######## counter_frame_reader ########
**counter_frame_reader: the clock network**

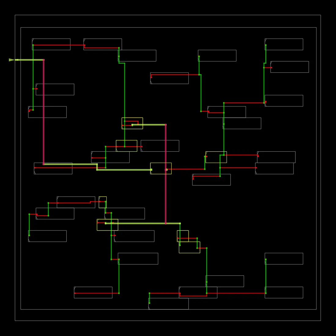

--- config.mk ---
export PLATFORM = sky130hd
export DESIGN_NAME = counter_frame_reader
export DESIGN_NICKNAME = d
export VERILOG_FILES = /design/src/rtl/scope_pkg.sv /design/src/rtl/counter_frame_reader.sv
export SDC_FILE = /design/constraint.sdc
export NUM_CORES = 1
export LEC_CHECK = 0
export CELL_PAD_IN_SITES_DETAIL_PLACEMENT = 1
export CELL_PAD_IN_SITES_GLOBAL_PLACEMENT = 2
export CORE_UTILIZATION = 34
export DETAILED_ROUTE_END_ITERATION = 6
export PLACE_DENSITY_LB_ADDON = 0.1
export SLEW_MARGIN = 15
export SYNTH_ARGS = -nofsm -noshare
export SYNTH_HDL_FRONTEND = slang
export SYNTH_SLANG_ARGS = --single-unit
--- constraint.sdc ---
create_clock -name clk -period 4 [get_ports clk]
set_input_delay 0.8 -clock clk [delete_from_list [all_inputs] [get_ports clk]]
set_output_delay 0.8 -clock clk [all_outputs]
set_load 0.01 [all_outputs]
--- src/rtl/scope_pkg.sv ---
// rtl/scope_pkg.sv - shared constants, state encoding and select mapping for the counter readout path
package scope_pkg;

    localparam int         N_CH_DEFAULT   = 16;
    localparam logic [7:0] HEADER_DEFAULT = 8'hA5;

    typedef enum logic [2:0] {
        ST_IDLE = 3'd0,
        ST_HDR  = 3'd1,
        ST_SEL  = 3'd2,
        ST_SEND = 3'd3,
        ST_CSUM = 3'd4
    } state_t;

    // The multiplexer is wired in reverse: select 15 returns channel 0.
    function automatic logic [3:0] ch_to_sel(input logic [3:0] idx);
        return 4'd15 - idx;
    endfunction

endpackage

--- src/rtl/counter_frame_reader.sv ---
// rtl/counter_frame_reader.sv - reads 16 multiplexed counters and streams a header/counts/checksum frame
// Ports:
//   clk, rst_n            clock, asynchronous active-low reset
//   start                 one-cycle frame request, honoured only when idle
//   mux_sel, counter_mux  channel select out, selected 8-bit count in (combinational)
//   tx_data, tx_valid,    byte stream to the host-link transmitter (valid/ready)
//   tx_ready
//   busy, done            frame in progress, one-cycle pulse after the checksum is accepted
module counter_frame_reader
    import scope_pkg::*;
#(
    parameter int         N_CH   = N_CH_DEFAULT,
    parameter logic [7:0] HEADER = HEADER_DEFAULT
) (
    input  logic       clk,
    input  logic       rst_n,
    input  logic       start,
    output logic [3:0] mux_sel,
    input  logic [7:0] counter_mux,
    output logic [7:0] tx_data,
    output logic       tx_valid,
    input  logic       tx_ready,
    output logic       busy,
    output logic       done
);

    localparam logic [3:0] LAST_IDX = 4'(N_CH - 1);

    state_t     state_q, state_d;
    logic [3:0] idx_q, idx_d;
    logic [7:0] csum_q, csum_d;
    logic [3:0] sel_d;
    logic [7:0] data_d;
    logic       valid_d, busy_d, done_d;

    always_ff @(posedge clk or negedge rst_n) begin
        if (!rst_n) begin
            state_q  <= ST_IDLE;
            idx_q    <= 4'd0;
            csum_q   <= 8'h00;
            mux_sel  <= 4'd15;
            tx_data  <= 8'h00;
            tx_valid <= 1'b0;
            busy     <= 1'b0;
            done     <= 1'b0;
        end else begin
            state_q  <= state_d;
            idx_q    <= idx_d;
            csum_q   <= csum_d;
            mux_sel  <= sel_d;
            tx_data  <= data_d;
            tx_valid <= valid_d;
            busy     <= busy_d;
            done     <= done_d;
        end
    end

    always_comb begin
        state_d = state_q;
        idx_d   = idx_q;
        csum_d  = csum_q;
        sel_d   = mux_sel;
        data_d  = tx_data;
        valid_d = tx_valid;
        busy_d  = busy;
        done_d  = 1'b0;

        case (state_q)
            ST_IDLE: begin
                if (start) begin
                    state_d = ST_HDR;
                    data_d  = HEADER;
                    valid_d = 1'b1;
                    busy_d  = 1'b1;
                    idx_d   = 4'd0;
                    csum_d  = 8'h00;
                end
            end
            ST_HDR: begin
                if (tx_ready) begin
                    valid_d = 1'b0;
                    sel_d   = ch_to_sel(idx_q);
                    state_d = ST_SEL;
                end
            end
            ST_SEL: begin
                // The select was changed one cycle ago, so the mux output has settled.
                data_d  = counter_mux;
                valid_d = 1'b1;
                csum_d  = csum_q + counter_mux;
                state_d = ST_SEND;
            end
            ST_SEND: begin
                if (tx_ready) begin
                    if (idx_q != LAST_IDX) begin
                        idx_d   = idx_q + 4'd1;
                        sel_d   = ch_to_sel(idx_q + 4'd1);
                        valid_d = 1'b0;
                        state_d = ST_SEL;
                    end else begin
                        // csum_q already includes the last channel, added in its SEL cycle.
                        data_d  = csum_q;
                        valid_d = 1'b1;
                        state_d = ST_CSUM;
                    end
                end
            end
            ST_CSUM: begin
                if (tx_ready) begin
                    valid_d = 1'b0;
                    busy_d  = 1'b0;
                    done_d  = 1'b1;
                    sel_d   = 4'd15;
                    state_d = ST_IDLE;
                end
            end
            default: state_d = ST_IDLE;
        endcase
    end

endmodule

######## f_stage_sched ########
[config.mk]
export PLATFORM = sky130hd
export DESIGN_NAME = f_stage_sched
export DESIGN_NICKNAME = d
export VERILOG_FILES = /design/src/rtl/f_stage_sched.sv
export SDC_FILE = /design/constraint.sdc
export NUM_CORES = 1
export LEC_CHECK = 0
export ABC_CLOCK_PERIOD_IN_PS = 2100
export CAP_MARGIN = 5
export CORE_ASPECT_RATIO = 0.75
export CORE_MARGIN = 5
export CORE_UTILIZATION = 25
export DETAILED_ROUTE_END_ITERATION = 8
export RECOVER_POWER = 50
export SYNTH_ARGS = -nofsm -noshare
export SYNTH_HDL_FRONTEND = slang
export SYNTH_SLANG_ARGS = --single-unit
[constraint.sdc]
create_clock -name CLK -period 2.1 [get_ports CLK]
set_input_delay 0.525 -clock CLK [delete_from_list [all_inputs] [get_ports CLK]]
set_output_delay 0.525 -clock CLK [all_outputs]
set_load 0.01 [all_outputs]
[src/rtl/f_stage_sched.sv]
// f_stage_sched: two-requester round-robin frame scheduler for a shared F-stage row with a tag pipeline; F_SCHED_TIMEOUT_EN adds a stall abort
module f_stage_sched #(
  parameter int DW = 12,
  parameter int FRAME_LEN = 8,
  parameter int LAT = 2,
  parameter int TIMEOUT = 16,
  localparam int IW = $clog2(FRAME_LEN)
) (
  input  logic          CLK,
  input  logic          RESET,
  input  logic          REQ0_VALID,
  input  logic [DW-1:0] REQ0_DATA,
  output logic          REQ0_READY,
  input  logic          REQ1_VALID,
  input  logic [DW-1:0] REQ1_DATA,
  output logic          REQ1_READY,
  output logic [DW-1:0] STAGE_IN,
  output logic          STAGE_EN,
  output logic          OUT_VALID,
  output logic          OUT_ID,
  output logic [IW-1:0] OUT_IDX,
  output logic          OUT_LAST,
  output logic          FRAME_DONE,
  output logic          ABORT
);
  localparam int TW = IW + 3;
  typedef enum logic [1:0] {IDLE, BUSY, DRAIN} state_t;
  state_t state, state_nx;
  logic pri, pri_nx, gnt, gnt_nx, acc, last, tags_busy;
  logic [IW-1:0] cnt, cnt_nx;
  logic [TW-1:0] tag [LAT];
  assign REQ0_READY = state == BUSY && !gnt;
  assign REQ1_READY = state == BUSY && gnt;
  assign acc = state == BUSY && (gnt ? REQ1_VALID : REQ0_VALID);
  assign last = cnt == IW'(FRAME_LEN - 1);
  assign STAGE_EN = acc;
  assign STAGE_IN = acc ? (gnt ? REQ1_DATA : REQ0_DATA) : '0;
  assign {OUT_VALID, OUT_ID, OUT_IDX, OUT_LAST} = tag[LAT-1];
  assign FRAME_DONE = OUT_VALID & OUT_LAST;
`ifdef F_SCHED_TIMEOUT_EN
  localparam int SW = $clog2(TIMEOUT + 1);
  logic [SW-1:0] stall;
  assign ABORT = state == BUSY && !acc && stall == SW'(TIMEOUT - 1);
  // consecutive BUSY cycles without an accept
  always_ff @(posedge CLK or negedge RESET)
    if (!RESET) stall <= '0;
    else stall <= (state == BUSY && !acc && !ABORT) ? stall + SW'(1) : '0;
`else
  assign ABORT = TIMEOUT < 0;
`endif
  // any tag still in flight ahead of the output stage keeps DRAIN busy
  always_comb begin
    tags_busy = 1'b0;
    for (int i = 0; i < LAT - 1; i++) tags_busy = tags_busy | tag[i][TW-1];
  end
  // next state, grant, priority pointer and in-frame sample counter
  always_comb begin
    state_nx = state;
    gnt_nx = gnt;
    pri_nx = pri;
    cnt_nx = cnt;
    case (state)
      IDLE: if (REQ0_VALID || REQ1_VALID) begin
        state_nx = BUSY;
        gnt_nx = (REQ0_VALID && REQ1_VALID) ? pri : REQ1_VALID;
        cnt_nx = '0;
      end
      BUSY: begin
        cnt_nx = acc ? cnt + IW'(1) : cnt;
        if (acc ? last : ABORT) begin
          state_nx = DRAIN;
          pri_nx = ~gnt;
        end
      end
      DRAIN: state_nx = tags_busy ? DRAIN : IDLE;
      default: state_nx = IDLE;
    endcase
  end
  // control registers
  always_ff @(posedge CLK or negedge RESET)
    if (!RESET) begin
      state <= IDLE;
      pri <= 1'b0;
      gnt <= 1'b0;
      cnt <= '0;
    end else begin
      state <= state_nx;
      pri <= pri_nx;
      gnt <= gnt_nx;
      cnt <= cnt_nx;
    end
  // tag pipeline {valid, id, idx, last} tracking the stage latency
  always_ff @(posedge CLK or negedge RESET)
    if (!RESET) begin
      for (int i = 0; i < LAT; i++) tag[i] <= '0;
    end else begin
      tag[0] <= acc ? {1'b1, gnt, cnt, last} : '0;
      for (int i = 1; i < LAT; i++) tag[i] <= tag[i-1];
    end
endmodule

**counter_frame_reader: PDN straps and rails**

Pins as bars on the die edge.
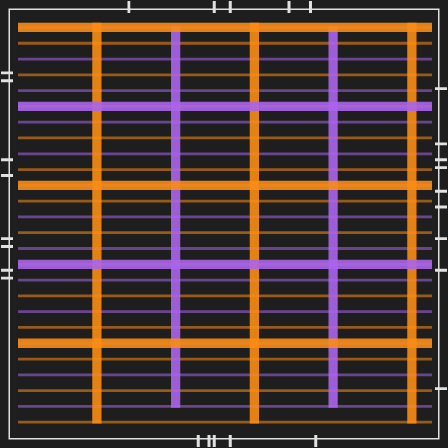
- VSS: orange
- VDD: purple
- met1 rails: 26
- met5 straps: 5
- signal pins: 27
die y size: 73.7 µm
maximum resistive drop on vdd: 0.000232 V
core region area: 4850 µm²
Die Span X: 73.7 µm

Notes on 'the clock network' of counter_frame_reader above:
flop count: 30
clk latency late pin: 0.28 ns
number of buffers created by CTS: 5
largest clock skew in the final design: 0.00917 ns
number of clock-tree buffers in the layout: 6

==> ds_physical_params.txt, counter_frame_reader <==
Summary of implementation characteristics

Parameter                              Value

Run status
  Result of the run    complete, no violations

GRT
  Global-route met2 utilization    ~29%
  Antenna violations before repair    0
  GR Util met1    about a quarter

Setup path
  Critical path origin    counter_mux[1]
  Destination of the critical timing path    csum_q[7]$_DFFE_PN0P_
  Category of the worst setup path launch point    primary input
  Cell family contributing the most delay on the critical path    simple AND/OR/NAND/NOR gates
  Register-to-Register Setup Slack    1.84 ns

Synth
  Synth top cells by count    sky130_fd_sc_hd__dfrtp_1 (26), sky130_fd_sc_hd__nand2_1 (12), sky130_fd_sc_hd__a21oi_1 (11)
  Synthesized registers    30
  Fraction of post-synthesis cell area in the top cell type by area    ~37%
  Cell type with the largest total area    sky130_fd_sc_hd__dfrtp_1
  Post-synth ARST share    100%
  Cell count in the Yosys report    175

Cells and area
  Area overhead of the layout relative to synthesis    22.2%
  Most frequent cells in the layout    sky130_fd_sc_hd__dfrtp_1 (26), sky130_fd_sc_hd__clkdlybuf4s50_1 (26), sky130_fd_sc_hd__nand2_1 (12), sky130_fd_sc_hd__a21oi_1 (11), sky130_fd_sc_hd__nor2_1 (9)
  Post-layout utilization of the core    44.1%
  Share of final-layout standard cells stronger than drive strength 1    around an eighth

STA
  Setup slack after layout    1.40 ns
  Worst slack on hold paths    roughly 0.48 ns
  Final Hold Viols    0

Min path
  Worst Hold Class    flop to flop
  Hold Path Sink    busy$_DFFE_PN0P_

Routing
  Final antenna-violating net count    0
  Detailed-router iteration count before antenna repair    4
  DR iter-0 viols    approximately 48

Clock tree
  Cts hold-fix bufs    0
  Root buffer cell    sky130_fd_sc_hd__clkbuf_8

Die
  Floorplan-stage core utilization    ~36%
  Chip area    approximately 5400 µm²
==> counter_frame_reader: flip-flops by register name, summed over array words and instances, names as in the netlist <==
register  flops
csum_q        8
tx_data       8
idx_q         4
mux_sel       4
state_q       3
busy          1
done          1
tx_valid      1
==> counter_frame_reader: power groups by stage <==
stage	Sequential [W]	Clock [W]	Combinational, W
after floorplan	0.000491	0	0.000304
after global placement	0.000482	0	0.000479
after detailed placement	0.000489	0	0.000492
after CTS	0.000486	0.000268	0.000499
after global routing	0.000496	0.000281	0.000556
final	0.000485	0.000259	0.000490
==> counter_frame_reader: logic make-up (layout without fill, tap and decap cells) <==
group,after synthesis,after routing,share of synthesized area [%]
and+or+nand+nor,46,46,14.9
muxes,4,4,2.36
adders and majority gates,9,9,6.87
DFF,30,30,43.2
AOI/OAI and AO/OA,63,63,25.0
buffers and inverters,18,44,5.22
xor gates and xnor gates,5,5,2.50
==> counter_frame_reader: final cells by class <==
| type | instances | area (µm²) |
|---|---|---|
| repair buffers | 27 | 268 |
| flip-flops and latches | 30 | 756 |
| well taps | 67 | 83.8 |
| inverters | 9 | 33.8 |
| multi-input cells | 127 | 902 |
| clock inverters | 2 | 12.5 |
| fillers | 558 | 2710 |
| clock buffers | 6 | 82.6 |
**f_stage_sched: signal wires on met1**

Supply wires on this layer in gray.
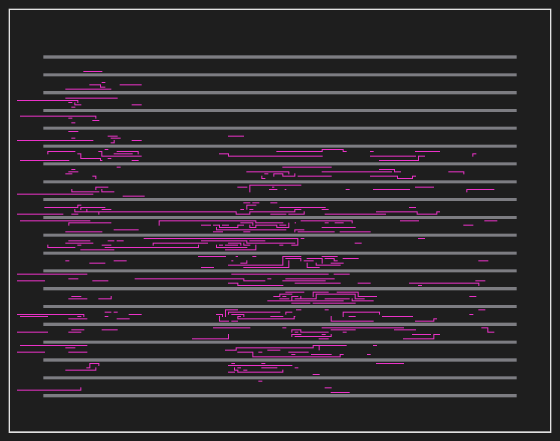
- longest straight run: 24.6 µm
- wire length on this layer: 1,050 µm

**f_stage_sched: PDN straps and rails**

Pins as bars on the die edge.
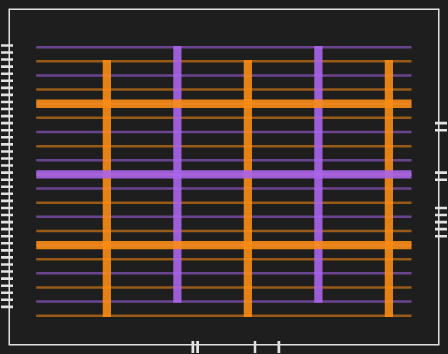
- VDD: purple
- VSS: orange
- rows: 19
- met1 rails: 20
- met4 straps: 5

==> ds_physical_params.txt, f_stage_sched <==
Summary of implementation characteristics

Parameter                              Value

Synth
  Synth Cell Area    982 µm²
  Flip-flops with a built-in enable    0
  Most popular library cell in the synthesized design by count    sky130_fd_sc_hd__dfrtp_1
  Leading register cell type out of synthesis    sky130_fd_sc_hd__dfrtp_1

Run
  Number of warnings in the stage logs    26

Cells and area
  Clock network share of area    ~2.9%
  Layout Cells excl Fill    around 200
  Most used logic cell in the final layout    sky130_fd_sc_hd__clkdlybuf4s50_1
  Net count, final    roughly 180

Run status
  Result of the run    complete, no violations

Clock tree
  Maximum count of clock buffers along a single path    2
  Number of instances resized during post-cts repair    22
  Clock sink count    19

Placed design
  DP Wirelength    approximately 1900 µm
  Placed insts    195
  Global placement routability congestion    approximately 0.8

Power and ir drop
  Leakage power summed over all cells    slightly below 0.8 nW
  Combinational power share    just under 60%

Min path
  Worst Hold Class    flop to flop

Setup path
  Register-to-Register Setup Slack    a little under 0.7 ns
  Kind of critical path    primary input to output pin
  Category of the worst setup path launch point    primary input
  RR Endpoint    state[1]$_DFFE_PN0P_
  Required time at the worst-slack endpoint    roughly 1.6 ns
  Delay contributed by the slowest stage of the critical path    0.33 ns
  Critical path origin    REQ0_VALID
  CP Data Arrival Time    between 1.5 and 2 ns

STA
  Unrepaired setup endpoints after global routing    no
  Aggregate negative setup slack    0 ns
  Worst slack on hold paths    between 0.3 and 0.4 ns
  Number of pins with negative max-slew slack in the final report    0
  Final critical-path share of the clock period    about 100%

Die
  I/O pin cnt    between 50 and 60

GRT
  Largest net degree at the start of global routing    20
-- f_stage_sched: registers in the layout, summed over array words and instances (netlist names) --
register,count
tag,6
OUT_IDX,3
cnt,3
state,2
OUT_ID,1
OUT_LAST,1
OUT_VALID,1
gnt,1
pri,1
-- f_stage_sched: power groups by stage --
stage / clock network (W) / logic (W) / registers (W)
floorplan: 0 / 0.000689 / 0.000589
global placement: 0 / 0.00119 / 0.000590
detailed placement: 0 / 0.00121 / 0.000598
CTS: 0.000247 / 0.00121 / 0.000592
global route: 0.000265 / 0.00135 / 0.000616
finish: 0.000237 / 0.00123 / 0.000593
-- f_stage_sched: through the flow --
step	util (%)	instance area [µm²]	power (W)	setup slack (ns)
floorplan	-	982	0.00128	0.440
global placement	41.2	1540	0.00178	-0.453
detailed placement	41.2	1540	0.00181	-0.514
CTS	42.9	1600	0.00205	0.0187
global route	43.1	1610	0.00223	0.00713
finish	43.1	1610	0.00206	0.0478
-- f_stage_sched: per-layer routing --
layer	vias to the layer above	GRT usage, %	routed length [µm]
li1	432	-	-
met1	389	12.1	1050
met2	51	15.1	1040
met3	0	4.35	340
met4	0	2.49	0
met5	-	0	0

######## parity_frame_ctrl ########
**parity_frame_ctrl: gate families picked out**

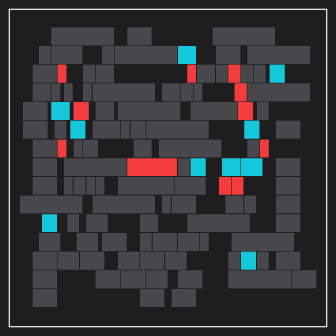

`src/rtl/parity_frame_ctrl.sv`:
```
// Frames a byte stream into FRAME_LEN-byte frames, checks per-byte parity and counts bad frames.
// Optional macro PARITY_ERR_IDX_EN adds first_err_idx (index of first bad byte in the last frame).
module parity_frame_ctrl #(
  parameter int FRAME_LEN = 4,
  parameter int CNT_W     = 8
) (
  input  logic             clk,
  input  logic             rst_n,
  input  logic             en,
  input  logic             odd_mode,
  input  logic             clr_cnt,
  input  logic [7:0]       s_data,
  input  logic             s_par,
  input  logic             s_valid,
  output logic             s_ready,
  output logic             byte_err,
  output logic             frame_done,
  output logic             frame_err,
  output logic [CNT_W-1:0] err_cnt,
  output logic             busy
`ifdef PARITY_ERR_IDX_EN
  ,
  output logic [7:0]       first_err_idx
`endif
);

  localparam int IDX_W = (FRAME_LEN > 2) ? $clog2(FRAME_LEN) : 1;
  localparam logic [IDX_W-1:0] LAST_IDX = IDX_W'(FRAME_LEN - 1);

  localparam logic [1:0] S_IDLE = 2'd0;
  localparam logic [1:0] S_RUN  = 2'd1;
  localparam logic [1:0] S_DONE = 2'd2;

  logic [1:0]       r_state;
  logic [IDX_W-1:0] r_cnt;
  logic             r_acc;
  logic             r_byte_err;
  logic             r_frame_err;
  logic [CNT_W-1:0] r_err_cnt;

  logic w_accept;
  logic w_par;
  logic w_mis;
  logic w_last;

  assign w_accept = s_valid && (r_state == S_RUN);
  assign w_par    = ^{s_data, s_par};
  // Odd mode expects an odd number of ones across data and parity bit.
  assign w_mis    = odd_mode ? ~w_par : w_par;
  assign w_last   = w_accept && (r_cnt == LAST_IDX);

  assign s_ready    = (r_state == S_RUN);
  assign frame_done = (r_state == S_DONE);
  assign busy       = (r_state != S_IDLE);
  assign byte_err   = r_byte_err;
  assign frame_err  = r_frame_err;
  assign err_cnt    = r_err_cnt;

  always_ff @(posedge clk or negedge rst_n) begin
    if (!rst_n) begin
      r_state     <= S_IDLE;
      r_cnt       <= '0;
      r_acc       <= 1'b0;
      r_byte_err  <= 1'b0;
      r_frame_err <= 1'b0;
    end else begin
      r_byte_err <= w_accept && w_mis;
      case (r_state)
        S_IDLE: begin
          if (en) begin
            r_state <= S_RUN;
            r_cnt   <= '0;
            r_acc   <= 1'b0;
          end
        end
        S_RUN: begin
          if (w_accept) begin
            r_acc <= r_acc | w_mis;
            if (w_last) begin
              r_state     <= S_DONE;
              r_frame_err <= r_acc | w_mis;
            end else begin
              r_cnt <= r_cnt + IDX_W'(1);
            end
          end
        end
        S_DONE: begin
          r_state <= en ? S_RUN : S_IDLE;
          r_cnt   <= '0;
          r_acc   <= 1'b0;
        end
        default: r_state <= S_IDLE;
      endcase
    end
  end

  // Clear wins over an increment landing in the same DONE cycle.
  always_ff @(posedge clk or negedge rst_n) begin
    if (!rst_n) begin
      r_err_cnt <= '0;
    end else if (clr_cnt) begin
      r_err_cnt <= '0;
    end else if ((r_state == S_DONE) && r_frame_err && (r_err_cnt != '1)) begin
      r_err_cnt <= r_err_cnt + CNT_W'(1);
    end
  end

`ifdef PARITY_ERR_IDX_EN
  logic [7:0] r_first;
  logic [7:0] r_first_err_idx;

  assign first_err_idx = r_first_err_idx;

  always_ff @(posedge clk or negedge rst_n) begin
    if (!rst_n) begin
      r_first         <= 8'hFF;
      r_first_err_idx <= 8'hFF;
    end else if (r_state != S_RUN) begin
      r_first <= 8'hFF;
    end else if (w_accept) begin
      if (w_mis && !r_acc) begin
        r_first <= 8'(r_cnt);
      end
      if (w_last) begin
        r_first_err_idx <= r_acc ? r_first : (w_mis ? 8'(r_cnt) : 8'hFF);
      end
    end
  end
`endif

endmodule

```
`config.mk`:
```
export PLATFORM = sky130hd
export DESIGN_NAME = parity_frame_ctrl
export DESIGN_NICKNAME = d
export VERILOG_FILES = /design/src/rtl/parity_frame_ctrl.sv
export SDC_FILE = /design/constraint.sdc
export NUM_CORES = 1
export LEC_CHECK = 0
export ABC_CLOCK_PERIOD_IN_PS = 4050
export CAP_MARGIN = 20
export CORE_UTILIZATION = 45
export CTS_CLUSTER_DIAMETER = 60
export DETAILED_ROUTE_END_ITERATION = 8
export PLACE_DENSITY_LB_ADDON = 0.05
export SYNTH_ARGS = -nofsm -noshare
export SYNTH_HDL_FRONTEND = slang
export SYNTH_SLANG_ARGS = --single-unit
```
`constraint.sdc`:
```
create_clock -name clk -period 4.05 [get_ports clk]
set_clock_uncertainty 0.1 [all_clocks]
set_input_delay 0.81 -clock clk [delete_from_list [all_inputs] [get_ports clk]]
set_output_delay 0.81 -clock clk [all_outputs]
set_load 0.005 [all_outputs]
```
######## fetch_unit ########
**src/rtl/fetch_unit.sv**
```systemverilog
// Instruction-fetch stage: program counter, IF/ID pipeline register and delivered-instruction counter.
// Instruction memory is zero-wait combinational; instrF answers pcF in the same cycle.
module fetch_unit #(
  parameter int unsigned W        = 32,
  parameter logic [W-1:0] RESET_PC = 32'h0000_0000,
  parameter logic [31:0]  NOP      = 32'h0000_0013
) (
  input  logic         clk,
  input  logic         rst,
  input  logic         stallF,
  input  logic         stallD,
  input  logic         flushD,
  input  logic         pcSrcE,
  input  logic [W-1:0] pcTargetE,
  input  logic [31:0]  instrF,
  output logic [W-1:0] pcF,
  output logic [W-1:0] pcPlus4F,
  output logic [31:0]  instrD,
  output logic [W-1:0] pcD,
  output logic [W-1:0] pcPlus4D,
  output logic         validD,
  output logic         misalignD,
  output logic [31:0]  fetchCount
);

  function automatic logic is_misaligned(input logic [W-1:0] addr);
    return addr[1:0] != 2'b00;
  endfunction

  function automatic logic [31:0] fetch_word(input logic [W-1:0] addr, input logic [31:0] word);
    return is_misaligned(addr) ? NOP : word;
  endfunction

  logic load_d;

  assign pcPlus4F = pcF + W'(4);
  assign load_d   = !flushD && !stallD;

  // IF stage: a redirect wins over stallF so a resolved branch is never dropped
  always_ff @(posedge clk) begin
    if (rst) begin
      pcF <= RESET_PC;
    end else if (pcSrcE) begin
      pcF <= pcTargetE;
    end else if (!stallF) begin
      pcF <= pcPlus4F;
    end
  end

  // IF/ID boundary: flush inserts a bubble even while decode is stalled
  always_ff @(posedge clk) begin
    if (rst || flushD) begin
      instrD    <= NOP;
      pcD       <= '0;
      pcPlus4D  <= '0;
      validD    <= 1'b0;
      misalignD <= 1'b0;
    end else if (load_d) begin
      instrD    <= fetch_word(pcF, instrF);
      pcD       <= pcF;
      pcPlus4D  <= pcPlus4F;
      validD    <= 1'b1;
      misalignD <= is_misaligned(pcF);
    end
  end

  always_ff @(posedge clk) begin
    if (rst) begin
      fetchCount <= '0;
    end else if (load_d) begin
      fetchCount <= fetchCount + 32'd1;
    end
  end

endmodule

```
**config.mk**
```make
export PLATFORM = sky130hd
export DESIGN_NAME = fetch_unit
export DESIGN_NICKNAME = d
export VERILOG_FILES = /design/src/rtl/fetch_unit.sv
export SDC_FILE = /design/constraint.sdc
export NUM_CORES = 1
export LEC_CHECK = 0
export CAP_MARGIN = 20
export CORE_ASPECT_RATIO = 2
export CORE_MARGIN = 8
export CORE_UTILIZATION = 44
export CTS_CLUSTER_SIZE = 10
export DETAILED_ROUTE_END_ITERATION = 16
export PLACE_DENSITY = 0.79
export SLEW_MARGIN = 25
export SYNTH_ARGS = -nofsm -noshare
export SYNTH_HDL_FRONTEND = slang
export SYNTH_SLANG_ARGS = --single-unit
```
**constraint.sdc**
```tcl
create_clock -name clk -period 2.96 [get_ports clk]
set_input_delay 0.444 -clock clk [delete_from_list [all_inputs] [get_ports clk]]
set_output_delay 0.444 -clock clk [all_outputs]
set_load 0.02 [all_outputs]
```
######## wb2uart ########
===== src/rtl/uart_wb_pkg.sv =====
// Shared definitions for the UART-to-Wishbone bridge: command codes, frame
// alphabet and the response-encoder FSM states.
package uart_wb_pkg;

  localparam logic [1:0] CMD_R = 2'b00;
  localparam logic [1:0] CMD_W = 2'b01;
  localparam logic [1:0] CMD_A = 2'b10;
  localparam logic [1:0] CMD_S = 2'b11;

  localparam logic [7:0] ASCII_R = 8'h52;
  localparam logic [7:0] ASCII_W = 8'h57;
  localparam logic [7:0] ASCII_A = 8'h41;
  localparam logic [7:0] ASCII_S = 8'h53;
  localparam logic [7:0] ASCII_T = 8'h54;

  typedef enum logic [2:0] {
    ST_IDLE,
    ST_PREFIX,
    ST_HEX,
    ST_TERM,
    ST_GUARD
  } enc_state_t;

  // Lowercase hex only, so parser and encoder agree on one alphabet.
  function automatic logic [7:0] nib2ascii(input logic [3:0] nib);
    if (nib < 4'd10) nib2ascii = 8'h30 + {4'h0, nib};
    else             nib2ascii = 8'h57 + {4'h0, nib};
  endfunction

  function automatic logic [7:0] cmd2prefix(input logic [1:0] cmd);
    case (cmd)
      CMD_R:   cmd2prefix = ASCII_R;
      CMD_W:   cmd2prefix = ASCII_W;
      CMD_A:   cmd2prefix = ASCII_A;
      default: cmd2prefix = ASCII_S;
    endcase
  endfunction

endpackage


===== src/rtl/wb2uart.sv =====
// Response encoder: captures a completed Wishbone result and streams it to the
// UART transmitter as prefix, hex digits (MSB first) and terminator.
module wb2uart
  import uart_wb_pkg::*;
#(
  parameter int         NIBBLES   = 8,
  parameter logic [7:0] TERM_CHAR = 8'h0A
) (
  input  logic                 clk,
  input  logic                 rst_n,
  input  logic                 WB_i_ack,
  input  logic [1:0]           WB_i_cmd,
  input  logic [4*NIBBLES-1:0] WB_i_dat,
  output logic                 rdy,
  output logic                 ovf,
  output logic [7:0]           UART_tx_data,
  output logic                 UART_tx_start,
  input  logic                 UART_tx_busy
);

  localparam int DW = 4 * NIBBLES;
  localparam int CW = (NIBBLES > 1) ? $clog2(NIBBLES) : 1;

  enc_state_t    state_q, state_d;
  enc_state_t    after_q, after_d;
  logic [1:0]    cmd_q;
  logic [DW-1:0] dat_q;
  logic [CW-1:0] cnt_q;
  logic          ovf_q;
  logic          alive_q;
  logic          accept;
  logic          shift;

  // alive_q keeps rdy low while reset is held and rises on the first clock after.
  assign rdy    = alive_q && (state_q == ST_IDLE);
  assign accept = rdy && WB_i_ack;
  assign ovf    = ovf_q;

  // NOTE: every signal driven here gets a default first, so no path can infer a latch.
  always_comb begin
    state_d       = state_q;
    after_d       = after_q;
    UART_tx_start = 1'b0;
    UART_tx_data  = 8'h00;
    shift         = 1'b0;
    case (state_q)
      ST_IDLE: begin
        if (accept) state_d = ST_PREFIX;
      end
      ST_PREFIX: begin
        UART_tx_data = cmd2prefix(cmd_q);
        if (!UART_tx_busy) begin
          UART_tx_start = 1'b1;
          state_d       = ST_GUARD;
          after_d       = (cmd_q == CMD_W) ? ST_TERM : ST_HEX;
        end
      end
      ST_HEX: begin
        UART_tx_data = nib2ascii(dat_q[DW-1 -: 4]);
        if (!UART_tx_busy) begin
          UART_tx_start = 1'b1;
          shift         = 1'b1;
          state_d       = ST_GUARD;
          after_d       = (cnt_q == '0) ? ST_TERM : ST_HEX;
        end
      end
      ST_TERM: begin
        UART_tx_data = TERM_CHAR;
        if (!UART_tx_busy) begin
          UART_tx_start = 1'b1;
          state_d       = ST_GUARD;
          after_d       = ST_IDLE;
        end
      end
      // Busy may lag the start by one cycle, so this cycle never looks at it.
      ST_GUARD: state_d = after_q;
      default:  state_d = ST_IDLE;
    endcase
  end

  // NOTE: sequential state uses non-blocking assignments so all flops update together.
  always_ff @(posedge clk or negedge rst_n) begin
    if (!rst_n) begin
      state_q <= ST_IDLE;
      after_q <= ST_IDLE;
      cmd_q   <= '0;
      dat_q   <= '0;
      cnt_q   <= '0;
      ovf_q   <= 1'b0;
      alive_q <= 1'b0;
    end else begin
      state_q <= state_d;
      after_q <= after_d;
      alive_q <= 1'b1;
      if (accept) begin
        cmd_q <= WB_i_cmd;
        dat_q <= WB_i_dat;
        cnt_q <= CW'(NIBBLES - 1);
      end else if (shift) begin
        dat_q <= dat_q << 4;
        cnt_q <= cnt_q - 1'b1;
      end
      if (WB_i_ack && !rdy) ovf_q <= 1'b1;
    end
  end

endmodule

===== config.mk =====
export PLATFORM = sky130hd
export DESIGN_NAME = wb2uart
export DESIGN_NICKNAME = d
export VERILOG_FILES = /design/src/rtl/uart_wb_pkg.sv /design/src/rtl/wb2uart.sv
export SDC_FILE = /design/constraint.sdc
export NUM_CORES = 1
export LEC_CHECK = 0
export CAP_MARGIN = 25
export CORE_UTILIZATION = 47
export DETAILED_ROUTE_END_ITERATION = 8
export PLACE_DENSITY_LB_ADDON = 0.3
export SLEW_MARGIN = 20
export SYNTH_ARGS = -nofsm -noshare
export SYNTH_HDL_FRONTEND = slang
export SYNTH_SLANG_ARGS = --single-unit

===== constraint.sdc =====
create_clock -name clk -period 1.6 [get_ports clk]
set_input_delay 0.32 -clock clk [delete_from_list [all_inputs] [get_ports clk]]
set_output_delay 0.32 -clock clk [all_outputs]
set_load 0.02 [all_outputs]

######## add_seq2b ########
[src/rtl/add_seq2b.sv]
// add_seq2b: multi-cycle WIDTH-bit adder that reuses one 2-bit ripple slice
// (add2b, built from two fac cells), processing operands LSB-first, two bits
// per clock, with the inter-slice carry held in a register.
//
// Optional feature macro: ADDSEQ_SUB_EN
//   defined   -> extra input port 'sub'; sub=1 computes x - y (two's complement)
//   undefined -> addition only, no 'sub' port
//
// WIDTH must be even and >= 2.

// Single-bit full adder cell.
module fac (
  input  logic a,
  input  logic b,
  input  logic ci,
  output logic s,
  output logic co
);

  assign s  = a ^ b ^ ci;
  assign co = (a & b) | (ci & (a ^ b));

endmodule

// Two-bit ripple-carry slice made of two full adder cells.
module add2b (
  input  logic [1:0] a,
  input  logic [1:0] b,
  input  logic       ci,
  output logic [1:0] s,
  output logic       co
);

  logic c_mid;

  fac u_fac0 (.a(a[0]), .b(b[0]), .ci(ci),    .s(s[0]), .co(c_mid));
  fac u_fac1 (.a(a[1]), .b(b[1]), .ci(c_mid), .s(s[1]), .co(co));

endmodule

module add_seq2b #(
  parameter int WIDTH = 8
) (
  input  logic             clk,
  input  logic             rst,
  input  logic             start,
  input  logic [WIDTH-1:0] x,
  input  logic [WIDTH-1:0] y,
  input  logic             ci,
`ifdef ADDSEQ_SUB_EN
  input  logic             sub,
`endif
  output logic             busy,
  output logic             done,
  output logic [WIDTH-1:0] z,
  output logic             co
);

  localparam int N  = WIDTH / 2;
  // Counter needs at least one bit even when a single slice covers the word.
  localparam int CW = (N > 1) ? $clog2(N) : 1;

  typedef enum logic [1:0] {
    IDLE = 2'd0,
    RUN  = 2'd1,
    DONE = 2'd2
  } state_t;

  state_t           state_q, state_d;
  logic [CW-1:0]    cnt_q;
  logic             carry_q;
  logic [WIDTH-1:0] x_q, y_q, acc_q;

  logic [1:0]       slice_s;
  logic             slice_co;
  logic [WIDTH-1:0] acc_next;
  logic             last_slice;
  logic             sub_sel;
  logic [WIDTH-1:0] y_load;
  logic             carry_load;

`ifdef ADDSEQ_SUB_EN
  assign sub_sel = sub;
`else
  assign sub_sel = 1'b0;
`endif

  // Subtraction is x + ~y + 1, so invert y and force the initial carry.
  assign y_load     = sub_sel ? ~y : y;
  assign carry_load = sub_sel ? 1'b1 : ci;

  add2b u_slice (
    .a  (x_q[1:0]),
    .b  (y_q[1:0]),
    .ci (carry_q),
    .s  (slice_s),
    .co (slice_co)
  );

  // New slice sum enters at the top; after N shifts the word is LSB-aligned.
  // Shift form keeps this legal for WIDTH=2, where no lower bits remain.
  assign acc_next   = (acc_q >> 2) | (WIDTH'(slice_s) << (WIDTH - 2));
  assign last_slice = (cnt_q == CW'(N - 1));

  // Status outputs are pure decodes of the state register.
  assign busy = (state_q == RUN);
  assign done = (state_q == DONE);

  // Next-state logic for the IDLE -> RUN -> DONE -> IDLE sequence.
  always_comb begin
    // NOTE: assigning a default before the case keeps every path driven, so no latch is inferred.
    state_d = state_q;
    case (state_q)
      IDLE:    if (start) state_d = RUN;
      RUN:     if (last_slice) state_d = DONE;
      DONE:    state_d = IDLE;
      default: state_d = IDLE;
    endcase
  end

  // State register with synchronous reset.
  always_ff @(posedge clk) begin
    // NOTE: sequential state uses non-blocking assignments so all registers update from pre-edge values.
    if (rst) state_q <= IDLE;
    else     state_q <= state_d;
  end

  // Datapath: operand capture, slice stepping and result latch.
  always_ff @(posedge clk) begin
    if (rst) begin
      cnt_q   <= '0;
      carry_q <= 1'b0;
      x_q     <= '0;
      y_q     <= '0;
      acc_q   <= '0;
      z       <= '0;
      co      <= 1'b0;
    end else begin
      case (state_q)
        IDLE: begin
          if (start) begin
            x_q     <= x;
            y_q     <= y_load;
            carry_q <= carry_load;
            cnt_q   <= '0;
          end
        end
        RUN: begin
          acc_q   <= acc_next;
          x_q     <= x_q >> 2;
          y_q     <= y_q >> 2;
          carry_q <= slice_co;
          cnt_q   <= cnt_q + CW'(1);
          if (last_slice) begin
            z  <= acc_next;
            co <= slice_co;
          end
        end
        default: ;
      endcase
    end
  end

endmodule

[config.mk]
export PLATFORM = sky130hd
export DESIGN_NAME = add_seq2b
export DESIGN_NICKNAME = d
export VERILOG_FILES = /design/src/rtl/add_seq2b.sv
export SDC_FILE = /design/constraint.sdc
export NUM_CORES = 1
export LEC_CHECK = 0
export CAP_MARGIN = 20
export CORE_MARGIN = 2
export CORE_UTILIZATION = 50
export CTS_CLUSTER_DIAMETER = 60
export CTS_CLUSTER_SIZE = 8
export DETAILED_ROUTE_END_ITERATION = 10
export DONT_BUFFER_PORTS = 1
export PLACE_DENSITY = 0.7
export SKIP_LAST_GASP = 1
export SYNTH_ARGS = -nofsm -noshare
export SYNTH_HDL_FRONTEND = slang
export SYNTH_SLANG_ARGS = --single-unit
[constraint.sdc]
create_clock -name clk -period 1.9 [get_ports clk]
set_input_delay 0.19 -clock clk [delete_from_list [all_inputs] [get_ports clk]]
set_output_delay 0.19 -clock clk [all_outputs]
set_load 0.02 [all_outputs]
######## agro_sense_sequencer ########
[config.mk]
export PLATFORM = sky130hd
export DESIGN_NAME = agro_sense_sequencer
export DESIGN_NICKNAME = d
export VERILOG_FILES = /design/src/rtl/agro_sense_sequencer.sv
export SDC_FILE = /design/constraint.sdc
export NUM_CORES = 1
export LEC_CHECK = 0
export ABC_AREA = 1
export CAP_MARGIN = 20
export CELL_PAD_IN_SITES_DETAIL_PLACEMENT = 1
export CELL_PAD_IN_SITES_GLOBAL_PLACEMENT = 1
export CORE_UTILIZATION = 35
export DETAILED_ROUTE_END_ITERATION = 7
export PLACE_DENSITY_LB_ADDON = 0.3
export SKIP_LAST_GASP = 1
export SYNTH_ARGS = -nofsm -noshare
export SYNTH_HDL_FRONTEND = slang
export SYNTH_SLANG_ARGS = --single-unit
[constraint.sdc]
create_clock -name wb_clk_i -period 2.5 [get_ports wb_clk_i]
set_clock_uncertainty 0.05 [all_clocks]
set_input_delay 0.75 -clock wb_clk_i [delete_from_list [all_inputs] [get_ports wb_clk_i]]
set_output_delay 0.75 -clock wb_clk_i [all_outputs]
set_load 0.05 [all_outputs]
[src/rtl/agro_sense_sequencer.sv]
// ----------------------------------------------------------------------------
// agro_sense_sequencer
//
// Sequences the agrochip classifier. A prescaled tick samples the raw sensor
// bits and debounces them. Once a sample has been seen unchanged on DEBOUNCE
// consecutive ticks it is driven onto the classifier input (bits_o). After
// SETTLE cycles the classifier result (nbit_final_i) is captured into
// decision_o. A positive decision holds the actuator on for at least MIN_ON
// ticks.
//
// Ports:
//   wb_clk_i          system clock
//   rst_n             asynchronous active-low reset
//   en                run enable; 0 holds the block idle
//   sensor_i          raw sensor bits
//   bits_o            last stable sample, driven to the classifier
//   nbit_final_i      classifier result
//   decision_o        last captured classifier result
//   decision_valid_o  one-cycle pulse when decision_o updates
//   actuator_o        actuator drive (pump/valve)
//   busy_o            high while a sample is settling or being captured
//   evt_cnt_o         (AGRO_EVENT_CNT_EN only) saturating count of actuator
//                     turn-on events; cleared only by rst_n
//
// Optional feature macro: AGRO_EVENT_CNT_EN
// ----------------------------------------------------------------------------
module agro_sense_sequencer #(
  parameter int BITS     = 5,
  parameter int PRESCALE = 1000,
  parameter int DEBOUNCE = 3,
  parameter int SETTLE   = 2,
  parameter int MIN_ON   = 8
) (
  input  logic            wb_clk_i,
  input  logic            rst_n,
  input  logic            en,
  input  logic [BITS-1:0] sensor_i,
  output logic [BITS-1:0] bits_o,
  input  logic            nbit_final_i,
  output logic            decision_o,
  output logic            decision_valid_o,
  output logic            actuator_o,
  output logic            busy_o
`ifdef AGRO_EVENT_CNT_EN
  ,
  output logic [15:0]     evt_cnt_o
`endif
);

  localparam logic [15:0] PS_MAX  = 16'(PRESCALE - 1);
  localparam logic [3:0]  DEB_C   = 4'(DEBOUNCE);
  localparam logic [3:0]  SET_C   = 4'(SETTLE);
  localparam logic [7:0]  MINON_C = 8'(MIN_ON);

  typedef enum logic [1:0] {
    ST_IDLE,
    ST_WAIT,
    ST_APPLY,
    ST_CAPTURE
  } state_t;

  state_t          state;
  logic [15:0]     presc;
  logic [BITS-1:0] last_smp;
  logic [3:0]      stable_cnt;
  logic [3:0]      stable_nxt;
  logic [3:0]      settle_cnt;
  logic [7:0]      on_cnt;
  logic            tick;
  logic            launch;
  logic            reload;

  assign tick = en && (presc == PS_MAX);

  // Debounce count as it will be after this tick; the launch decision uses
  // the updated value so evaluation happens on the DEBOUNCE-th matching tick.
  // NOTE: every always_comb output gets a default first so no path can leave
  // it unassigned, which would otherwise infer a latch.
  always_comb begin
    stable_nxt = 4'd1;
    if (sensor_i == last_smp) begin
      stable_nxt = (stable_cnt >= DEB_C) ? DEB_C : stable_cnt + 4'd1;
    end
  end

  assign launch = tick && (state == ST_WAIT) && (stable_nxt == DEB_C);
  assign reload = (state == ST_CAPTURE) && nbit_final_i;

  // Prescaler and debounce history. Debounce runs on every tick regardless
  // of the FSM state.
  // NOTE: sequential state is updated with non-blocking assignments so all
  // registers see pre-edge values of each other, independent of block order.
  always_ff @(posedge wb_clk_i or negedge rst_n) begin
    if (!rst_n) begin
      presc      <= '0;
      last_smp   <= '0;
      stable_cnt <= '0;
    end else if (!en) begin
      presc      <= '0;
      stable_cnt <= '0;
    end else begin
      presc <= tick ? '0 : presc + 16'd1;
      if (tick) begin
        last_smp   <= sensor_i;
        stable_cnt <= stable_nxt;
      end
    end
  end

  // Sequencing FSM with registered outputs.
  always_ff @(posedge wb_clk_i or negedge rst_n) begin
    if (!rst_n) begin
      state            <= ST_IDLE;
      settle_cnt       <= '0;
      bits_o           <= '0;
      decision_o       <= 1'b0;
      decision_valid_o <= 1'b0;
      busy_o           <= 1'b0;
    end else if (!en) begin
      // Abandon any evaluation in flight; bits_o and decision_o hold.
      state            <= ST_IDLE;
      decision_valid_o <= 1'b0;
      busy_o           <= 1'b0;
    end else begin
      decision_valid_o <= 1'b0;
      case (state)
        ST_IDLE: begin
          state <= ST_WAIT;
        end
        ST_WAIT: begin
          if (launch) begin
            bits_o     <= sensor_i;
            settle_cnt <= SET_C;
            busy_o     <= 1'b1;
            state      <= ST_APPLY;
          end
        end
        ST_APPLY: begin
          if (settle_cnt <= 4'd1) begin
            state <= ST_CAPTURE;
          end else begin
            settle_cnt <= settle_cnt - 4'd1;
          end
        end
        ST_CAPTURE: begin
          decision_o       <= nbit_final_i;
          decision_valid_o <= 1'b1;
          busy_o           <= 1'b0;
          state            <= ST_WAIT;
        end
        default: begin
          state <= ST_IDLE;
        end
      endcase
    end
  end

  // Minimum-on hold. A positive capture (re)loads the hold, taking priority
  // over a tick decrement in the same cycle; a negative capture never cuts
  // the hold short.
  always_ff @(posedge wb_clk_i or negedge rst_n) begin
    if (!rst_n) begin
      on_cnt <= '0;
    end else if (!en) begin
      on_cnt <= '0;
    end else if (reload) begin
      on_cnt <= MINON_C;
    end else if (tick && (on_cnt != 8'd0)) begin
      on_cnt <= on_cnt - 8'd1;
    end
  end

  assign actuator_o = (on_cnt != 8'd0);

`ifdef AGRO_EVENT_CNT_EN
  // Counts actuator turn-on events only: a reload while already on is not
  // a new episode. Deliberately unaffected by en.
  always_ff @(posedge wb_clk_i or negedge rst_n) begin
    if (!rst_n) begin
      evt_cnt_o <= '0;
    end else if (en && reload && (on_cnt == 8'd0) && (evt_cnt_o != 16'hFFFF)) begin
      evt_cnt_o <= evt_cnt_o + 16'd1;
    end
  end
`endif

endmodule


==> screenshots <==
Register map, names as in the netlist.
Plate I
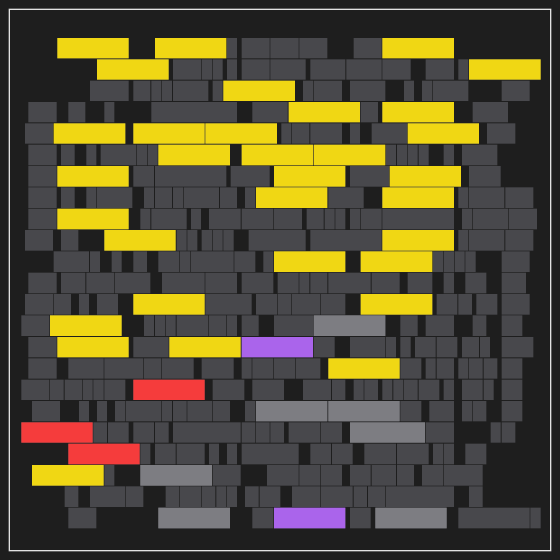
Plate II
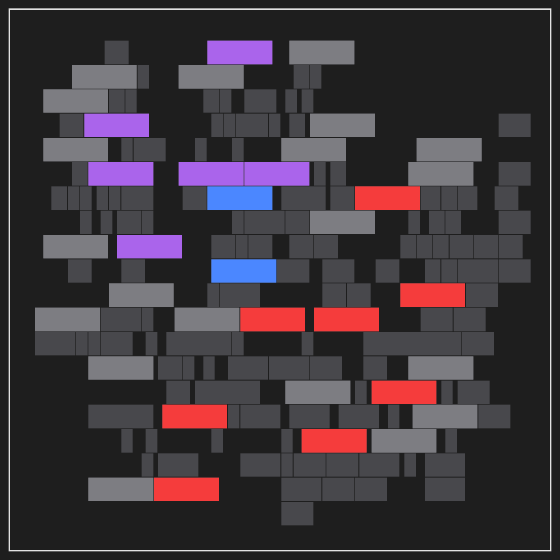
Plate III
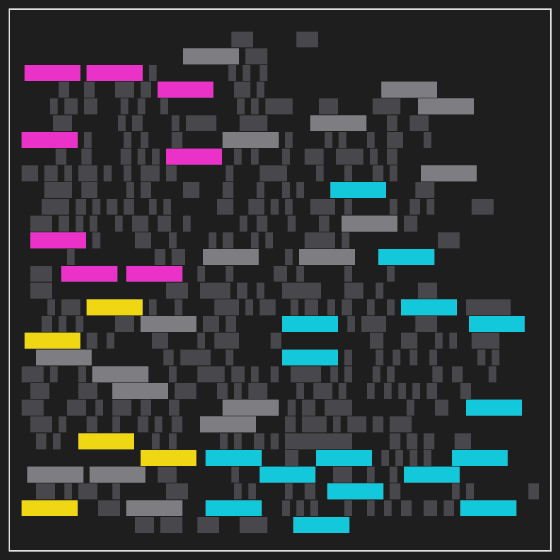
Plate IV
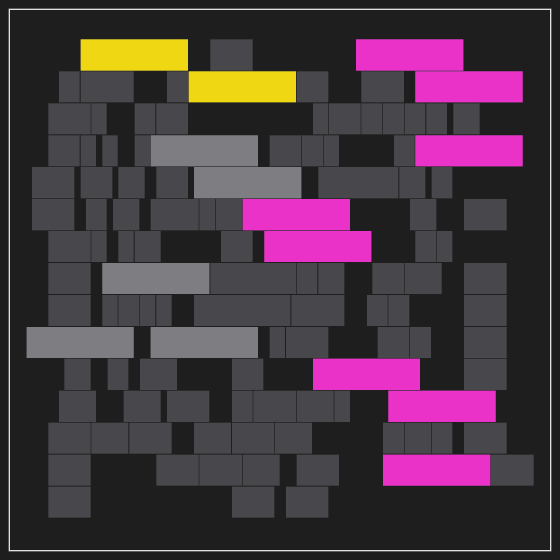
Plate V
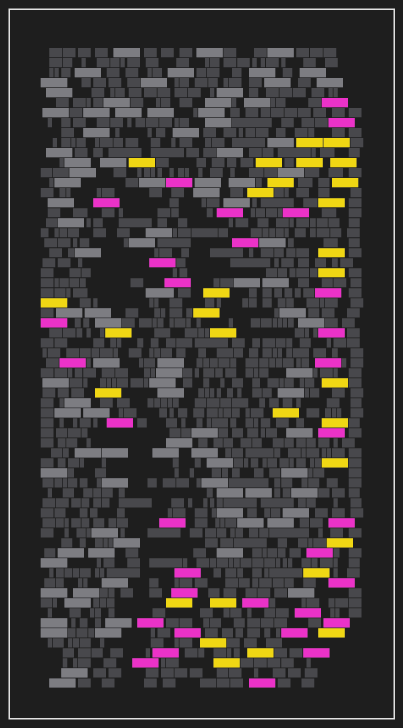
| picture | from |
|---|---|
| Plate II | add_seq2b |
| Plate IV | parity_frame_ctrl |
| Plate V | fetch_unit |
| Plate III | agro_sense_sequencer |
| Plate I | wb2uart |
- fewest sequential cells: Plate IV

**parity_frame_ctrl: PDN straps and rails**

Pins as bars on the die edge.
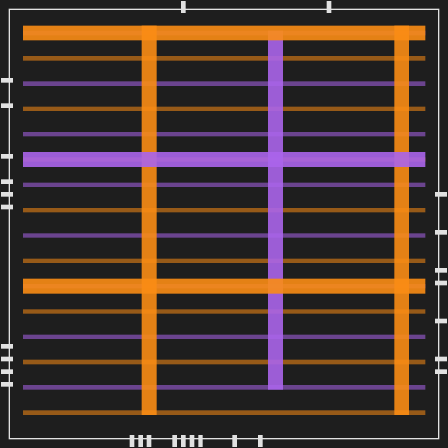
- VSS: orange
- VDD: purple
- met4 straps: 3
- signal pins: 28
core region area: 1760 µm²
maximum resistive drop on vdd: 0.000291 V
Die Span X: 46.0 µm

About 'gate families picked out' of parity_frame_ctrl:
- NAND gates: red (cells 11)
- AND and OR gates: cyan (cells 10)

==> ds_physical_params.txt, parity_frame_ctrl <==
Summary of implementation characteristics

Parameter                              Value

Cells and area
  Share of final-layout standard cells stronger than drive strength 1    a little under 7%
  Clock network share of area    2.35%
  Layout Cells excl Fill    around 140
  Dominant class by area    logic gates
  Nonclk buf count    27
  Number of clock-tree buffers in the layout    3

GRT
  First-pass GRT wire length    between 3000 and 4000 µm
  GR Util All Layers    approximately 20%
  Aggregate global routing overflow    0

Placed design
  Tally of buffers added on design ports    27
  Post-place instance area    1140 µm²

Setup path
  Worst-path fanout max    10
  RR Endpoint    err_cnt[7]$_DFFE_PN0P_
  Kind of critical path    flop to output pin
  Register-to-Register Setup Slack    about 2.2 ns

Min path
  Min-delay src    r_acc$_DFFE_PN0P_
  Worst Hold Class    flop to flop
  Hold Path Sink    r_acc$_DFFE_PN0P_

Run
  Number of warnings in the stage logs    26

Synth
  Most popular library cell in the synthesized design by count    sky130_fd_sc_hd__dfrtp_1
  Synth top cells by count    sky130_fd_sc_hd__dfrtp_1 (15), sky130_fd_sc_hd__nor2_1 (9), sky130_fd_sc_hd__a21oi_1 (8), sky130_fd_sc_hd__o21ai_0 (8), sky130_fd_sc_hd__xnor2_1 (6)
  Cell type with the largest total area    sky130_fd_sc_hd__dfrtp_1
  Gate count after technology mapping    a little under 90
  Fraction of post-synthesis cell area in the top cell type by area    a little over two fifths

Routing
  DR iter-0 viols    9

Power and ir drop
  Leakage power summed over all cells    roughly 0.47 nW
  Sequential Power    around 0.00022 W
  Proportion of total power due to net switching    31.7%

Die
  I/O pin cnt    28
  Number of rows created at floorplan    15

STA
  Relative max-transition margin    between 50% and 60%
  Worst slack on hold paths    0.434 ns
  Final period demand of the worst path    2.48 ns
  Number of pins with negative max-slew slack in the final report    0

Run status
  Result of the run    complete, no violations

Clock tree
  Number of instances resized during post-cts repair    0
  Clock sink count    15
parity_frame_ctrl: critical path, delay by kind of cell, from the launching register on:
kind                   cells  cell delay, ns
and+or+nand+nor            1            0.34
DFF                        1            0.51
buffers and inverters      1            0.44
parity_frame_ctrl: layer usage:
layer	GRT usage, %	up-vias	wire, µm
met5	0	-	0
met4	7.06	0	12
met3	3.57	2	61
met2	33.5	17	934
met1	26.3	352	729
li1	-	364	-
parity_frame_ctrl: kinds of logic (layout without fill, tap and decap cells):
family                   Yosys count  after routing  share of synthesized area, %
multiplexers                       2              2                          2.44
buffers and inverters              6             33                          4.31
flip-flops                        15             15                          43.1
adder cells (fa/ha/maj)            2              2                          2.87
XOR/XNOR                           9              9                          10.6
AND-OR/OR-AND                     22             22                          15.5
AND/OR/NAND/NOR                   32             32                          21.1
parity_frame_ctrl: registers in the layout, summed over array words and instances, names as in the netlist:
register	cells
err_cnt	8
r_state	2
frame_err	1
byte_err	1
r_cnt	2
r_acc	1
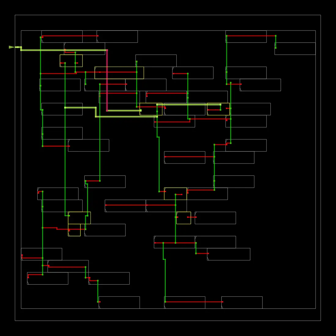
**Above:** wb2uart (the clock network).
number of buffers created by CTS: 5
clk latency late pin: 0.30 ns
clock sink count: 44
power consumed by the clock network: 0.000877 W
number of clock-tree buffers in the layout: 5

==> ds_physical_params.txt, wb2uart <==
Summary of implementation characteristics

Parameter                              Value

Synth
  Mean instance size in the synthesized netlist    slightly below 9 µm²
  XOR/XNOR Area Share    less than 1%
  Post-synth ARST share    100%
  Synth top cells by count    sky130_fd_sc_hd__nand2_1 (76), sky130_fd_sc_hd__dfrtp_1 (44), sky130_fd_sc_hd__a22oi_1 (25)
  Post-synthesis compound-gate area fraction    between 10% and 20%
  Gate count after technology mapping    236
  Adder Share, Synth    approximately 1.8%
  Largest cells by area after synthesis    sky130_fd_sc_hd__dfrtp_1 (53%), sky130_fd_sc_hd__nand2_1 (14%), sky130_fd_sc_hd__a22oi_1 (9.0%), sky130_fd_sc_hd__o21ai_0 (2.6%), sky130_fd_sc_hd__a21oi_1 (2.1%)
  Cell count in the Yosys report    around 240
  Leading register cell type out of synthesis    sky130_fd_sc_hd__dfrtp_1
  Unique cell types    29
  Fraction of post-synthesis cell area in the top cell type by area    52.5%

STA
  Worst Tran Pin Value    approximately 0.51 ns
  Setup slack after layout    -0.242 ns
  Relative max-transition margin    66.3%
  Finish-stage setup viols    35

Run
  Number of warnings in the stage logs    30

GRT
  Number of global-route vias before repair    between 1,500 and 2,000
  GR Util All Layers    roughly a quarter
  GR Util met1    between 30 and 40%

Clock tree
  Root buffer cell    sky130_fd_sc_hd__clkbuf_8

Routing
  Highest routed layer    met4
  Routed via count divided by cell count    roughly 5.7
  Number of DRC violations after detailed routing    0
  Met1 routed wirelength after detailed routing    between 2000 and 3000 µm

Die
  Chip area    4730 µm²
  Number of rows created at floorplan    23

Run status
  Violations in the final reports    negative setup slack
  Result of the run    complete, but fails checks

Setup path
  Required time at the worst-slack endpoint    1.28 ns
  Kind of critical path    flop to output pin

Placed design
  Setup slack after placement    -0.402 ns

Cells and area
  Post-layout utilization of the core    about four fifths
  Number of inserted diodes    0
[wb2uart: final timing paths]
| check | startpoint | end | cells after the start |
|---|---|---|---|
| max in group asynchronous | rst_n | dat_q[18]$_DFFE_PN0P_ | 3 |
| worst min register to register | dat_q[10]$_DFFE_PN0P_ | dat_q[10]$_DFFE_PN0P_ | 2 |
| min in group asynchronous | rst_n | dat_q[2]$_DFFE_PN0P_ | 2 |
| worst max register to register | state_q[0]$_DFFE_PN0P_ | state_q[0]$_DFFE_PN0P_ | 7 |
| worst min-delay path | dat_q[10]$_DFFE_PN0P_ | dat_q[10]$_DFFE_PN0P_ | 2 |
| worst max-delay path | dat_q[29]$_DFFE_PN0P_ | UART_tx_data[2] | 7 |
[wb2uart: power by group]
part / switching, W / internal, W
combinational: 0.00161 / 0.00156
sequential: 0.000392 / 0.00161
clock: 0.000407 / 0.000470
[wb2uart: flip-flops by register name, summed over array words and instances, names as in the netlist]
signal and cells:
cmd_q 2, after_q 2, cnt_q 3, ovf 1, state_q 3, dat_q 32, alive_q 1
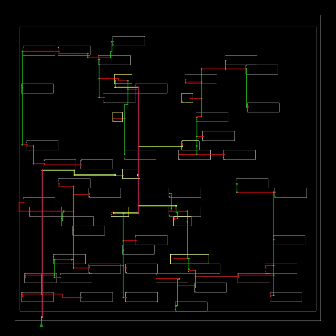
**Above:** agro_sense_sequencer (the clock network).
clock sink count: 47
clk latency late pin: 0.31 ns
flop count: 47

==> ds_physical_params.txt, agro_sense_sequencer <==
Summary of implementation characteristics

Parameter                              Value

Synth
  Post-synth ARST share    100%
  Nets in the synthesized netlist    around 330
  Proportion of synthesized chip area in sequential cells    45.7%
  Cell count in the Yosys report    307

Routing
  Final antenna-violating net count    0

Setup path
  Launching point of the worst reg2reg path    stable_cnt[0]$_DFFE_PN0P_
  RR Endpoint    settle_cnt[0]$_DFFE_PN0P_
  Critical path origin    bits_o[4]$_DFFE_PN0P_

Cells and area
  Net count, final    351
  Multi-input gate share of total cell area    between 30 and 40%
  Mi-comb count    ~210
  Post-layout utilization of the core    43.3%
  Number of inserted diodes    0
  Dominant class by area    logic gates

STA
  Number of pins with negative max-slew slack in the final report    0
  Relative max-transition margin    56.9%
  Setup slack after layout    about 0.20 ns

Run
  Number of warnings in the stage logs    30

Run status
  Result of the run    complete, no violations

GRT
  Largest net degree at the start of global routing    28

Clock tree
  H-tree levels    2

Power and ir drop
  Areal power density over the cells    778 nW/µm²
agro_sense_sequencer: kinds of logic after synthesis:
kind of cell / Yosys count / synth area share (%)
flops: 47 / 45.7
fa+ha+maj: 9 / 4.38
xor+xnor: 14 / 4.76
buf+inv: 48 / 7.63
compound gates: 33 / 8.31
simple gates: 156 / 29.2
agro_sense_sequencer: per-layer routing:
| metal | track usage [%] | wire [µm] | share of wire, % | vias to the layer above |
|---|---|---|---|---|
| met2 | 27.4 | 2710 | 48 | 21 |
| met3 | 2.07 | 123 | 2.2 | 9 |
| li1 | - | - | - | 1037 |
| met5 | 0 | 0 | 0 | - |
| met1 | 22.8 | 2690 | 48 | 972 |
| met4 | 5.37 | 94 | 1.7 | 0 |
agro_sense_sequencer: where the power goes:
part           total [W]  internal, W  switching (W)  leakage [nW]
Combinational   0.000813     0.000299       0.000514         0.676
Clock           0.000579     0.000302       0.000277        0.0548
Sequential      0.000947     0.000861      0.0000856         0.641
agro_sense_sequencer: flip-flops by register name, indices dropped and copies added, names as in the netlist:
signal	cells
stable_cnt	4
bits_o	5
state	2
on_cnt	8
decision_valid_o	1
settle_cnt	4
busy_o	1
presc	16
decision_o	1
last_smp	5
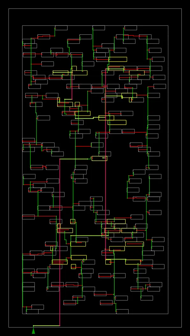
**Above:** fetch_unit (the clock network).
largest clock skew in the final design: 0.0101 ns
number of buffers created by CTS: 17
clk latency late pin: 0.42 ns
number of clock-tree buffers in the layout: 20

==> ds_physical_params.txt, fetch_unit <==
Summary of implementation characteristics

Parameter                              Value

Setup path
  Delay contributed by the slowest stage of the critical path    between 0.3 and 0.4 ns
  CP most frequent cell    sky130_fd_sc_hd__buf_4

GRT
  Largest net degree at the start of global routing    ~63
  Layer carrying the most global-route usage    met2

STA
  Worst slack on hold paths    approximately 0.27 ns
  Unrepaired setup endpoints after global routing    no
  Worst Tran Pin Value    0.665 ns
  Finish-stage setup viols    0

Synth
  Largest cells by area after synthesis    sky130_fd_sc_hd__dfxtp_1 (47%), sky130_fd_sc_hd__nor2_1 (8.0%), sky130_fd_sc_hd__xor2_1 (5.6%), sky130_fd_sc_hd__mux2i_1 (5.1%), sky130_fd_sc_hd__xnor2_1 (4.6%)
  Unique cell types    ~49
  Most popular library cell in the synthesized design by count    sky130_fd_sc_hd__dfxtp_1
  Post-synth ARST share    0%
  Mux cell area share after synthesis    under 10%
  Cell type with the largest total area    sky130_fd_sc_hd__dfxtp_1

Cells and area
  Share of final-layout standard cells stronger than drive strength 1    10.9%
  Final instance area    between 10,000 and 15,000 µm²
  Net count, final    around 1,100

Clock tree
  TritonCTS clock tree    built
  Maximum count of clock buffers along a single path    2

Routing
  Highest routed layer    met4
  Vias    ~6,900
  Final antenna-violating net count    0
  Total met3 wirelength after detailed routing    1430 µm
  Number of DRC violations after detailed routing    0
  Detailed-router iteration count before antenna repair    5

Die
  Die Span X    ~100 µm

Run status
  Result of the run    complete, no violations

Power and ir drop
  Top power group    registers
  Overall power of the completed layout    about 0.0053 W

Placed design
  DP Wirelength    around 19,000 µm
==> fetch_unit: final timing paths <==
kind,start,end,slack [ns],cells after the start
worst max register to register,fetchCount[0]$_SDFFE_PP0P_,fetchCount[22]$_SDFFE_PP0P_,0.55,6
worst min-delay path,rst,pcF[0]$_SDFFE_PP0P_,0.27,2
worst min register to register,pcPlus4D[8]$_SDFFE_PP0P_,pcPlus4D[8]$_SDFFE_PP0P_,0.45,2
worst max-delay path,pcF[7]$_SDFFE_PP0N_,pcPlus4F[24],0.14,7
==> fetch_unit: layout make-up <==
class	count	area, µm²	area share, %
multi-input cells	541	3390	32.3
flip-flops and latches	160	3200	30.5
repair buffers	317	3020	28.8
clock buffers	20	437	4.16
well taps	198	248	2.36
clock inverters	10	164	1.56
inverters	9	33.8	0.322
diodes	1	2.50	0.0238
==> fetch_unit: worst max-delay path, delay by kind of cell (launching register included) <==
family,cells,cell delay [ns]
buffers and inverters,3,0.72
and+or+nand+nor,3,0.68
xor gates and xnor gates,1,0.20
DFF,1,0.36
**add_seq2b: PDN straps and rails**

Pins as bars on the die edge.
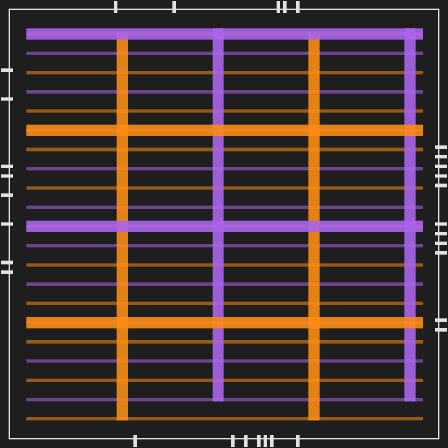
- VSS: orange
- VDD: purple
- met1 rails: 21
- met4 straps: 4
- met5 straps: 4
- rows: 20

**add_seq2b: the clock network**

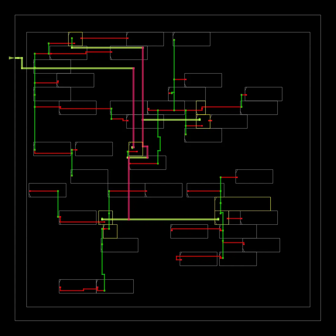
number of clock-tree buffers in the layout: 5
clk latency late pin: 0.35 ns

==> ds_physical_params.txt, add_seq2b <==
Summary of implementation characteristics

Parameter                              Value

STA
  Worst Tran Pin Value    0.413 ns

Cells and area
  Flop count    36
  Number of inserted diodes    0
  Nonclk buf count    9
  Area overhead of the layout relative to synthesis    8.14%
  Most used logic cell in the final layout    sky130_fd_sc_hd__dfxtp_1
  Mi-comb count    104

Power and ir drop
  Areal power density over the cells    894 nW/µm²
  Proportion of total power due to net switching    approximately 25%
  Overall power of the completed layout    about 0.0015 W
  Power consumed by the clock network    approximately 0.00053 W

Synth
  Mean instance size in the synthesized netlist    10.0 µm²
  Synth warnings    0
  Leading register cell type out of synthesis    sky130_fd_sc_hd__dfxtp_1
  Flip-flops with a built-in enable    0

Setup path
  Worst r2r path cells    6
  Ordered cell list for the critical path    inv_1, fa_1, fa_1, inv_1, mux2i_1, a211oi_2
  CP max-delay cell    sky130_fd_sc_hd__fa_1

Clock tree
  Post-CTS setup-driven buffer insertion count    0

Run status
  Result of the run    complete, no violations
## add_seq2b: layer usage
metal | up-vias | track usage (%) | wire (µm)
met5 | - | 0 | 0
met4 | 0 | 8.07 | 50
met3 | 7 | 7.68 | 191
met2 | 28 | 27.8 | 1330
met1 | 514 | 20.9 | 1290
li1 | 556 | - | -
## add_seq2b: worst paths after layout
| check | startpoint | slack, ns | end |
|---|---|---|---|
| max | carry_q$_SDFFE_PP0P_ | 0.23 | carry_q$_SDFFE_PP0P_ |
| min | start | 0.09 | state_q[0]$_SDFFE_PP0P_ |
| max reg2reg | carry_q$_SDFFE_PP0P_ | 0.23 | carry_q$_SDFFE_PP0P_ |
| min reg2reg | acc_q[2]$_SDFFE_PP0P_ | 0.47 | z[0]$_SDFFE_PP0P_ |
## add_seq2b: through the flow
stage / worst slack, ns / std cells
global placement: 0.304 / 194
CTS: 0.0771 / 207
global route: 0.142 / 207
detailed placement: 0.236 / 194
floorplan: 0.329 / 159
finish: 0.234 / 207
## add_seq2b: kinds of logic after synthesis
kind of cell	Yosys count	synth area share [%]
mux	17	10.6
fa+ha+maj	3	3.29
buf+inv	19	7.67
simple gates	47	13.2
compound gates	37	20.0
flops	36	45.1

######## m_store_buffer ########
**m_store_buffer: the clock network**

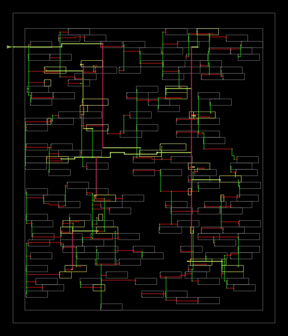

===== config.mk =====
export PLATFORM = sky130hd
export DESIGN_NAME = m_store_buffer
export DESIGN_NICKNAME = d
export VERILOG_FILES = /design/src/rtl/m_store_buffer_pkg.sv /design/src/rtl/m_store_buffer_se_align.sv /design/src/rtl/m_store_buffer.sv
export SDC_FILE = /design/constraint.sdc
export NUM_CORES = 1
export LEC_CHECK = 0
export CORE_ASPECT_RATIO = 1.2
export CORE_MARGIN = 5
export CORE_UTILIZATION = 60
export DETAILED_ROUTE_END_ITERATION = 10
export DONT_BUFFER_PORTS = 1
export HOLD_SLACK_MARGIN = 0.1
export PLACE_DENSITY = 0.74
export SYNTH_ARGS = -nofsm -noshare
export SYNTH_HDL_FRONTEND = slang
export SYNTH_SLANG_ARGS = --single-unit

===== constraint.sdc =====
create_clock -name clk -period 7.1 [get_ports clk]
set_input_delay 2.13 -clock clk [delete_from_list [all_inputs] [get_ports clk]]
set_output_delay 2.13 -clock clk [all_outputs]
set_load 0.05 [all_outputs]

===== src/rtl/m_store_buffer_pkg.sv =====
// Shared store/load op encodings for the M-stage memory path.
// Store codes feed m_se_align; load codes are used by the M-stage load extender.
package m_store_buffer_pkg;

   typedef enum logic [2:0] {
      SE_NONE = 3'd0,
      SE_SW   = 3'd1,
      SE_SH   = 3'd2,
      SE_SB   = 3'd3
   } se_op_e;

   typedef enum logic [2:0] {
      DE_NONE = 3'd0,
      DE_LW   = 3'd1,
      DE_LH   = 3'd2,
      DE_LHU  = 3'd3,
      DE_LB   = 3'd4,
      DE_LBU  = 3'd5
   } de_op_e;

   localparam int WORD_BYTES = 4;
   localparam int DATA_W     = 32;

endpackage


===== src/rtl/m_store_buffer_se_align.sv =====
// m_se_align: byte-enable and lane-replicated data generation for one store.
// With STORE_ALIGN_CHECK_EN defined, misaligned SW/SH are flagged; otherwise misaligned_o is 0.
module m_se_align
   import m_store_buffer_pkg::*;
(
   input  logic [1:0]        addr_i,
   input  logic [2:0]        seOp_i,
   input  logic [DATA_W-1:0] wdata_i,
   output logic [3:0]        be_o,
   output logic [DATA_W-1:0] data_o,
   output logic              validOp_o,
   output logic              misaligned_o
);

   // Undefined op codes fall through to the default and are never pushed.
   always_comb begin
      be_o         = 4'b0000;
      data_o       = '0;
      validOp_o    = 1'b0;
      misaligned_o = 1'b0;
      case (seOp_i)
         SE_SW: begin
            be_o      = 4'b1111;
            data_o    = wdata_i;
            validOp_o = 1'b1;
`ifdef STORE_ALIGN_CHECK_EN
            misaligned_o = (addr_i != 2'b00);
`endif
         end
         SE_SH: begin
            be_o      = addr_i[1] ? 4'b1100 : 4'b0011;
            data_o    = {2{wdata_i[15:0]}};
            validOp_o = 1'b1;
`ifdef STORE_ALIGN_CHECK_EN
            misaligned_o = addr_i[0];
`endif
         end
         SE_SB: begin
            be_o      = 4'b0001 << addr_i;
            data_o    = {4{wdata_i[7:0]}};
            validOp_o = 1'b1;
         end
         default: begin
            validOp_o = 1'b0;
         end
      endcase
   end

endmodule


===== src/rtl/m_store_buffer.sv =====
// m_store_buffer: small FIFO of pending stores drained to data memory over req/ack.
// Optional STORE_ALIGN_CHECK_EN rejects misaligned SW/SH and pulses st_misalign.
module m_store_buffer
   import m_store_buffer_pkg::*;
#(
   parameter int DEPTH = 2,
   parameter int AW    = 32
)(
   input  logic          clk,
   input  logic          reset,
   input  logic          st_valid,
   output logic          st_ready,
   input  logic [AW-1:0] st_addr,
   input  logic [31:0]   st_wdata,
   input  logic [2:0]    SEOp,
   output logic          mem_req,
   input  logic          mem_ack,
   output logic [AW-1:0] mem_addr,
   output logic [3:0]    mem_be,
   output logic [31:0]   mem_wdata,
   input  logic [AW-1:0] ld_addr,
   output logic          ld_hit,
   output logic          busy,
   output logic          st_misalign
);

   localparam int PW = (DEPTH > 1) ? $clog2(DEPTH) : 1;
   localparam int CW = PW + 1;
   localparam logic [CW-1:0] FULL_COUNT = CW'(DEPTH);

   logic [PW-1:0]  wrPtr_q, wrPtr_d;
   logic [PW-1:0]  rdPtr_q, rdPtr_d;
   logic [CW-1:0]  count_q, count_d;
   logic [DEPTH-1:0] valid_q, valid_d;

   logic [AW-3:0]  addrMem_q [DEPTH];
   logic [3:0]     beMem_q   [DEPTH];
   logic [31:0]    dataMem_q [DEPTH];

   logic [3:0]     laneBe;
   logic [31:0]    laneData;
   logic           validOp;
   logic           misaligned;
   logic           push;
   logic           pop;
   logic [1:0]     unusedLdOffset;

   m_se_align u_se_align (
      .addr_i       (st_addr[1:0]),
      .seOp_i       (SEOp),
      .wdata_i      (st_wdata),
      .be_o         (laneBe),
      .data_o       (laneData),
      .validOp_o    (validOp),
      .misaligned_o (misaligned)
   );

   assign st_ready = (count_q != FULL_COUNT);
   assign mem_req  = (count_q != '0);
   assign busy     = mem_req;
   assign push     = st_valid && st_ready && validOp && !misaligned;
   assign pop      = mem_req && mem_ack;

   assign mem_addr  = {addrMem_q[rdPtr_q], 2'b00};
   assign mem_be    = beMem_q[rdPtr_q];
   assign mem_wdata = dataMem_q[rdPtr_q];

   assign unusedLdOffset = ld_addr[1:0];

   // Pointer, occupancy and per-entry valid next state; push and pop never hit
   // the same slot because push needs a free entry and pop needs an occupied one.
   always_comb begin
      wrPtr_d = wrPtr_q;
      rdPtr_d = rdPtr_q;
      count_d = count_q;
      valid_d = valid_q;
      if (push) begin
         wrPtr_d          = wrPtr_q + 1'b1;
         valid_d[wrPtr_q] = 1'b1;
      end
      if (pop) begin
         rdPtr_d          = rdPtr_q + 1'b1;
         valid_d[rdPtr_q] = 1'b0;
      end
      case ({push, pop})
         2'b10:   count_d = count_q + 1'b1;
         2'b01:   count_d = count_q - 1'b1;
         default: count_d = count_q;
      endcase
   end

   always_ff @(posedge clk or posedge reset) begin
      if (reset) begin
         wrPtr_q <= '0;
         rdPtr_q <= '0;
         count_q <= '0;
         valid_q <= '0;
      end else begin
         wrPtr_q <= wrPtr_d;
         rdPtr_q <= rdPtr_d;
         count_q <= count_d;
         valid_q <= valid_d;
      end
   end

   // Entry storage is cleared on reset so the head outputs read as zero when empty after reset.
   always_ff @(posedge clk or posedge reset) begin
      if (reset) begin
         for (int i = 0; i < DEPTH; i++) begin
            addrMem_q[i] <= '0;
            beMem_q[i]   <= '0;
            dataMem_q[i] <= '0;
         end
      end else if (push) begin
         addrMem_q[wrPtr_q] <= st_addr[AW-1:2];
         beMem_q[wrPtr_q]   <= laneBe;
         dataMem_q[wrPtr_q] <= laneData;
      end
   end

   always_comb begin
      ld_hit = 1'b0;
      for (int i = 0; i < DEPTH; i++) begin
         if (valid_q[i] && (addrMem_q[i] == ld_addr[AW-1:2])) begin
            ld_hit = 1'b1;
         end
      end
   end

`ifdef STORE_ALIGN_CHECK_EN
   logic misalign_q;

   // One-cycle pulse following any misaligned store attempt, accepted or not.
   always_ff @(posedge clk or posedge reset) begin
      if (reset) begin
         misalign_q <= 1'b0;
      end else begin
         misalign_q <= st_valid && validOp && misaligned;
      end
   end

   assign st_misalign = misalign_q;
`else
   assign st_misalign = 1'b0;
`endif

endmodule


######## multicycle_control ########
<file path="src/rtl/multicycle_control.sv">
// Multi-cycle MISC-V controller: sequences each instruction through FETCH/DECODE/EXEC/MEM/WB,
// with a latched IR, a timed memory handshake, illegal-instruction trapping and a retire counter.
module multicycle_control #(
    parameter int OPCODE_W    = 3,
    parameter int FUNC_W      = 4,
    parameter int ALUOP_W     = 3,
    parameter int MEM_TIMEOUT = 15,
    parameter int CNT_W       = 16
) (
    input  logic                CLK,
    input  logic                reset,
    input  logic                instr_valid,
    input  logic [OPCODE_W-1:0] opcode,
    input  logic [FUNC_W-1:0]   func,
    input  logic                mem_ready,
    output logic                instr_ready,
    output logic                RegWrite,
    output logic                ALUsrc,
    output logic                MemWrite,
    output logic                MemRead,
    output logic                Branch,
    output logic                JumpOut,
    output logic [ALUOP_W-1:0]  ALUop,
    output logic [1:0]          RegStore,
    output logic                PCWrite,
    output logic [2:0]          state,
    output logic                fault,
    output logic [CNT_W-1:0]    retired
);

    typedef enum logic [2:0] {
        S_UNUSED0 = 3'd0,
        FETCH     = 3'd1,
        DECODE    = 3'd2,
        EXEC      = 3'd3,
        MEM       = 3'd4,
        WB        = 3'd5,
        FAULT     = 3'd6,
        S_UNUSED7 = 3'd7
    } state_t;

    localparam logic [OPCODE_W-1:0] OP_R    = OPCODE_W'(0);
    localparam logic [OPCODE_W-1:0] OP_I    = OPCODE_W'(1);
    localparam logic [OPCODE_W-1:0] OP_LW   = OPCODE_W'(2);
    localparam logic [OPCODE_W-1:0] OP_SW   = OPCODE_W'(3);
    localparam logic [OPCODE_W-1:0] OP_BR0  = OPCODE_W'(4);
    localparam logic [OPCODE_W-1:0] OP_BR1  = OPCODE_W'(5);
    localparam logic [OPCODE_W-1:0] OP_JIN  = OPCODE_W'(6);
    localparam logic [OPCODE_W-1:0] OP_JOUT = OPCODE_W'(7);

    localparam int                WAIT_W    = $clog2(MEM_TIMEOUT + 1);
    localparam logic [WAIT_W-1:0] WAIT_LAST = WAIT_W'(MEM_TIMEOUT - 1);

    state_t               r_state;
    state_t               w_nextState;
    logic [OPCODE_W-1:0]  r_irOp;
    logic [FUNC_W-1:0]    r_irFunc;
    logic [WAIT_W-1:0]    r_waitCnt;
    logic [CNT_W-1:0]     r_retired;
    logic [ALUOP_W-1:0]   w_aluOpDec;
    logic                 w_retire;
    logic                 w_illegal;
    logic                 w_isLoad;

    assign w_illegal = (r_irOp == OP_R) && (r_irFunc > FUNC_W'(3));
    assign w_isLoad  = (r_irOp == OP_LW);
    assign state     = r_state;
    assign retired   = r_retired;

    // ALU operation is a pure function of the IR so it stays stable from EXEC through WB
    always_comb begin
        w_aluOpDec = '0;
        case (r_irOp)
            OP_R:          w_aluOpDec = ALUOP_W'(r_irFunc[1:0]) + ALUOP_W'(1);
            OP_I: begin
                case (r_irFunc[FUNC_W-1 -: 2])
                    2'd0:    w_aluOpDec = ALUOP_W'(1);
                    2'd1:    w_aluOpDec = ALUOP_W'(5);
                    2'd2:    w_aluOpDec = ALUOP_W'(6);
                    default: w_aluOpDec = ALUOP_W'(7);
                endcase
            end
            OP_LW, OP_SW:   w_aluOpDec = ALUOP_W'(1);
            OP_BR0, OP_BR1: w_aluOpDec = ALUOP_W'(2);
            default:        w_aluOpDec = '0;
        endcase
    end

    always_comb begin
        w_nextState = r_state;
        w_retire    = 1'b0;
        instr_ready = 1'b0;
        RegWrite    = 1'b0;
        ALUsrc      = 1'b0;
        MemWrite    = 1'b0;
        MemRead     = 1'b0;
        Branch      = 1'b0;
        JumpOut     = 1'b0;
        ALUop       = '0;
        RegStore    = 2'd0;
        PCWrite     = 1'b0;
        fault       = 1'b0;
        case (r_state)
            FETCH: begin
                instr_ready = ~reset;
                if (instr_valid) w_nextState = DECODE;
            end
            DECODE: begin
                w_nextState = w_illegal ? FAULT : EXEC;
            end
            EXEC: begin
                ALUop = w_aluOpDec;
                case (r_irOp)
                    OP_R: begin
                        ALUsrc      = 1'b1;
                        w_nextState = WB;
                    end
                    OP_I:         w_nextState = WB;
                    OP_LW, OP_SW: w_nextState = MEM;
                    default: begin
                        Branch      = 1'b1;
                        PCWrite     = 1'b1;
                        RegStore    = (r_irOp == OP_JIN) ? 2'd2 : 2'd0;
                        JumpOut     = (r_irOp == OP_JOUT);
                        w_retire    = 1'b1;
                        w_nextState = FETCH;
                    end
                endcase
            end
            MEM: begin
                ALUop    = w_aluOpDec;
                MemRead  = w_isLoad;
                MemWrite = ~w_isLoad;
                // A response arriving on the final allowed cycle still wins over the timeout
                if (mem_ready) begin
                    if (w_isLoad) begin
                        w_nextState = WB;
                    end else begin
                        PCWrite     = 1'b1;
                        w_retire    = 1'b1;
                        w_nextState = FETCH;
                    end
                end else if (r_waitCnt == WAIT_LAST) begin
                    w_nextState = FAULT;
                end
            end
            WB: begin
                ALUop       = w_aluOpDec;
                RegWrite    = 1'b1;
                PCWrite     = 1'b1;
                RegStore    = w_isLoad ? 2'd0 : 2'd1;
                w_retire    = 1'b1;
                w_nextState = FETCH;
            end
            FAULT: begin
                fault = 1'b1;
            end
            default: begin
                w_nextState = FAULT;
            end
        endcase
    end

    always_ff @(posedge CLK or posedge reset) begin
        if (reset) begin
            r_state   <= FETCH;
            r_irOp    <= '0;
            r_irFunc  <= '0;
            r_waitCnt <= '0;
            r_retired <= '0;
        end else begin
            r_state <= w_nextState;
            if (r_state == FETCH && instr_valid) begin
                r_irOp   <= opcode;
                r_irFunc <= func;
            end
            // Stall counter is held at zero everywhere but MEM, so it restarts on each entry
            if (r_state == MEM && !mem_ready) r_waitCnt <= r_waitCnt + 1'b1;
            else                              r_waitCnt <= '0;
            if (w_retire) r_retired <= r_retired + 1'b1;
        end
    end

endmodule
</file>
<file path="config.mk">
export PLATFORM = sky130hd
export DESIGN_NAME = multicycle_control
export DESIGN_NICKNAME = d
export VERILOG_FILES = /design/src/rtl/multicycle_control.sv
export SDC_FILE = /design/constraint.sdc
export NUM_CORES = 1
export LEC_CHECK = 0
export CAP_MARGIN = 10
export CORE_MARGIN = 5
export CORE_UTILIZATION = 40
export CTS_BUF_LIST = sky130_fd_sc_hd__clkbuf_8 sky130_fd_sc_hd__clkbuf_16
export DETAILED_ROUTE_END_ITERATION = 6
export PLACE_DENSITY = 0.7
export SYNTH_ARGS = -nofsm -noshare
export SYNTH_HDL_FRONTEND = slang
export SYNTH_SLANG_ARGS = --single-unit
</file>
<file path="constraint.sdc">
create_clock -name CLK -period 1.6 [get_ports CLK]
set_input_delay 0.16 -clock CLK [delete_from_list [all_inputs] [get_ports CLK]]
set_output_delay 0.16 -clock CLK [all_outputs]
set_load 0.05 [all_outputs]
</file>
######## sram_dma_master ########
--- config.mk ---
export PLATFORM = sky130hd
export DESIGN_NAME = sram_dma_master
export DESIGN_NICKNAME = d
export VERILOG_FILES = /design/src/rtl/sram_dma_master.sv
export SDC_FILE = /design/constraint.sdc
export NUM_CORES = 1
export LEC_CHECK = 0
export ABC_AREA = 1
export CORE_ASPECT_RATIO = 0.9
export CORE_UTILIZATION = 40
export DETAILED_ROUTE_END_ITERATION = 8
export PLACE_DENSITY = 0.69
export SKIP_LAST_GASP = 1
export SLEW_MARGIN = 20
export SYNTH_ARGS = -nofsm -noshare
export SYNTH_HDL_FRONTEND = slang
export SYNTH_SLANG_ARGS = --single-unit
--- constraint.sdc ---
create_clock -name clk -period 1.9 [get_ports clk]
set_clock_uncertainty 0.15 [all_clocks]
set_input_delay 0.19 -clock clk [delete_from_list [all_inputs] [get_ports clk]]
set_output_delay 0.19 -clock clk [all_outputs]
set_load 0.02 [all_outputs]
--- src/rtl/sram_dma_master.sv ---
// rtl/sram_dma_master.sv - fill/copy/check initiator for the SRAM controller request port
// Optional read-data CRC-32 enabled by defining SRAM_DMA_CRC_EN.
module sram_dma_master #(
  parameter int AW   = 13,
  parameter int DW   = 32,
  parameter int LENW = 12
) (
  input  logic            clk,
  input  logic            rst_n,
  input  logic            start,
  input  logic            abort,
  input  logic [1:0]      mode,
  input  logic [AW-1:0]   src_addr,
  input  logic [AW-1:0]   dst_addr,
  input  logic [LENW-1:0] len,
  input  logic [DW-1:0]   pattern,
  output logic            busy,
  output logic            done,
  output logic            err,
  output logic [AW-1:0]   err_addr,
  output logic [31:0]     crc,
  output logic            sram_req,
  output logic            sram_we,
  output logic [3:0]      sram_be,
  output logic [AW-1:0]   sram_addr,
  output logic [DW-1:0]   sram_wdata,
  input  logic [DW-1:0]   sram_rdata,
  input  logic            sram_ready
);

  typedef enum logic [2:0] {
    S_IDLE, S_FILL, S_COPY_RD, S_COPY_WR, S_CHK, S_CHK_LAST, S_FIN
  } state_t;

  localparam logic [AW-1:0] STRIDE = AW'(DW / 8);

  state_t          state;
  logic [DW-1:0]   pattern_q;
  logic [DW-1:0]   wdata_q;
  logic [AW-1:0]   rd_ptr;
  logic [AW-1:0]   wr_ptr;
  logic [AW-1:0]   rd_addr_q;
  logic [LENW-1:0] cnt;
  logic            rd_pend;
  logic            wr_fresh;
  logic            accepted;
  logic            mismatch;
  logic            launch;

  assign accepted = sram_req & sram_ready;
  assign mismatch = rd_pend & (sram_rdata != pattern_q);
  assign launch   = (state == S_IDLE) & start & ~abort;

  // The copy write data comes straight from rdata on its first cycle, then from the captured copy.
  assign sram_wdata = wr_fresh ? sram_rdata : wdata_q;

  always_ff @(posedge clk or negedge rst_n) begin
    if (!rst_n) begin
      state     <= S_IDLE;
      busy      <= 1'b0;
      done      <= 1'b0;
      err       <= 1'b0;
      err_addr  <= '0;
      sram_req  <= 1'b0;
      sram_we   <= 1'b0;
      sram_be   <= 4'b0000;
      sram_addr <= '0;
      pattern_q <= '0;
      wdata_q   <= '0;
      rd_ptr    <= '0;
      wr_ptr    <= '0;
      rd_addr_q <= '0;
      cnt       <= '0;
      rd_pend   <= 1'b0;
      wr_fresh  <= 1'b0;
    end else begin
      done      <= 1'b0;
      wr_fresh  <= 1'b0;
      rd_pend   <= (state == S_CHK) & accepted;
      rd_addr_q <= sram_addr;
      case (state)
        S_IDLE: begin
          if (launch) begin
            busy      <= 1'b1;
            err       <= 1'b0;
            err_addr  <= '0;
            pattern_q <= pattern;
            rd_ptr    <= src_addr & ~AW'(3);
            wr_ptr    <= dst_addr & ~AW'(3);
            cnt       <= len;
            if (len == '0) begin
              state <= S_FIN;
            end else if (mode == 2'b01 || mode == 2'b10) begin
              state     <= (mode == 2'b01) ? S_COPY_RD : S_CHK;
              sram_req  <= 1'b1;
              sram_we   <= 1'b0;
              sram_be   <= 4'b0000;
              sram_addr <= src_addr & ~AW'(3);
            end else begin
              state     <= S_FILL;
              sram_req  <= 1'b1;
              sram_we   <= 1'b1;
              sram_be   <= 4'b1111;
              sram_addr <= dst_addr & ~AW'(3);
              wdata_q   <= pattern;
            end
          end
        end
        S_FILL: begin
          if (abort) begin
            sram_req <= 1'b0;
            state    <= S_FIN;
          end else if (sram_ready) begin
            if (cnt == LENW'(1)) begin
              sram_req <= 1'b0;
              state    <= S_FIN;
            end else begin
              cnt       <= cnt - LENW'(1);
              sram_addr <= sram_addr + STRIDE;
            end
          end
        end
        S_COPY_RD: begin
          if (sram_ready) rd_ptr <= rd_ptr + STRIDE;
          if (abort) begin
            sram_req <= 1'b0;
            state    <= S_FIN;
          end else if (sram_ready) begin
            sram_we   <= 1'b1;
            sram_be   <= 4'b1111;
            sram_addr <= wr_ptr;
            wr_fresh  <= 1'b1;
            state     <= S_COPY_WR;
          end
        end
        S_COPY_WR: begin
          if (wr_fresh) wdata_q <= sram_rdata;
          if (abort) begin
            sram_req <= 1'b0;
            state    <= S_FIN;
          end else if (sram_ready) begin
            if (cnt == LENW'(1)) begin
              sram_req <= 1'b0;
              state    <= S_FIN;
            end else begin
              cnt       <= cnt - LENW'(1);
              wr_ptr    <= wr_ptr + STRIDE;
              sram_we   <= 1'b0;
              sram_be   <= 4'b0000;
              sram_addr <= rd_ptr;
              state     <= S_COPY_RD;
            end
          end
        end
        S_CHK: begin
          if (mismatch) begin
            // A read accepted this cycle is simply never compared.
            err      <= 1'b1;
            err_addr <= rd_addr_q;
            sram_req <= 1'b0;
            state    <= S_FIN;
          end else if (abort) begin
            sram_req <= 1'b0;
            state    <= accepted ? S_CHK_LAST : S_FIN;
          end else if (sram_ready) begin
            if (cnt == LENW'(1)) begin
              sram_req <= 1'b0;
              state    <= S_CHK_LAST;
            end else begin
              cnt       <= cnt - LENW'(1);
              sram_addr <= sram_addr + STRIDE;
            end
          end
        end
        S_CHK_LAST: begin
          if (mismatch) begin
            err      <= 1'b1;
            err_addr <= rd_addr_q;
          end
          state <= S_FIN;
        end
        S_FIN: begin
          done  <= 1'b1;
          busy  <= 1'b0;
          state <= S_IDLE;
        end
        default: state <= S_IDLE;
      endcase
    end
  end

`ifdef SRAM_DMA_CRC_EN
  logic [31:0] crc_q;
  logic        consume;

  function automatic logic [31:0] crc_step(input logic [31:0] c, input logic [DW-1:0] d);
    logic [31:0] r;
    r = c;
    for (int i = DW - 1; i >= 0; i--) begin
      r = {r[30:0], 1'b0} ^ ((r[31] ^ d[i]) ? 32'h04C1_1DB7 : 32'h0);
    end
    return r;
  endfunction

  assign consume = ((state == S_CHK || state == S_CHK_LAST) & rd_pend) |
                   ((state == S_COPY_WR) & wr_fresh);

  always_ff @(posedge clk or negedge rst_n) begin
    if (!rst_n) begin
      crc_q <= '0;
    end else if (launch) begin
      crc_q <= 32'hFFFF_FFFF;
    end else if (consume) begin
      crc_q <= crc_step(crc_q, sram_rdata);
    end
  end

  assign crc = crc_q;
`else
  assign crc = 32'h0;
`endif

endmodule

######## rbz_spi_reg_master_flat ########
===== config.mk =====
export PLATFORM = sky130hd
export DESIGN_NAME = rbz_spi_reg_master_flat
export DESIGN_NICKNAME = d
export VERILOG_FILES = /design/src/rtl/rbz_spi_reg_master_if.sv /design/src/rtl/rbz_spi_reg_master.sv /design/src/flat_wrapper.sv
export SDC_FILE = /design/constraint.sdc
export NUM_CORES = 1
export LEC_CHECK = 0
export ABC_AREA = 1
export CAP_MARGIN = 20
export CORE_MARGIN = 5
export CORE_UTILIZATION = 40
export CTS_CLUSTER_SIZE = 14
export DETAILED_ROUTE_END_ITERATION = 8
export PLACE_DENSITY = 0.67
export SETUP_SLACK_MARGIN = 0.5
export SYNTH_ARGS = -nofsm -noshare
export SYNTH_HDL_FRONTEND = slang
export SYNTH_SLANG_ARGS = --single-unit
export TNS_END_PERCENT = 20

===== constraint.sdc =====
create_clock -name wb_clk_i -period 2.2 [get_ports wb_clk_i]
set_clock_uncertainty 0.05 [all_clocks]
set_input_delay 0.22 -clock wb_clk_i [delete_from_list [all_inputs] [get_ports wb_clk_i]]
set_output_delay 0.22 -clock wb_clk_i [all_outputs]
set_load 0.05 [all_outputs]

===== src/rtl/rbz_spi_reg_master_if.sv =====
// rbz_spi_reg_master_if
// Wishbone classic slave-side bus bundle for rbz_spi_reg_master.
// Signal names follow the Caravel wbs_* naming so the wrapper hookup is obvious.
//   wbs_cyc_i, wbs_stb_i, wbs_we_i : cycle controls (master -> slave)
//   wbs_sel_i[3:0]                  : byte selects
//   wbs_adr_i[31:0]                 : byte address
//   wbs_dat_i[31:0]                 : write data
//   wbs_ack_o                       : single-cycle acknowledge (slave -> master)
//   wbs_dat_o[31:0]                 : read data, 0 when not acking
interface rbz_spi_reg_master_if;
  logic        wbs_cyc_i;
  logic        wbs_stb_i;
  logic        wbs_we_i;
  logic [3:0]  wbs_sel_i;
  logic [31:0] wbs_adr_i;
  logic [31:0] wbs_dat_i;
  logic        wbs_ack_o;
  logic [31:0] wbs_dat_o;

  modport master (
    output wbs_cyc_i, wbs_stb_i, wbs_we_i, wbs_sel_i, wbs_adr_i, wbs_dat_i,
    input  wbs_ack_o, wbs_dat_o
  );

  modport slave (
    input  wbs_cyc_i, wbs_stb_i, wbs_we_i, wbs_sel_i, wbs_adr_i, wbs_dat_i,
    output wbs_ack_o, wbs_dat_o
  );
endinterface


===== src/rtl/rbz_spi_reg_master.sv =====
// rbz_spi_reg_master
// Wishbone-slave SPI initiator for the raybox-zero register SPI port.
// A write to DATA serialises DATA[FRAME_BITS-1:0] MSB-first, SPI mode 0,
// with half-period H = div+1 clocks.
// Ports:
//   wb_clk_i, wb_rst_i     : clock, synchronous active-high reset
//   wb (slave modport)     : Wishbone classic register bus
//   o_reg_sclk/csb/mosi    : registered SPI outputs
//   o_vec_csb              : vec-port chip select (only with RBZ_SPI_VEC_PORT_EN)
//   o_busy                 : high from frame accept until end of the csb-high gap
// Optional feature macro: RBZ_SPI_VEC_PORT_EN (offset 0xC writes target vec csb).
module rbz_spi_reg_master #(
  parameter logic [31:0] BASE_ADDR  = 32'h3000_0000,
  parameter int          FRAME_BITS = 28,
  parameter logic [7:0]  DIV_RESET  = 8'd1
) (
  input  logic                       wb_clk_i,
  input  logic                       wb_rst_i,
  rbz_spi_reg_master_if.slave        wb,
  output logic                       o_reg_sclk,
  output logic                       o_reg_csb,
  output logic                       o_reg_mosi,
`ifdef RBZ_SPI_VEC_PORT_EN
  output logic                       o_vec_csb,
`endif
  output logic                       o_busy
);

  typedef enum logic [2:0] {IDLE, SETUP, SHIFT_HI, SHIFT_LO, HOLD, GAP} state_t;

  state_t                state_reg, state_next;
  logic [7:0]            div_reg, div_lat_reg;
  logic [7:0]            h_cnt_reg, h_cnt_next;
  logic [5:0]            bit_cnt_reg, bit_cnt_next;
  logic [FRAME_BITS-1:0] sr_reg, sr_next;
  logic                  ack_reg;
  logic [31:0]           dat_reg;
  logic                  sclk_reg, csb_reg, mosi_reg, busy_reg;
  logic                  sclk_next, csb_next, mosi_next, busy_next, active_next;
`ifdef RBZ_SPI_VEC_PORT_EN
  logic                  vec_sel_reg, vec_sel_next, vec_csb_reg, vec_csb_next;
`endif

  // Bus decode
  logic        hit, req, tick, can_accept, vec_wr, data_wr, accept, ack_next;
  logic [1:0]  off;
  logic [31:0] rd_data;
  logic        unused_ok;

  assign hit = (wb.wbs_adr_i[31:4] == BASE_ADDR[31:4]);
  // The !ack_reg term keeps ack to a single cycle when stb is held.
  assign req = wb.wbs_cyc_i & wb.wbs_stb_i & hit & ~ack_reg;
  assign off = wb.wbs_adr_i[3:2];
  assign tick = (h_cnt_reg == 8'd0);
  // Accepting in the last GAP cycle gives back-to-back frames exactly H clocks of csb high.
  assign can_accept = (state_reg == IDLE) || ((state_reg == GAP) && tick);
`ifdef RBZ_SPI_VEC_PORT_EN
  assign vec_wr = req & wb.wbs_we_i & (off == 2'd3);
`else
  assign vec_wr = 1'b0;
`endif
  assign data_wr = (req & wb.wbs_we_i & (off == 2'd0)) | vec_wr;
  assign accept = data_wr & can_accept;
  // A frame-start write that cannot be accepted yet is stalled by withholding ack.
  assign ack_next = req & (~data_wr | can_accept);
  assign unused_ok = &{1'b0, wb.wbs_adr_i[1:0], wb.wbs_sel_i[3:1], wb.wbs_dat_i};

  always_comb begin
    rd_data = 32'd0;
    case (off)
      2'd1:    rd_data = {31'd0, busy_reg};
      2'd2:    rd_data = {24'd0, div_reg};
      default: rd_data = 32'd0;
    endcase
  end

  // FSM next-state and next-output logic
  always_comb begin
    state_next   = state_reg;
    h_cnt_next   = tick ? 8'd0 : h_cnt_reg - 8'd1;
    bit_cnt_next = bit_cnt_reg;
    sr_next      = sr_reg;
    case (state_reg)
      IDLE: begin
        if (accept) begin
          state_next   = SETUP;
          h_cnt_next   = div_reg;
          bit_cnt_next = 6'(FRAME_BITS);
          sr_next      = wb.wbs_dat_i[FRAME_BITS-1:0];
        end
      end
      SETUP: begin
        if (tick) begin
          state_next = SHIFT_HI;
          h_cnt_next = div_lat_reg;
        end
      end
      SHIFT_HI: begin
        // Falling sclk: present the next bit and count this one as sent.
        if (tick) begin
          state_next   = SHIFT_LO;
          h_cnt_next   = div_lat_reg;
          sr_next      = sr_reg << 1;
          bit_cnt_next = bit_cnt_reg - 6'd1;
        end
      end
      SHIFT_LO: begin
        if (tick) begin
          state_next = (bit_cnt_reg == 6'd0) ? HOLD : SHIFT_HI;
          h_cnt_next = div_lat_reg;
        end
      end
      HOLD: begin
        if (tick) begin
          state_next = GAP;
          h_cnt_next = div_lat_reg;
        end
      end
      GAP: begin
        if (tick) begin
          if (accept) begin
            state_next   = SETUP;
            h_cnt_next   = div_reg;
            bit_cnt_next = 6'(FRAME_BITS);
            sr_next      = wb.wbs_dat_i[FRAME_BITS-1:0];
          end else begin
            state_next = IDLE;
          end
        end
      end
      default: state_next = IDLE;
    endcase

    active_next = (state_next == SETUP) || (state_next == SHIFT_HI) ||
                  (state_next == SHIFT_LO) || (state_next == HOLD);
    sclk_next   = (state_next == SHIFT_HI);
    mosi_next   = active_next & sr_next[FRAME_BITS-1];
    busy_next   = (state_next != IDLE);
`ifdef RBZ_SPI_VEC_PORT_EN
    vec_sel_next = accept ? vec_wr : vec_sel_reg;
    csb_next     = ~(active_next & ~vec_sel_next);
    vec_csb_next = ~(active_next & vec_sel_next);
`else
    csb_next     = ~active_next;
`endif
  end

  always_ff @(posedge wb_clk_i) begin
    if (wb_rst_i) begin
      state_reg   <= IDLE;
      h_cnt_reg   <= 8'd0;
      bit_cnt_reg <= 6'd0;
      sr_reg      <= '0;
      div_reg     <= DIV_RESET;
      div_lat_reg <= DIV_RESET;
      ack_reg     <= 1'b0;
      dat_reg     <= 32'd0;
      sclk_reg    <= 1'b0;
      csb_reg     <= 1'b1;
      mosi_reg    <= 1'b0;
      busy_reg    <= 1'b0;
`ifdef RBZ_SPI_VEC_PORT_EN
      vec_sel_reg <= 1'b0;
      vec_csb_reg <= 1'b1;
`endif
    end else begin
      state_reg   <= state_next;
      h_cnt_reg   <= h_cnt_next;
      bit_cnt_reg <= bit_cnt_next;
      sr_reg      <= sr_next;
      ack_reg     <= ack_next;
      dat_reg     <= (ack_next & ~wb.wbs_we_i) ? rd_data : 32'd0;
      if (req & wb.wbs_we_i & (off == 2'd2) & wb.wbs_sel_i[0])
        div_reg <= wb.wbs_dat_i[7:0];
      // Divider is frozen per frame so CTRL writes mid-frame apply to the next one.
      if (accept)
        div_lat_reg <= div_reg;
      sclk_reg    <= sclk_next;
      csb_reg     <= csb_next;
      mosi_reg    <= mosi_next;
      busy_reg    <= busy_next;
`ifdef RBZ_SPI_VEC_PORT_EN
      vec_sel_reg <= vec_sel_next;
      vec_csb_reg <= vec_csb_next;
`endif
    end
  end

  assign wb.wbs_ack_o = ack_reg;
  assign wb.wbs_dat_o = dat_reg;
  assign o_reg_sclk   = sclk_reg;
  assign o_reg_csb    = csb_reg;
  assign o_reg_mosi   = mosi_reg;
  assign o_busy       = busy_reg;
`ifdef RBZ_SPI_VEC_PORT_EN
  assign o_vec_csb    = vec_csb_reg;
`endif

endmodule


===== src/flat_wrapper.sv =====
// flat-port wrapper written by rule: the top's interface ports become plain ports
module rbz_spi_reg_master_flat 
#(
  parameter logic [31:0] BASE_ADDR  = 32'h3000_0000,
  parameter int          FRAME_BITS = 28,
  parameter logic [7:0]  DIV_RESET  = 8'd1
)
  (wb_clk_i, wb_rst_i, o_reg_sclk, o_reg_csb, o_reg_mosi, o_busy, wb_wbs_cyc_i, wb_wbs_stb_i, wb_wbs_we_i, wb_wbs_sel_i, wb_wbs_adr_i, wb_wbs_dat_i, wb_wbs_ack_o, wb_wbs_dat_o);
  rbz_spi_reg_master_if wb_i ();
  input  logic wb_clk_i;
  input  logic wb_rst_i;
  output logic o_reg_sclk;
  output logic o_reg_csb;
  output logic o_reg_mosi;
  output logic o_busy;
  input wire logic [$bits(wb_i.wbs_cyc_i)-1:0] wb_wbs_cyc_i;
  input wire logic [$bits(wb_i.wbs_stb_i)-1:0] wb_wbs_stb_i;
  input wire logic [$bits(wb_i.wbs_we_i)-1:0] wb_wbs_we_i;
  input wire logic [$bits(wb_i.wbs_sel_i)-1:0] wb_wbs_sel_i;
  input wire logic [$bits(wb_i.wbs_adr_i)-1:0] wb_wbs_adr_i;
  input wire logic [$bits(wb_i.wbs_dat_i)-1:0] wb_wbs_dat_i;
  output wire logic [$bits(wb_i.wbs_ack_o)-1:0] wb_wbs_ack_o;
  output wire logic [$bits(wb_i.wbs_dat_o)-1:0] wb_wbs_dat_o;
  assign wb_i.wbs_cyc_i = wb_wbs_cyc_i;
  assign wb_i.wbs_stb_i = wb_wbs_stb_i;
  assign wb_i.wbs_we_i = wb_wbs_we_i;
  assign wb_i.wbs_sel_i = wb_wbs_sel_i;
  assign wb_i.wbs_adr_i = wb_wbs_adr_i;
  assign wb_i.wbs_dat_i = wb_wbs_dat_i;
  assign wb_wbs_ack_o = wb_i.wbs_ack_o;
  assign wb_wbs_dat_o = wb_i.wbs_dat_o;
  rbz_spi_reg_master #(.BASE_ADDR(BASE_ADDR), .FRAME_BITS(FRAME_BITS), .DIV_RESET(DIV_RESET)) u_core (.wb_clk_i(wb_clk_i), .wb_rst_i(wb_rst_i), .wb(wb_i), .o_reg_sclk(o_reg_sclk), .o_reg_csb(o_reg_csb), .o_reg_mosi(o_reg_mosi), .o_busy(o_busy));
endmodule


==> layout pictures side by side <==
PDN straps and rails.
Pins as bars on the die edge.
shot_01.png
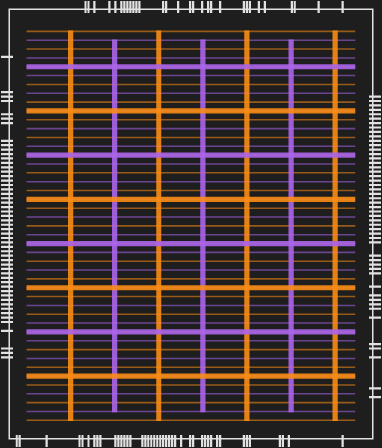
shot_02.png
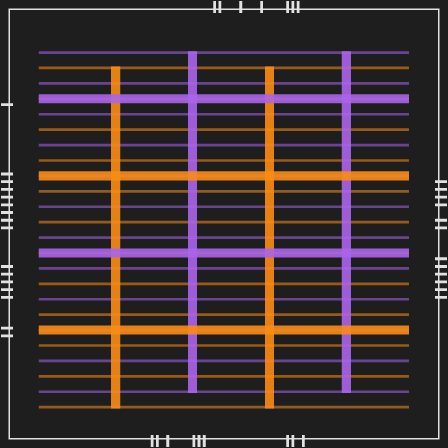
shot_03.png
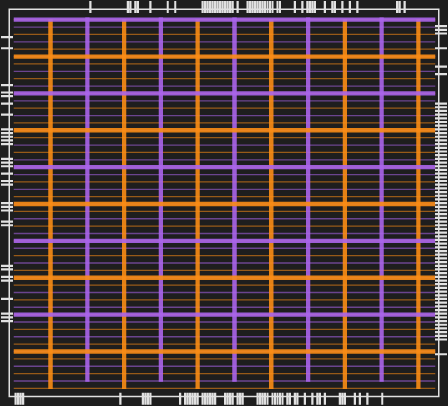
shot_04.png
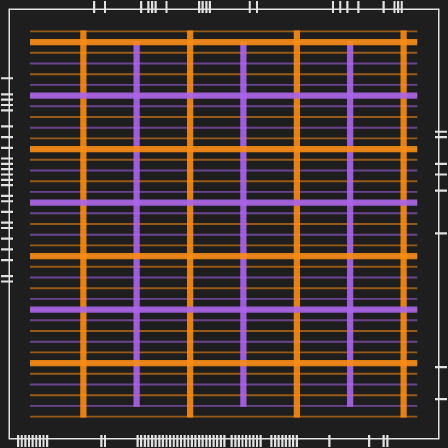
Of these, most pins: shot_03.png
Of these, smallest die: shot_02.png
rbz_spi_reg_master_flat -> shot_04.png
m_store_buffer -> shot_01.png
sram_dma_master -> shot_03.png
multicycle_control -> shot_02.png

Key to shot_01.png:
- VSS: orange
- VDD: purple
- met4 straps: 7
- signal pins: 176
- met5 straps: 8
- met1 rails: 45

**m_store_buffer: gate families picked out**

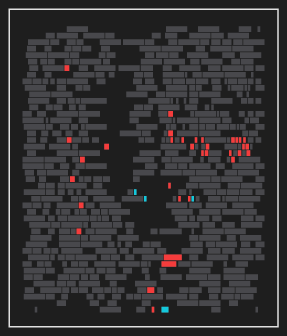
- NAND gates: red (cells 34)
- inverters: cyan (cells 4; where center)

Notes on 'the clock network' of m_store_buffer above:
clk latency late pin: 0.42 ns
flop count: 138
number of clock-tree buffers in the layout: 24

==> ds_physical_params.txt, m_store_buffer <==
Summary of implementation characteristics

Parameter                              Value

Die
  Floorplan-stage core utilization    between 60% and 70%
  Core region area    approximately 12,000 µm²

Cells and area
  Share of final-layout standard cells stronger than drive strength 1    43.8%
  Most frequent cells in the layout    sky130_fd_sc_hd__mux2_2 (156), sky130_fd_sc_hd__dfrtp_1 (137), sky130_fd_sc_hd__mux2_4 (47), sky130_fd_sc_hd__xor2_1 (47), sky130_fd_sc_hd__xnor2_1 (19)
  Number of inserted diodes    0

Power and ir drop
  Areal power density over the cells    573 nW/µm²

Synth
  Cell type with the largest total area    sky130_fd_sc_hd__dfrtp_1
  Dominant non-sequential cell family after synthesis    multiplexers
  Gate count after technology mapping    ~550
  Proportion of synthesized chip area in sequential cells    46.6%
  Synthesized registers    roughly 140
  Most popular library cell in the synthesized design by count    sky130_fd_sc_hd__mux2_2
  Synth warnings    0
  Mux cell area share after synthesis    about a third
  Fraction of post-synthesis cell area in the top cell type by area    46.6%

Routing
  Amount of wire on met2 after detailed routing    between 8000 and 9000 µm

GRT
  Antenna violations before repair    0
  Aggregate global routing overflow    0
  GR Util All Layers    around a quarter

Clock tree
  Clock sink count    around 140
  Number of instances resized during post-cts repair    0

STA
  Aggregate negative setup slack    0 ns
  Relative max-transition margin    about 24%

Setup path
  Critical path origin    ld_addr[26]
  CP max-delay cell    sky130_fd_sc_hd__or4_1
  Critical path depth in cells    5

Placed design
  DP Wirelength    roughly 12,000 µm

Run status
  Result of the run    complete, no violations
## m_store_buffer: per-stage QoR
step	hold slack [ns]	power [W]	cell area [µm²]	worst slack (ns)
3_5_place_dp	0.473	0.00373	7410	1.52
6_report	0.481	0.00457	7980	1.55
4_1_cts	0.486	0.00461	7980	1.51
2_1_floorplan	0.450	0.00346	7410	1.27
3_3_place_gp	0.464	0.00367	7410	1.51
5_1_grt	0.507	0.00478	7980	1.45
## m_store_buffer: power by group through the flow
stage	clock, W	combinational [W]	sequential, W
after global placement	0	0.00224	0.00144
after CTS	0.000878	0.00227	0.00147
after global routing	0.000907	0.00235	0.00152
after floorplan	0	0.00209	0.00137
final	0.000860	0.00225	0.00147
after detailed placement	0	0.00226	0.00147
## m_store_buffer: final cells by class
type,count,area (µm²)
Fill cell,903,4130
Multi-Input combinational cell,378,3690
Sequential cell,138,3450
Clock buffer,24,482
Tap cell,161,201
Clock inverter,7,91.3
Timing Repair Buffer,6,45.0
Inverter,4,20.0
## m_store_buffer: sequential cells by signal, indices dropped and copies added (netlist names)
signal and cells:
dataMem_q 64, rdPtr_q 1, wrPtr_q 1, addrMem_q 60, valid_q 2, count_q 2, beMem_q 8
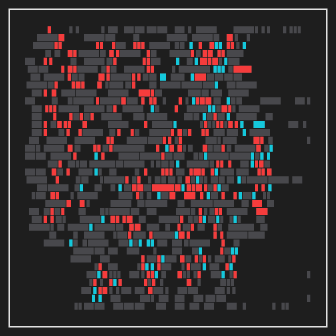
**Above:** rbz_spi_reg_master_flat (gate families picked out).
- inverters: cyan (cells 72)
- NAND gates: red (cells 216)

**rbz_spi_reg_master_flat: signal wires on met1**

Supply wires on this layer in gray.
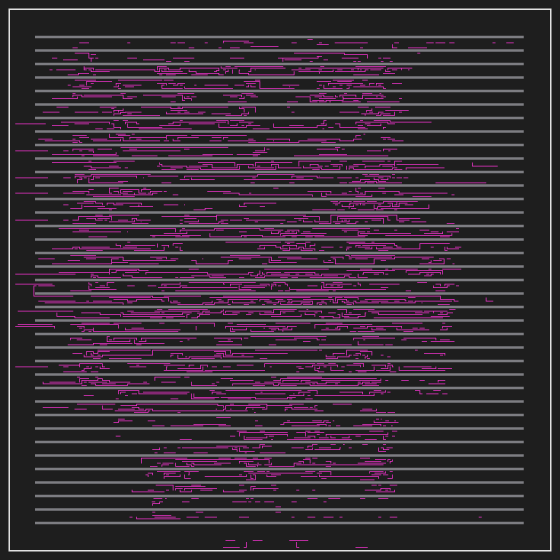
- wire length on this layer: 4,860 µm
- longest straight run: 43.7 µm
- share of all routed wire: 44%

==> ds_physical_params.txt, rbz_spi_reg_master_flat <==
Summary of implementation characteristics

Parameter                              Value

Run status
  Result of the run    complete, no violations

Power and ir drop
  Combinational power share    about 34%
  Reg power frac    between 30 and 40%

STA
  Number of pins with negative max-slew slack in the final report    0
  Final critical-path share of the clock period    88.8%
  Final Hold Viols    0
  Worst slack on hold paths    ~0.22 ns

Min path
  Min-delay src    wb_rst_i

Placed design
  Setup slack after placement    0.0158 ns
  Post-place instance area    4830 µm²

Clock tree
  Clk latency late pin    between 0.3 and 0.4 ns
  Maximum count of clock buffers along a single path    2
  Number of instances resized during post-cts repair    21

Routing
  Number of DRC violations after detailed routing    0
  Total met3 wirelength after detailed routing    605 µm

Setup path
  CP most frequent cell    sky130_fd_sc_hd__nand2_1

Cells and area
  Post-layout utilization of the core    between 50 and 60%

Synth
  Unique cell types    36
## rbz_spi_reg_master_flat: area by class of cell
type,count,area share (%)
clock buffer,10,2.39
clock inverter,6,1.69
inverter,72,5.26
multi-input combinational,416,38.9
sequential,74,27.9
tap,133,3.12
timing repair buffer,113,20.8
## rbz_spi_reg_master_flat: worst paths after layout
| check | slack [ns] | endpoint | cells past startpoint |
|---|---|---|---|
| setup / recovery | 0.25 | u_core.h_cnt_reg[2]$_SDFF_PP0_ | 14 |
| hold / removal | 0.22 | u_core.wb.wbs_dat_o[4]$_SDFF_PP0_ | 4 |
| setup reg to reg | 0.25 | u_core.h_cnt_reg[2]$_SDFF_PP0_ | 14 |
| hold reg to reg | 0.42 | u_core.div_lat_reg[7]$_SDFFE_PP0N_ | 2 |
## rbz_spi_reg_master_flat: kinds of logic after synthesis
group,count (synthesis),synth area share (%)
simple gates,304,33.2
fa+ha+maj,6,1.92
xor+xnor,3,0.673
compound gates,79,12.0
other cells,1,0.0960
buf+inv,115,14.2
flops,74,37.9
## rbz_spi_reg_master_flat: critical path: cells and delay by family (launching register included)
family,cells,cell delay [ns]
adders and majority gates,1,0.13
DFF,1,0.34
buffers and inverters,3,0.32
and+or+nand+nor,10,0.99
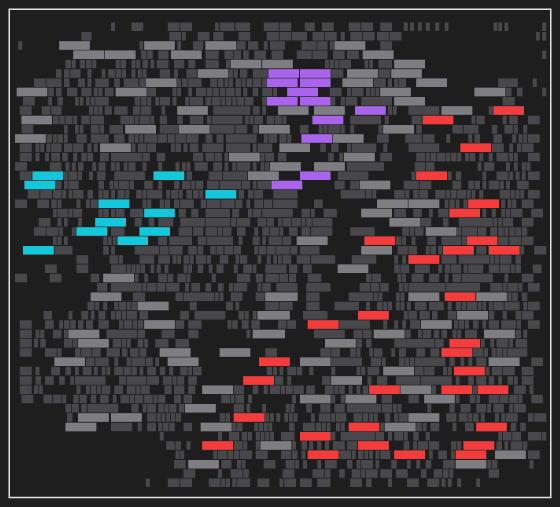
**Above:** sram_dma_master (register map, names as in the netlist).
- pattern_q: red (sequential cells 32)
- rd_addr_q: purple (sequential cells 12; where north)
- wr_ptr: cyan (sequential cells 11; where west)
- not colored: 89
fraction of area in registers: 27.3%
Sequential Power: 0.00556 W
FF+latch area: 3610 µm²
post-layout utilization of the core: 62.6%

**sram_dma_master: signal wires on met1**

Supply wires on this layer in gray.
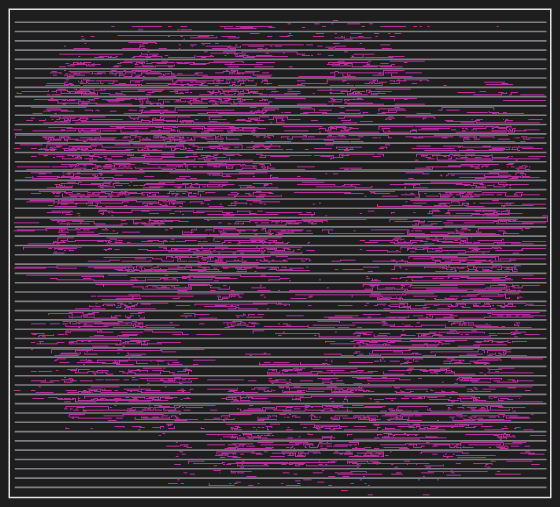
- wire length on this layer: 12,400 µm
- longest straight run: 43.7 µm
- main direction: horizontal
- nets with wire on the layer: 1,427

==> ds_physical_params.txt, sram_dma_master <==
Summary of implementation characteristics

Parameter                              Value

Synth
  Synthesized registers    between 100 and 150
  Unique cell types    50
  Synth warnings    0
  Cell type with the largest total area    sky130_fd_sc_hd__dfrtp_1
  Most popular library cell in the synthesized design by count    sky130_fd_sc_hd__nand2_1

Placed design
  DP Wirelength    between 15,000 and 20,000 µm

Setup path
  Launching point of the worst reg2reg path    state[0]$_DFFE_PN0P_

Power and ir drop
  Switching pwr    approximately 0.010 W
  Areal power density over the cells    between 1500 and 2000 nW/µm²
  Clock share of power    approximately 15%

Cells and area
  Area used by multi-input combinational logic    about 4700 µm²
  Number of clock-tree buffers in the layout    18
  Tally of filler cells in the layout    between 1,500 and 2,000

Min path
  Worst Hold Class    primary input to asynchronous set/reset pin

Run status
  Violations in the final reports    negative setup slack
  Result of the run    complete, but fails checks

Routing
  Amount of wire on met2 after detailed routing    13,400 µm
  Vias    about 8,900
  Routed Wire Length    27,900 µm
  WL per Instance    approximately 16 µm
  Highest routed layer    met4

Die
  Floorplan-stage core utilization    41.4%
  Die Span X    158 µm

STA
  Finish-stage setup viols    ~50
  Setup slack after layout    -0.121 ns

GRT
  Number of global-route vias before repair    roughly 8,400
[sram_dma_master: worst max-delay path: stages, from the launching register on]
cell	delay (ns)
sky130_fd_sc_hd__dfrtp_2	0.46
sky130_fd_sc_hd__nor2_4	0.14
sky130_fd_sc_hd__nand2_4	0.07
sky130_fd_sc_hd__inv_4	0.07
sky130_fd_sc_hd__nand3_4	0.09
sky130_fd_sc_hd__a21oi_4	0.20
sky130_fd_sc_hd__buf_6	0.12
sky130_fd_sc_hd__a21boi_4	0.28
sky130_fd_sc_hd__buf_6	0.18
sky130_fd_sc_hd__o211ai_1	0.10
sky130_fd_sc_hd__o21ai_1	0.08
[sram_dma_master: cells by family after synthesis]
kind of cell,count (synthesis),synth area share [%]
xor gates and xnor gates,30,3.00
buffers and inverters,242,12.9
AOI/OAI and AO/OA,262,18.7
adders and majority gates,7,1.00
DFF,144,41.2
and+or+nand+nor,482,23.1
other,1,0.0429
[sram_dma_master: repair_timing]
item                                    CTS  global route
hold endpoints to repair                144             0
endpoints found under the setup margin  127           131
resized                                 227           174
setup buffers                             9             7
pin swaps                                17            50
gates cloned                              6             7
hold buffers                              1             0
**multicycle_control: signal wires on met1**

Supply wires on this layer in gray.
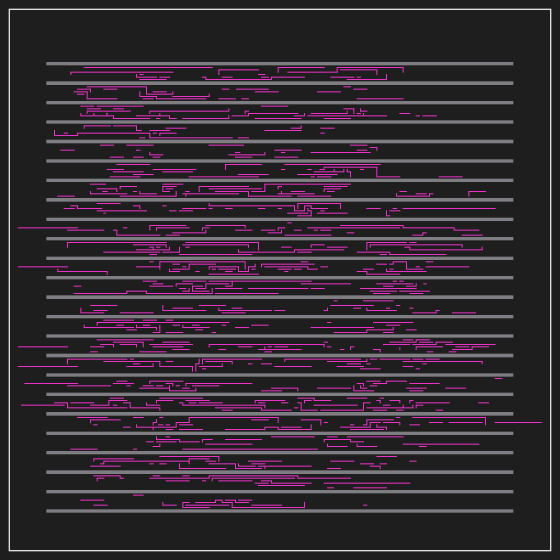
- nets with wire on the layer: 242
- share of all routed wire: 39%
- main direction: horizontal
- wire length on this layer: 2,160 µm
- longest straight run: 18.9 µm

**multicycle_control: register map, names as in the netlist**

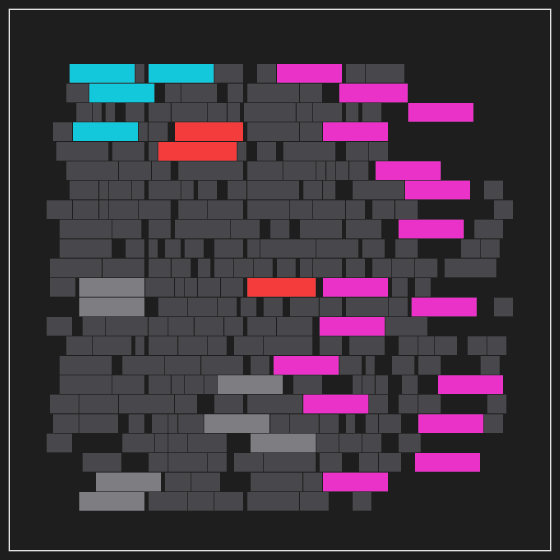
- state: red (sequential cells 3)
- r_waitCnt: cyan (sequential cells 4; where north-west)
- retired: magenta (sequential cells 16)
- not colored: 7
FF+latch area: 759 µm²
post-layout utilization of the core: 75.9%

==> ds_physical_params.txt, multicycle_control <==
Summary of implementation characteristics

Parameter                              Value

GRT
  Number of global-route vias before repair    between 1,500 and 2,000
  Grt met3 use    between 4 and 5%
  Layer carrying the most global-route usage    met2

Synth
  Synth warnings    0
  Post-synthesis compound-gate area fraction    between 10% and 20%
  Nets in the synthesized netlist    roughly 180
  Synth Cell Area    roughly 1700 µm²
  Fraction of post-synthesis cell area in the top cell type by area    between 40% and 50%
  Cell count in the Yosys report    ~160
  Unique cell types    between 40 and 50
  Synthesized registers    30
  Cell type with the largest total area    sky130_fd_sc_hd__dfrtp_1
  Yosys synthesis chip area    1720 µm²

Setup path
  Critical path depth in cells    4
  Worst r2r path cells    8
  Ordered cell list for the critical path    buf_6, or3_4, nor4_4, buf_12
  Combined buffer and inverter count along the critical path    2
  CP Data Arrival Time    1.71 ns

STA
  Worst Tran Pin Value    approximately 0.45 ns
  Relative max-transition margin    between 70% and 80%
  Final critical-path share of the clock period    117%
  Setup slack after layout    -0.270 ns
  Worst slack on hold paths    approximately 0.27 ns
  Finish-stage setup viols    35
  Number of pins with negative max-slew slack in the final report    0

Run status
  Violations in the final reports    negative setup slack
  Result of the run    complete, but fails checks

Power and ir drop
  Top power group    registers
  Combinational power share    24.2%
  Leakage power summed over all cells    around 1.3 nW
  Switching pwr    0.000620 W

Die
  Number of rows created at floorplan    23
  Die y size    around 76 µm

Clock tree
  Clk pin slew, worst setup/hold paths    0.07 ns
  Maximum count of clock buffers along a single path    2
  TritonCTS clock tree    built

Cells and area
  Share of final-layout standard cells stronger than drive strength 1    a little under three fifths
  Mi-comb count    between 100 and 150
  Nonclk buf count    roughly 92
  Multi-input gate share of total cell area    38.3%
  Dominant class by area    logic gates

Routing
  Amount of wire on met2 after detailed routing    ~3100 µm
  Final antenna-violating net count    0

Placed design
  DP Wirelength    3510 µm
==> multicycle_control: placed cells by master (no fill, tap or decap), types with 3 or more instances in the layout <==
master and n:
sky130_fd_sc_hd__mux2_4 8, sky130_fd_sc_hd__clkbuf_8 6, sky130_fd_sc_hd__nor2_2 3, sky130_fd_sc_hd__o21ai_0 3, sky130_fd_sc_hd__dfrtp_1 26, sky130_fd_sc_hd__buf_4 47
sky130_fd_sc_hd__nand3b_1 3, sky130_fd_sc_hd__nor4_4 4, sky130_fd_sc_hd__o21ai_2 5, sky130_fd_sc_hd__ha_1 4, sky130_fd_sc_hd__inv_1 5, sky130_fd_sc_hd__nand2_1 4
sky130_fd_sc_hd__a21oi_1 3, sky130_fd_sc_hd__o211ai_1 5, sky130_fd_sc_hd__nor2_1 8, sky130_fd_sc_hd__nand3_1 5, sky130_fd_sc_hd__nor3_1 3, sky130_fd_sc_hd__and3_1 3
sky130_fd_sc_hd__buf_12 15, sky130_fd_sc_hd__xnor2_1 15, sky130_fd_sc_hd__clkdlybuf4s50_1 10, sky130_fd_sc_hd__dfrtp_2 3, sky130_fd_sc_hd__buf_6 20, sky130_fd_sc_hd__nor3_4 6


==> layout pictures side by side <==
PDN straps and rails.
Pins as bars on the die edge.
image #1
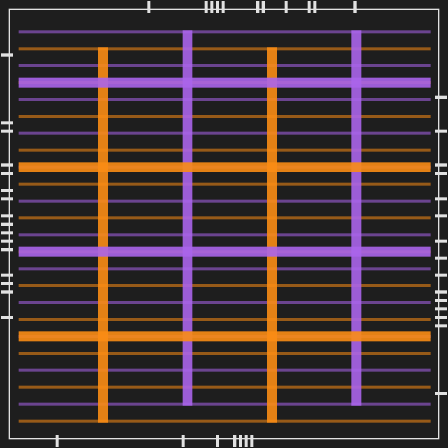
image #2
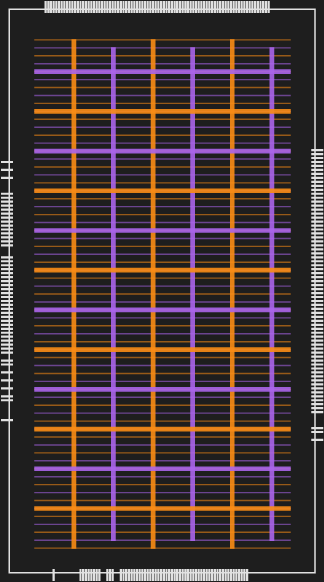
image #3
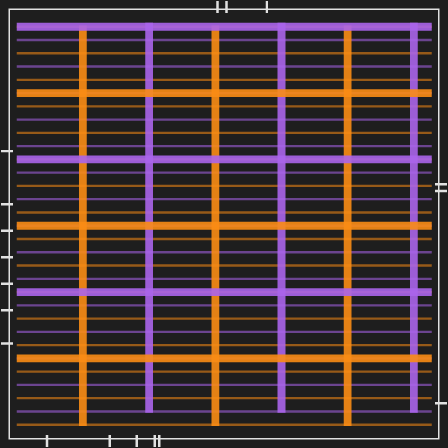
fetch_unit -> image #2
wb2uart -> image #1
agro_sense_sequencer -> image #3
Of these, smallest die: image #1
Of these, largest die: image #2

Key to image #3:
- VDD: purple
- VSS: orange
- met5 straps: 6
- rows: 30
- met4 straps: 6


==> gallery <==
The clock network.
(a)
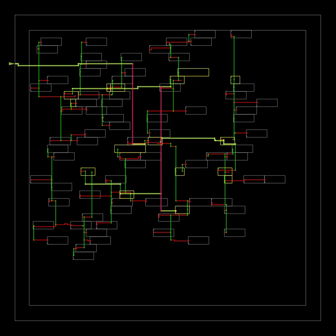
(b)
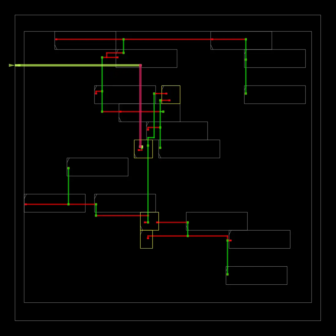
(c)
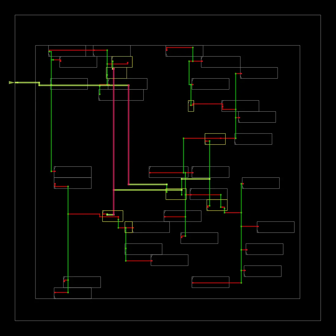
(d)
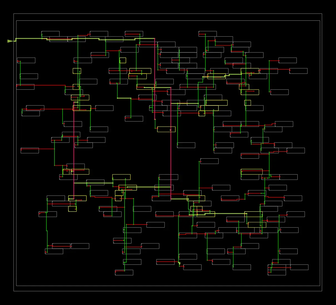
(c): multicycle_control
(a): rbz_spi_reg_master_flat
(b): parity_frame_ctrl
(d): sram_dma_master
The one with the fewest sequential cells is (b).

No activity file was given, so power comes from the tool's default toggle rates.
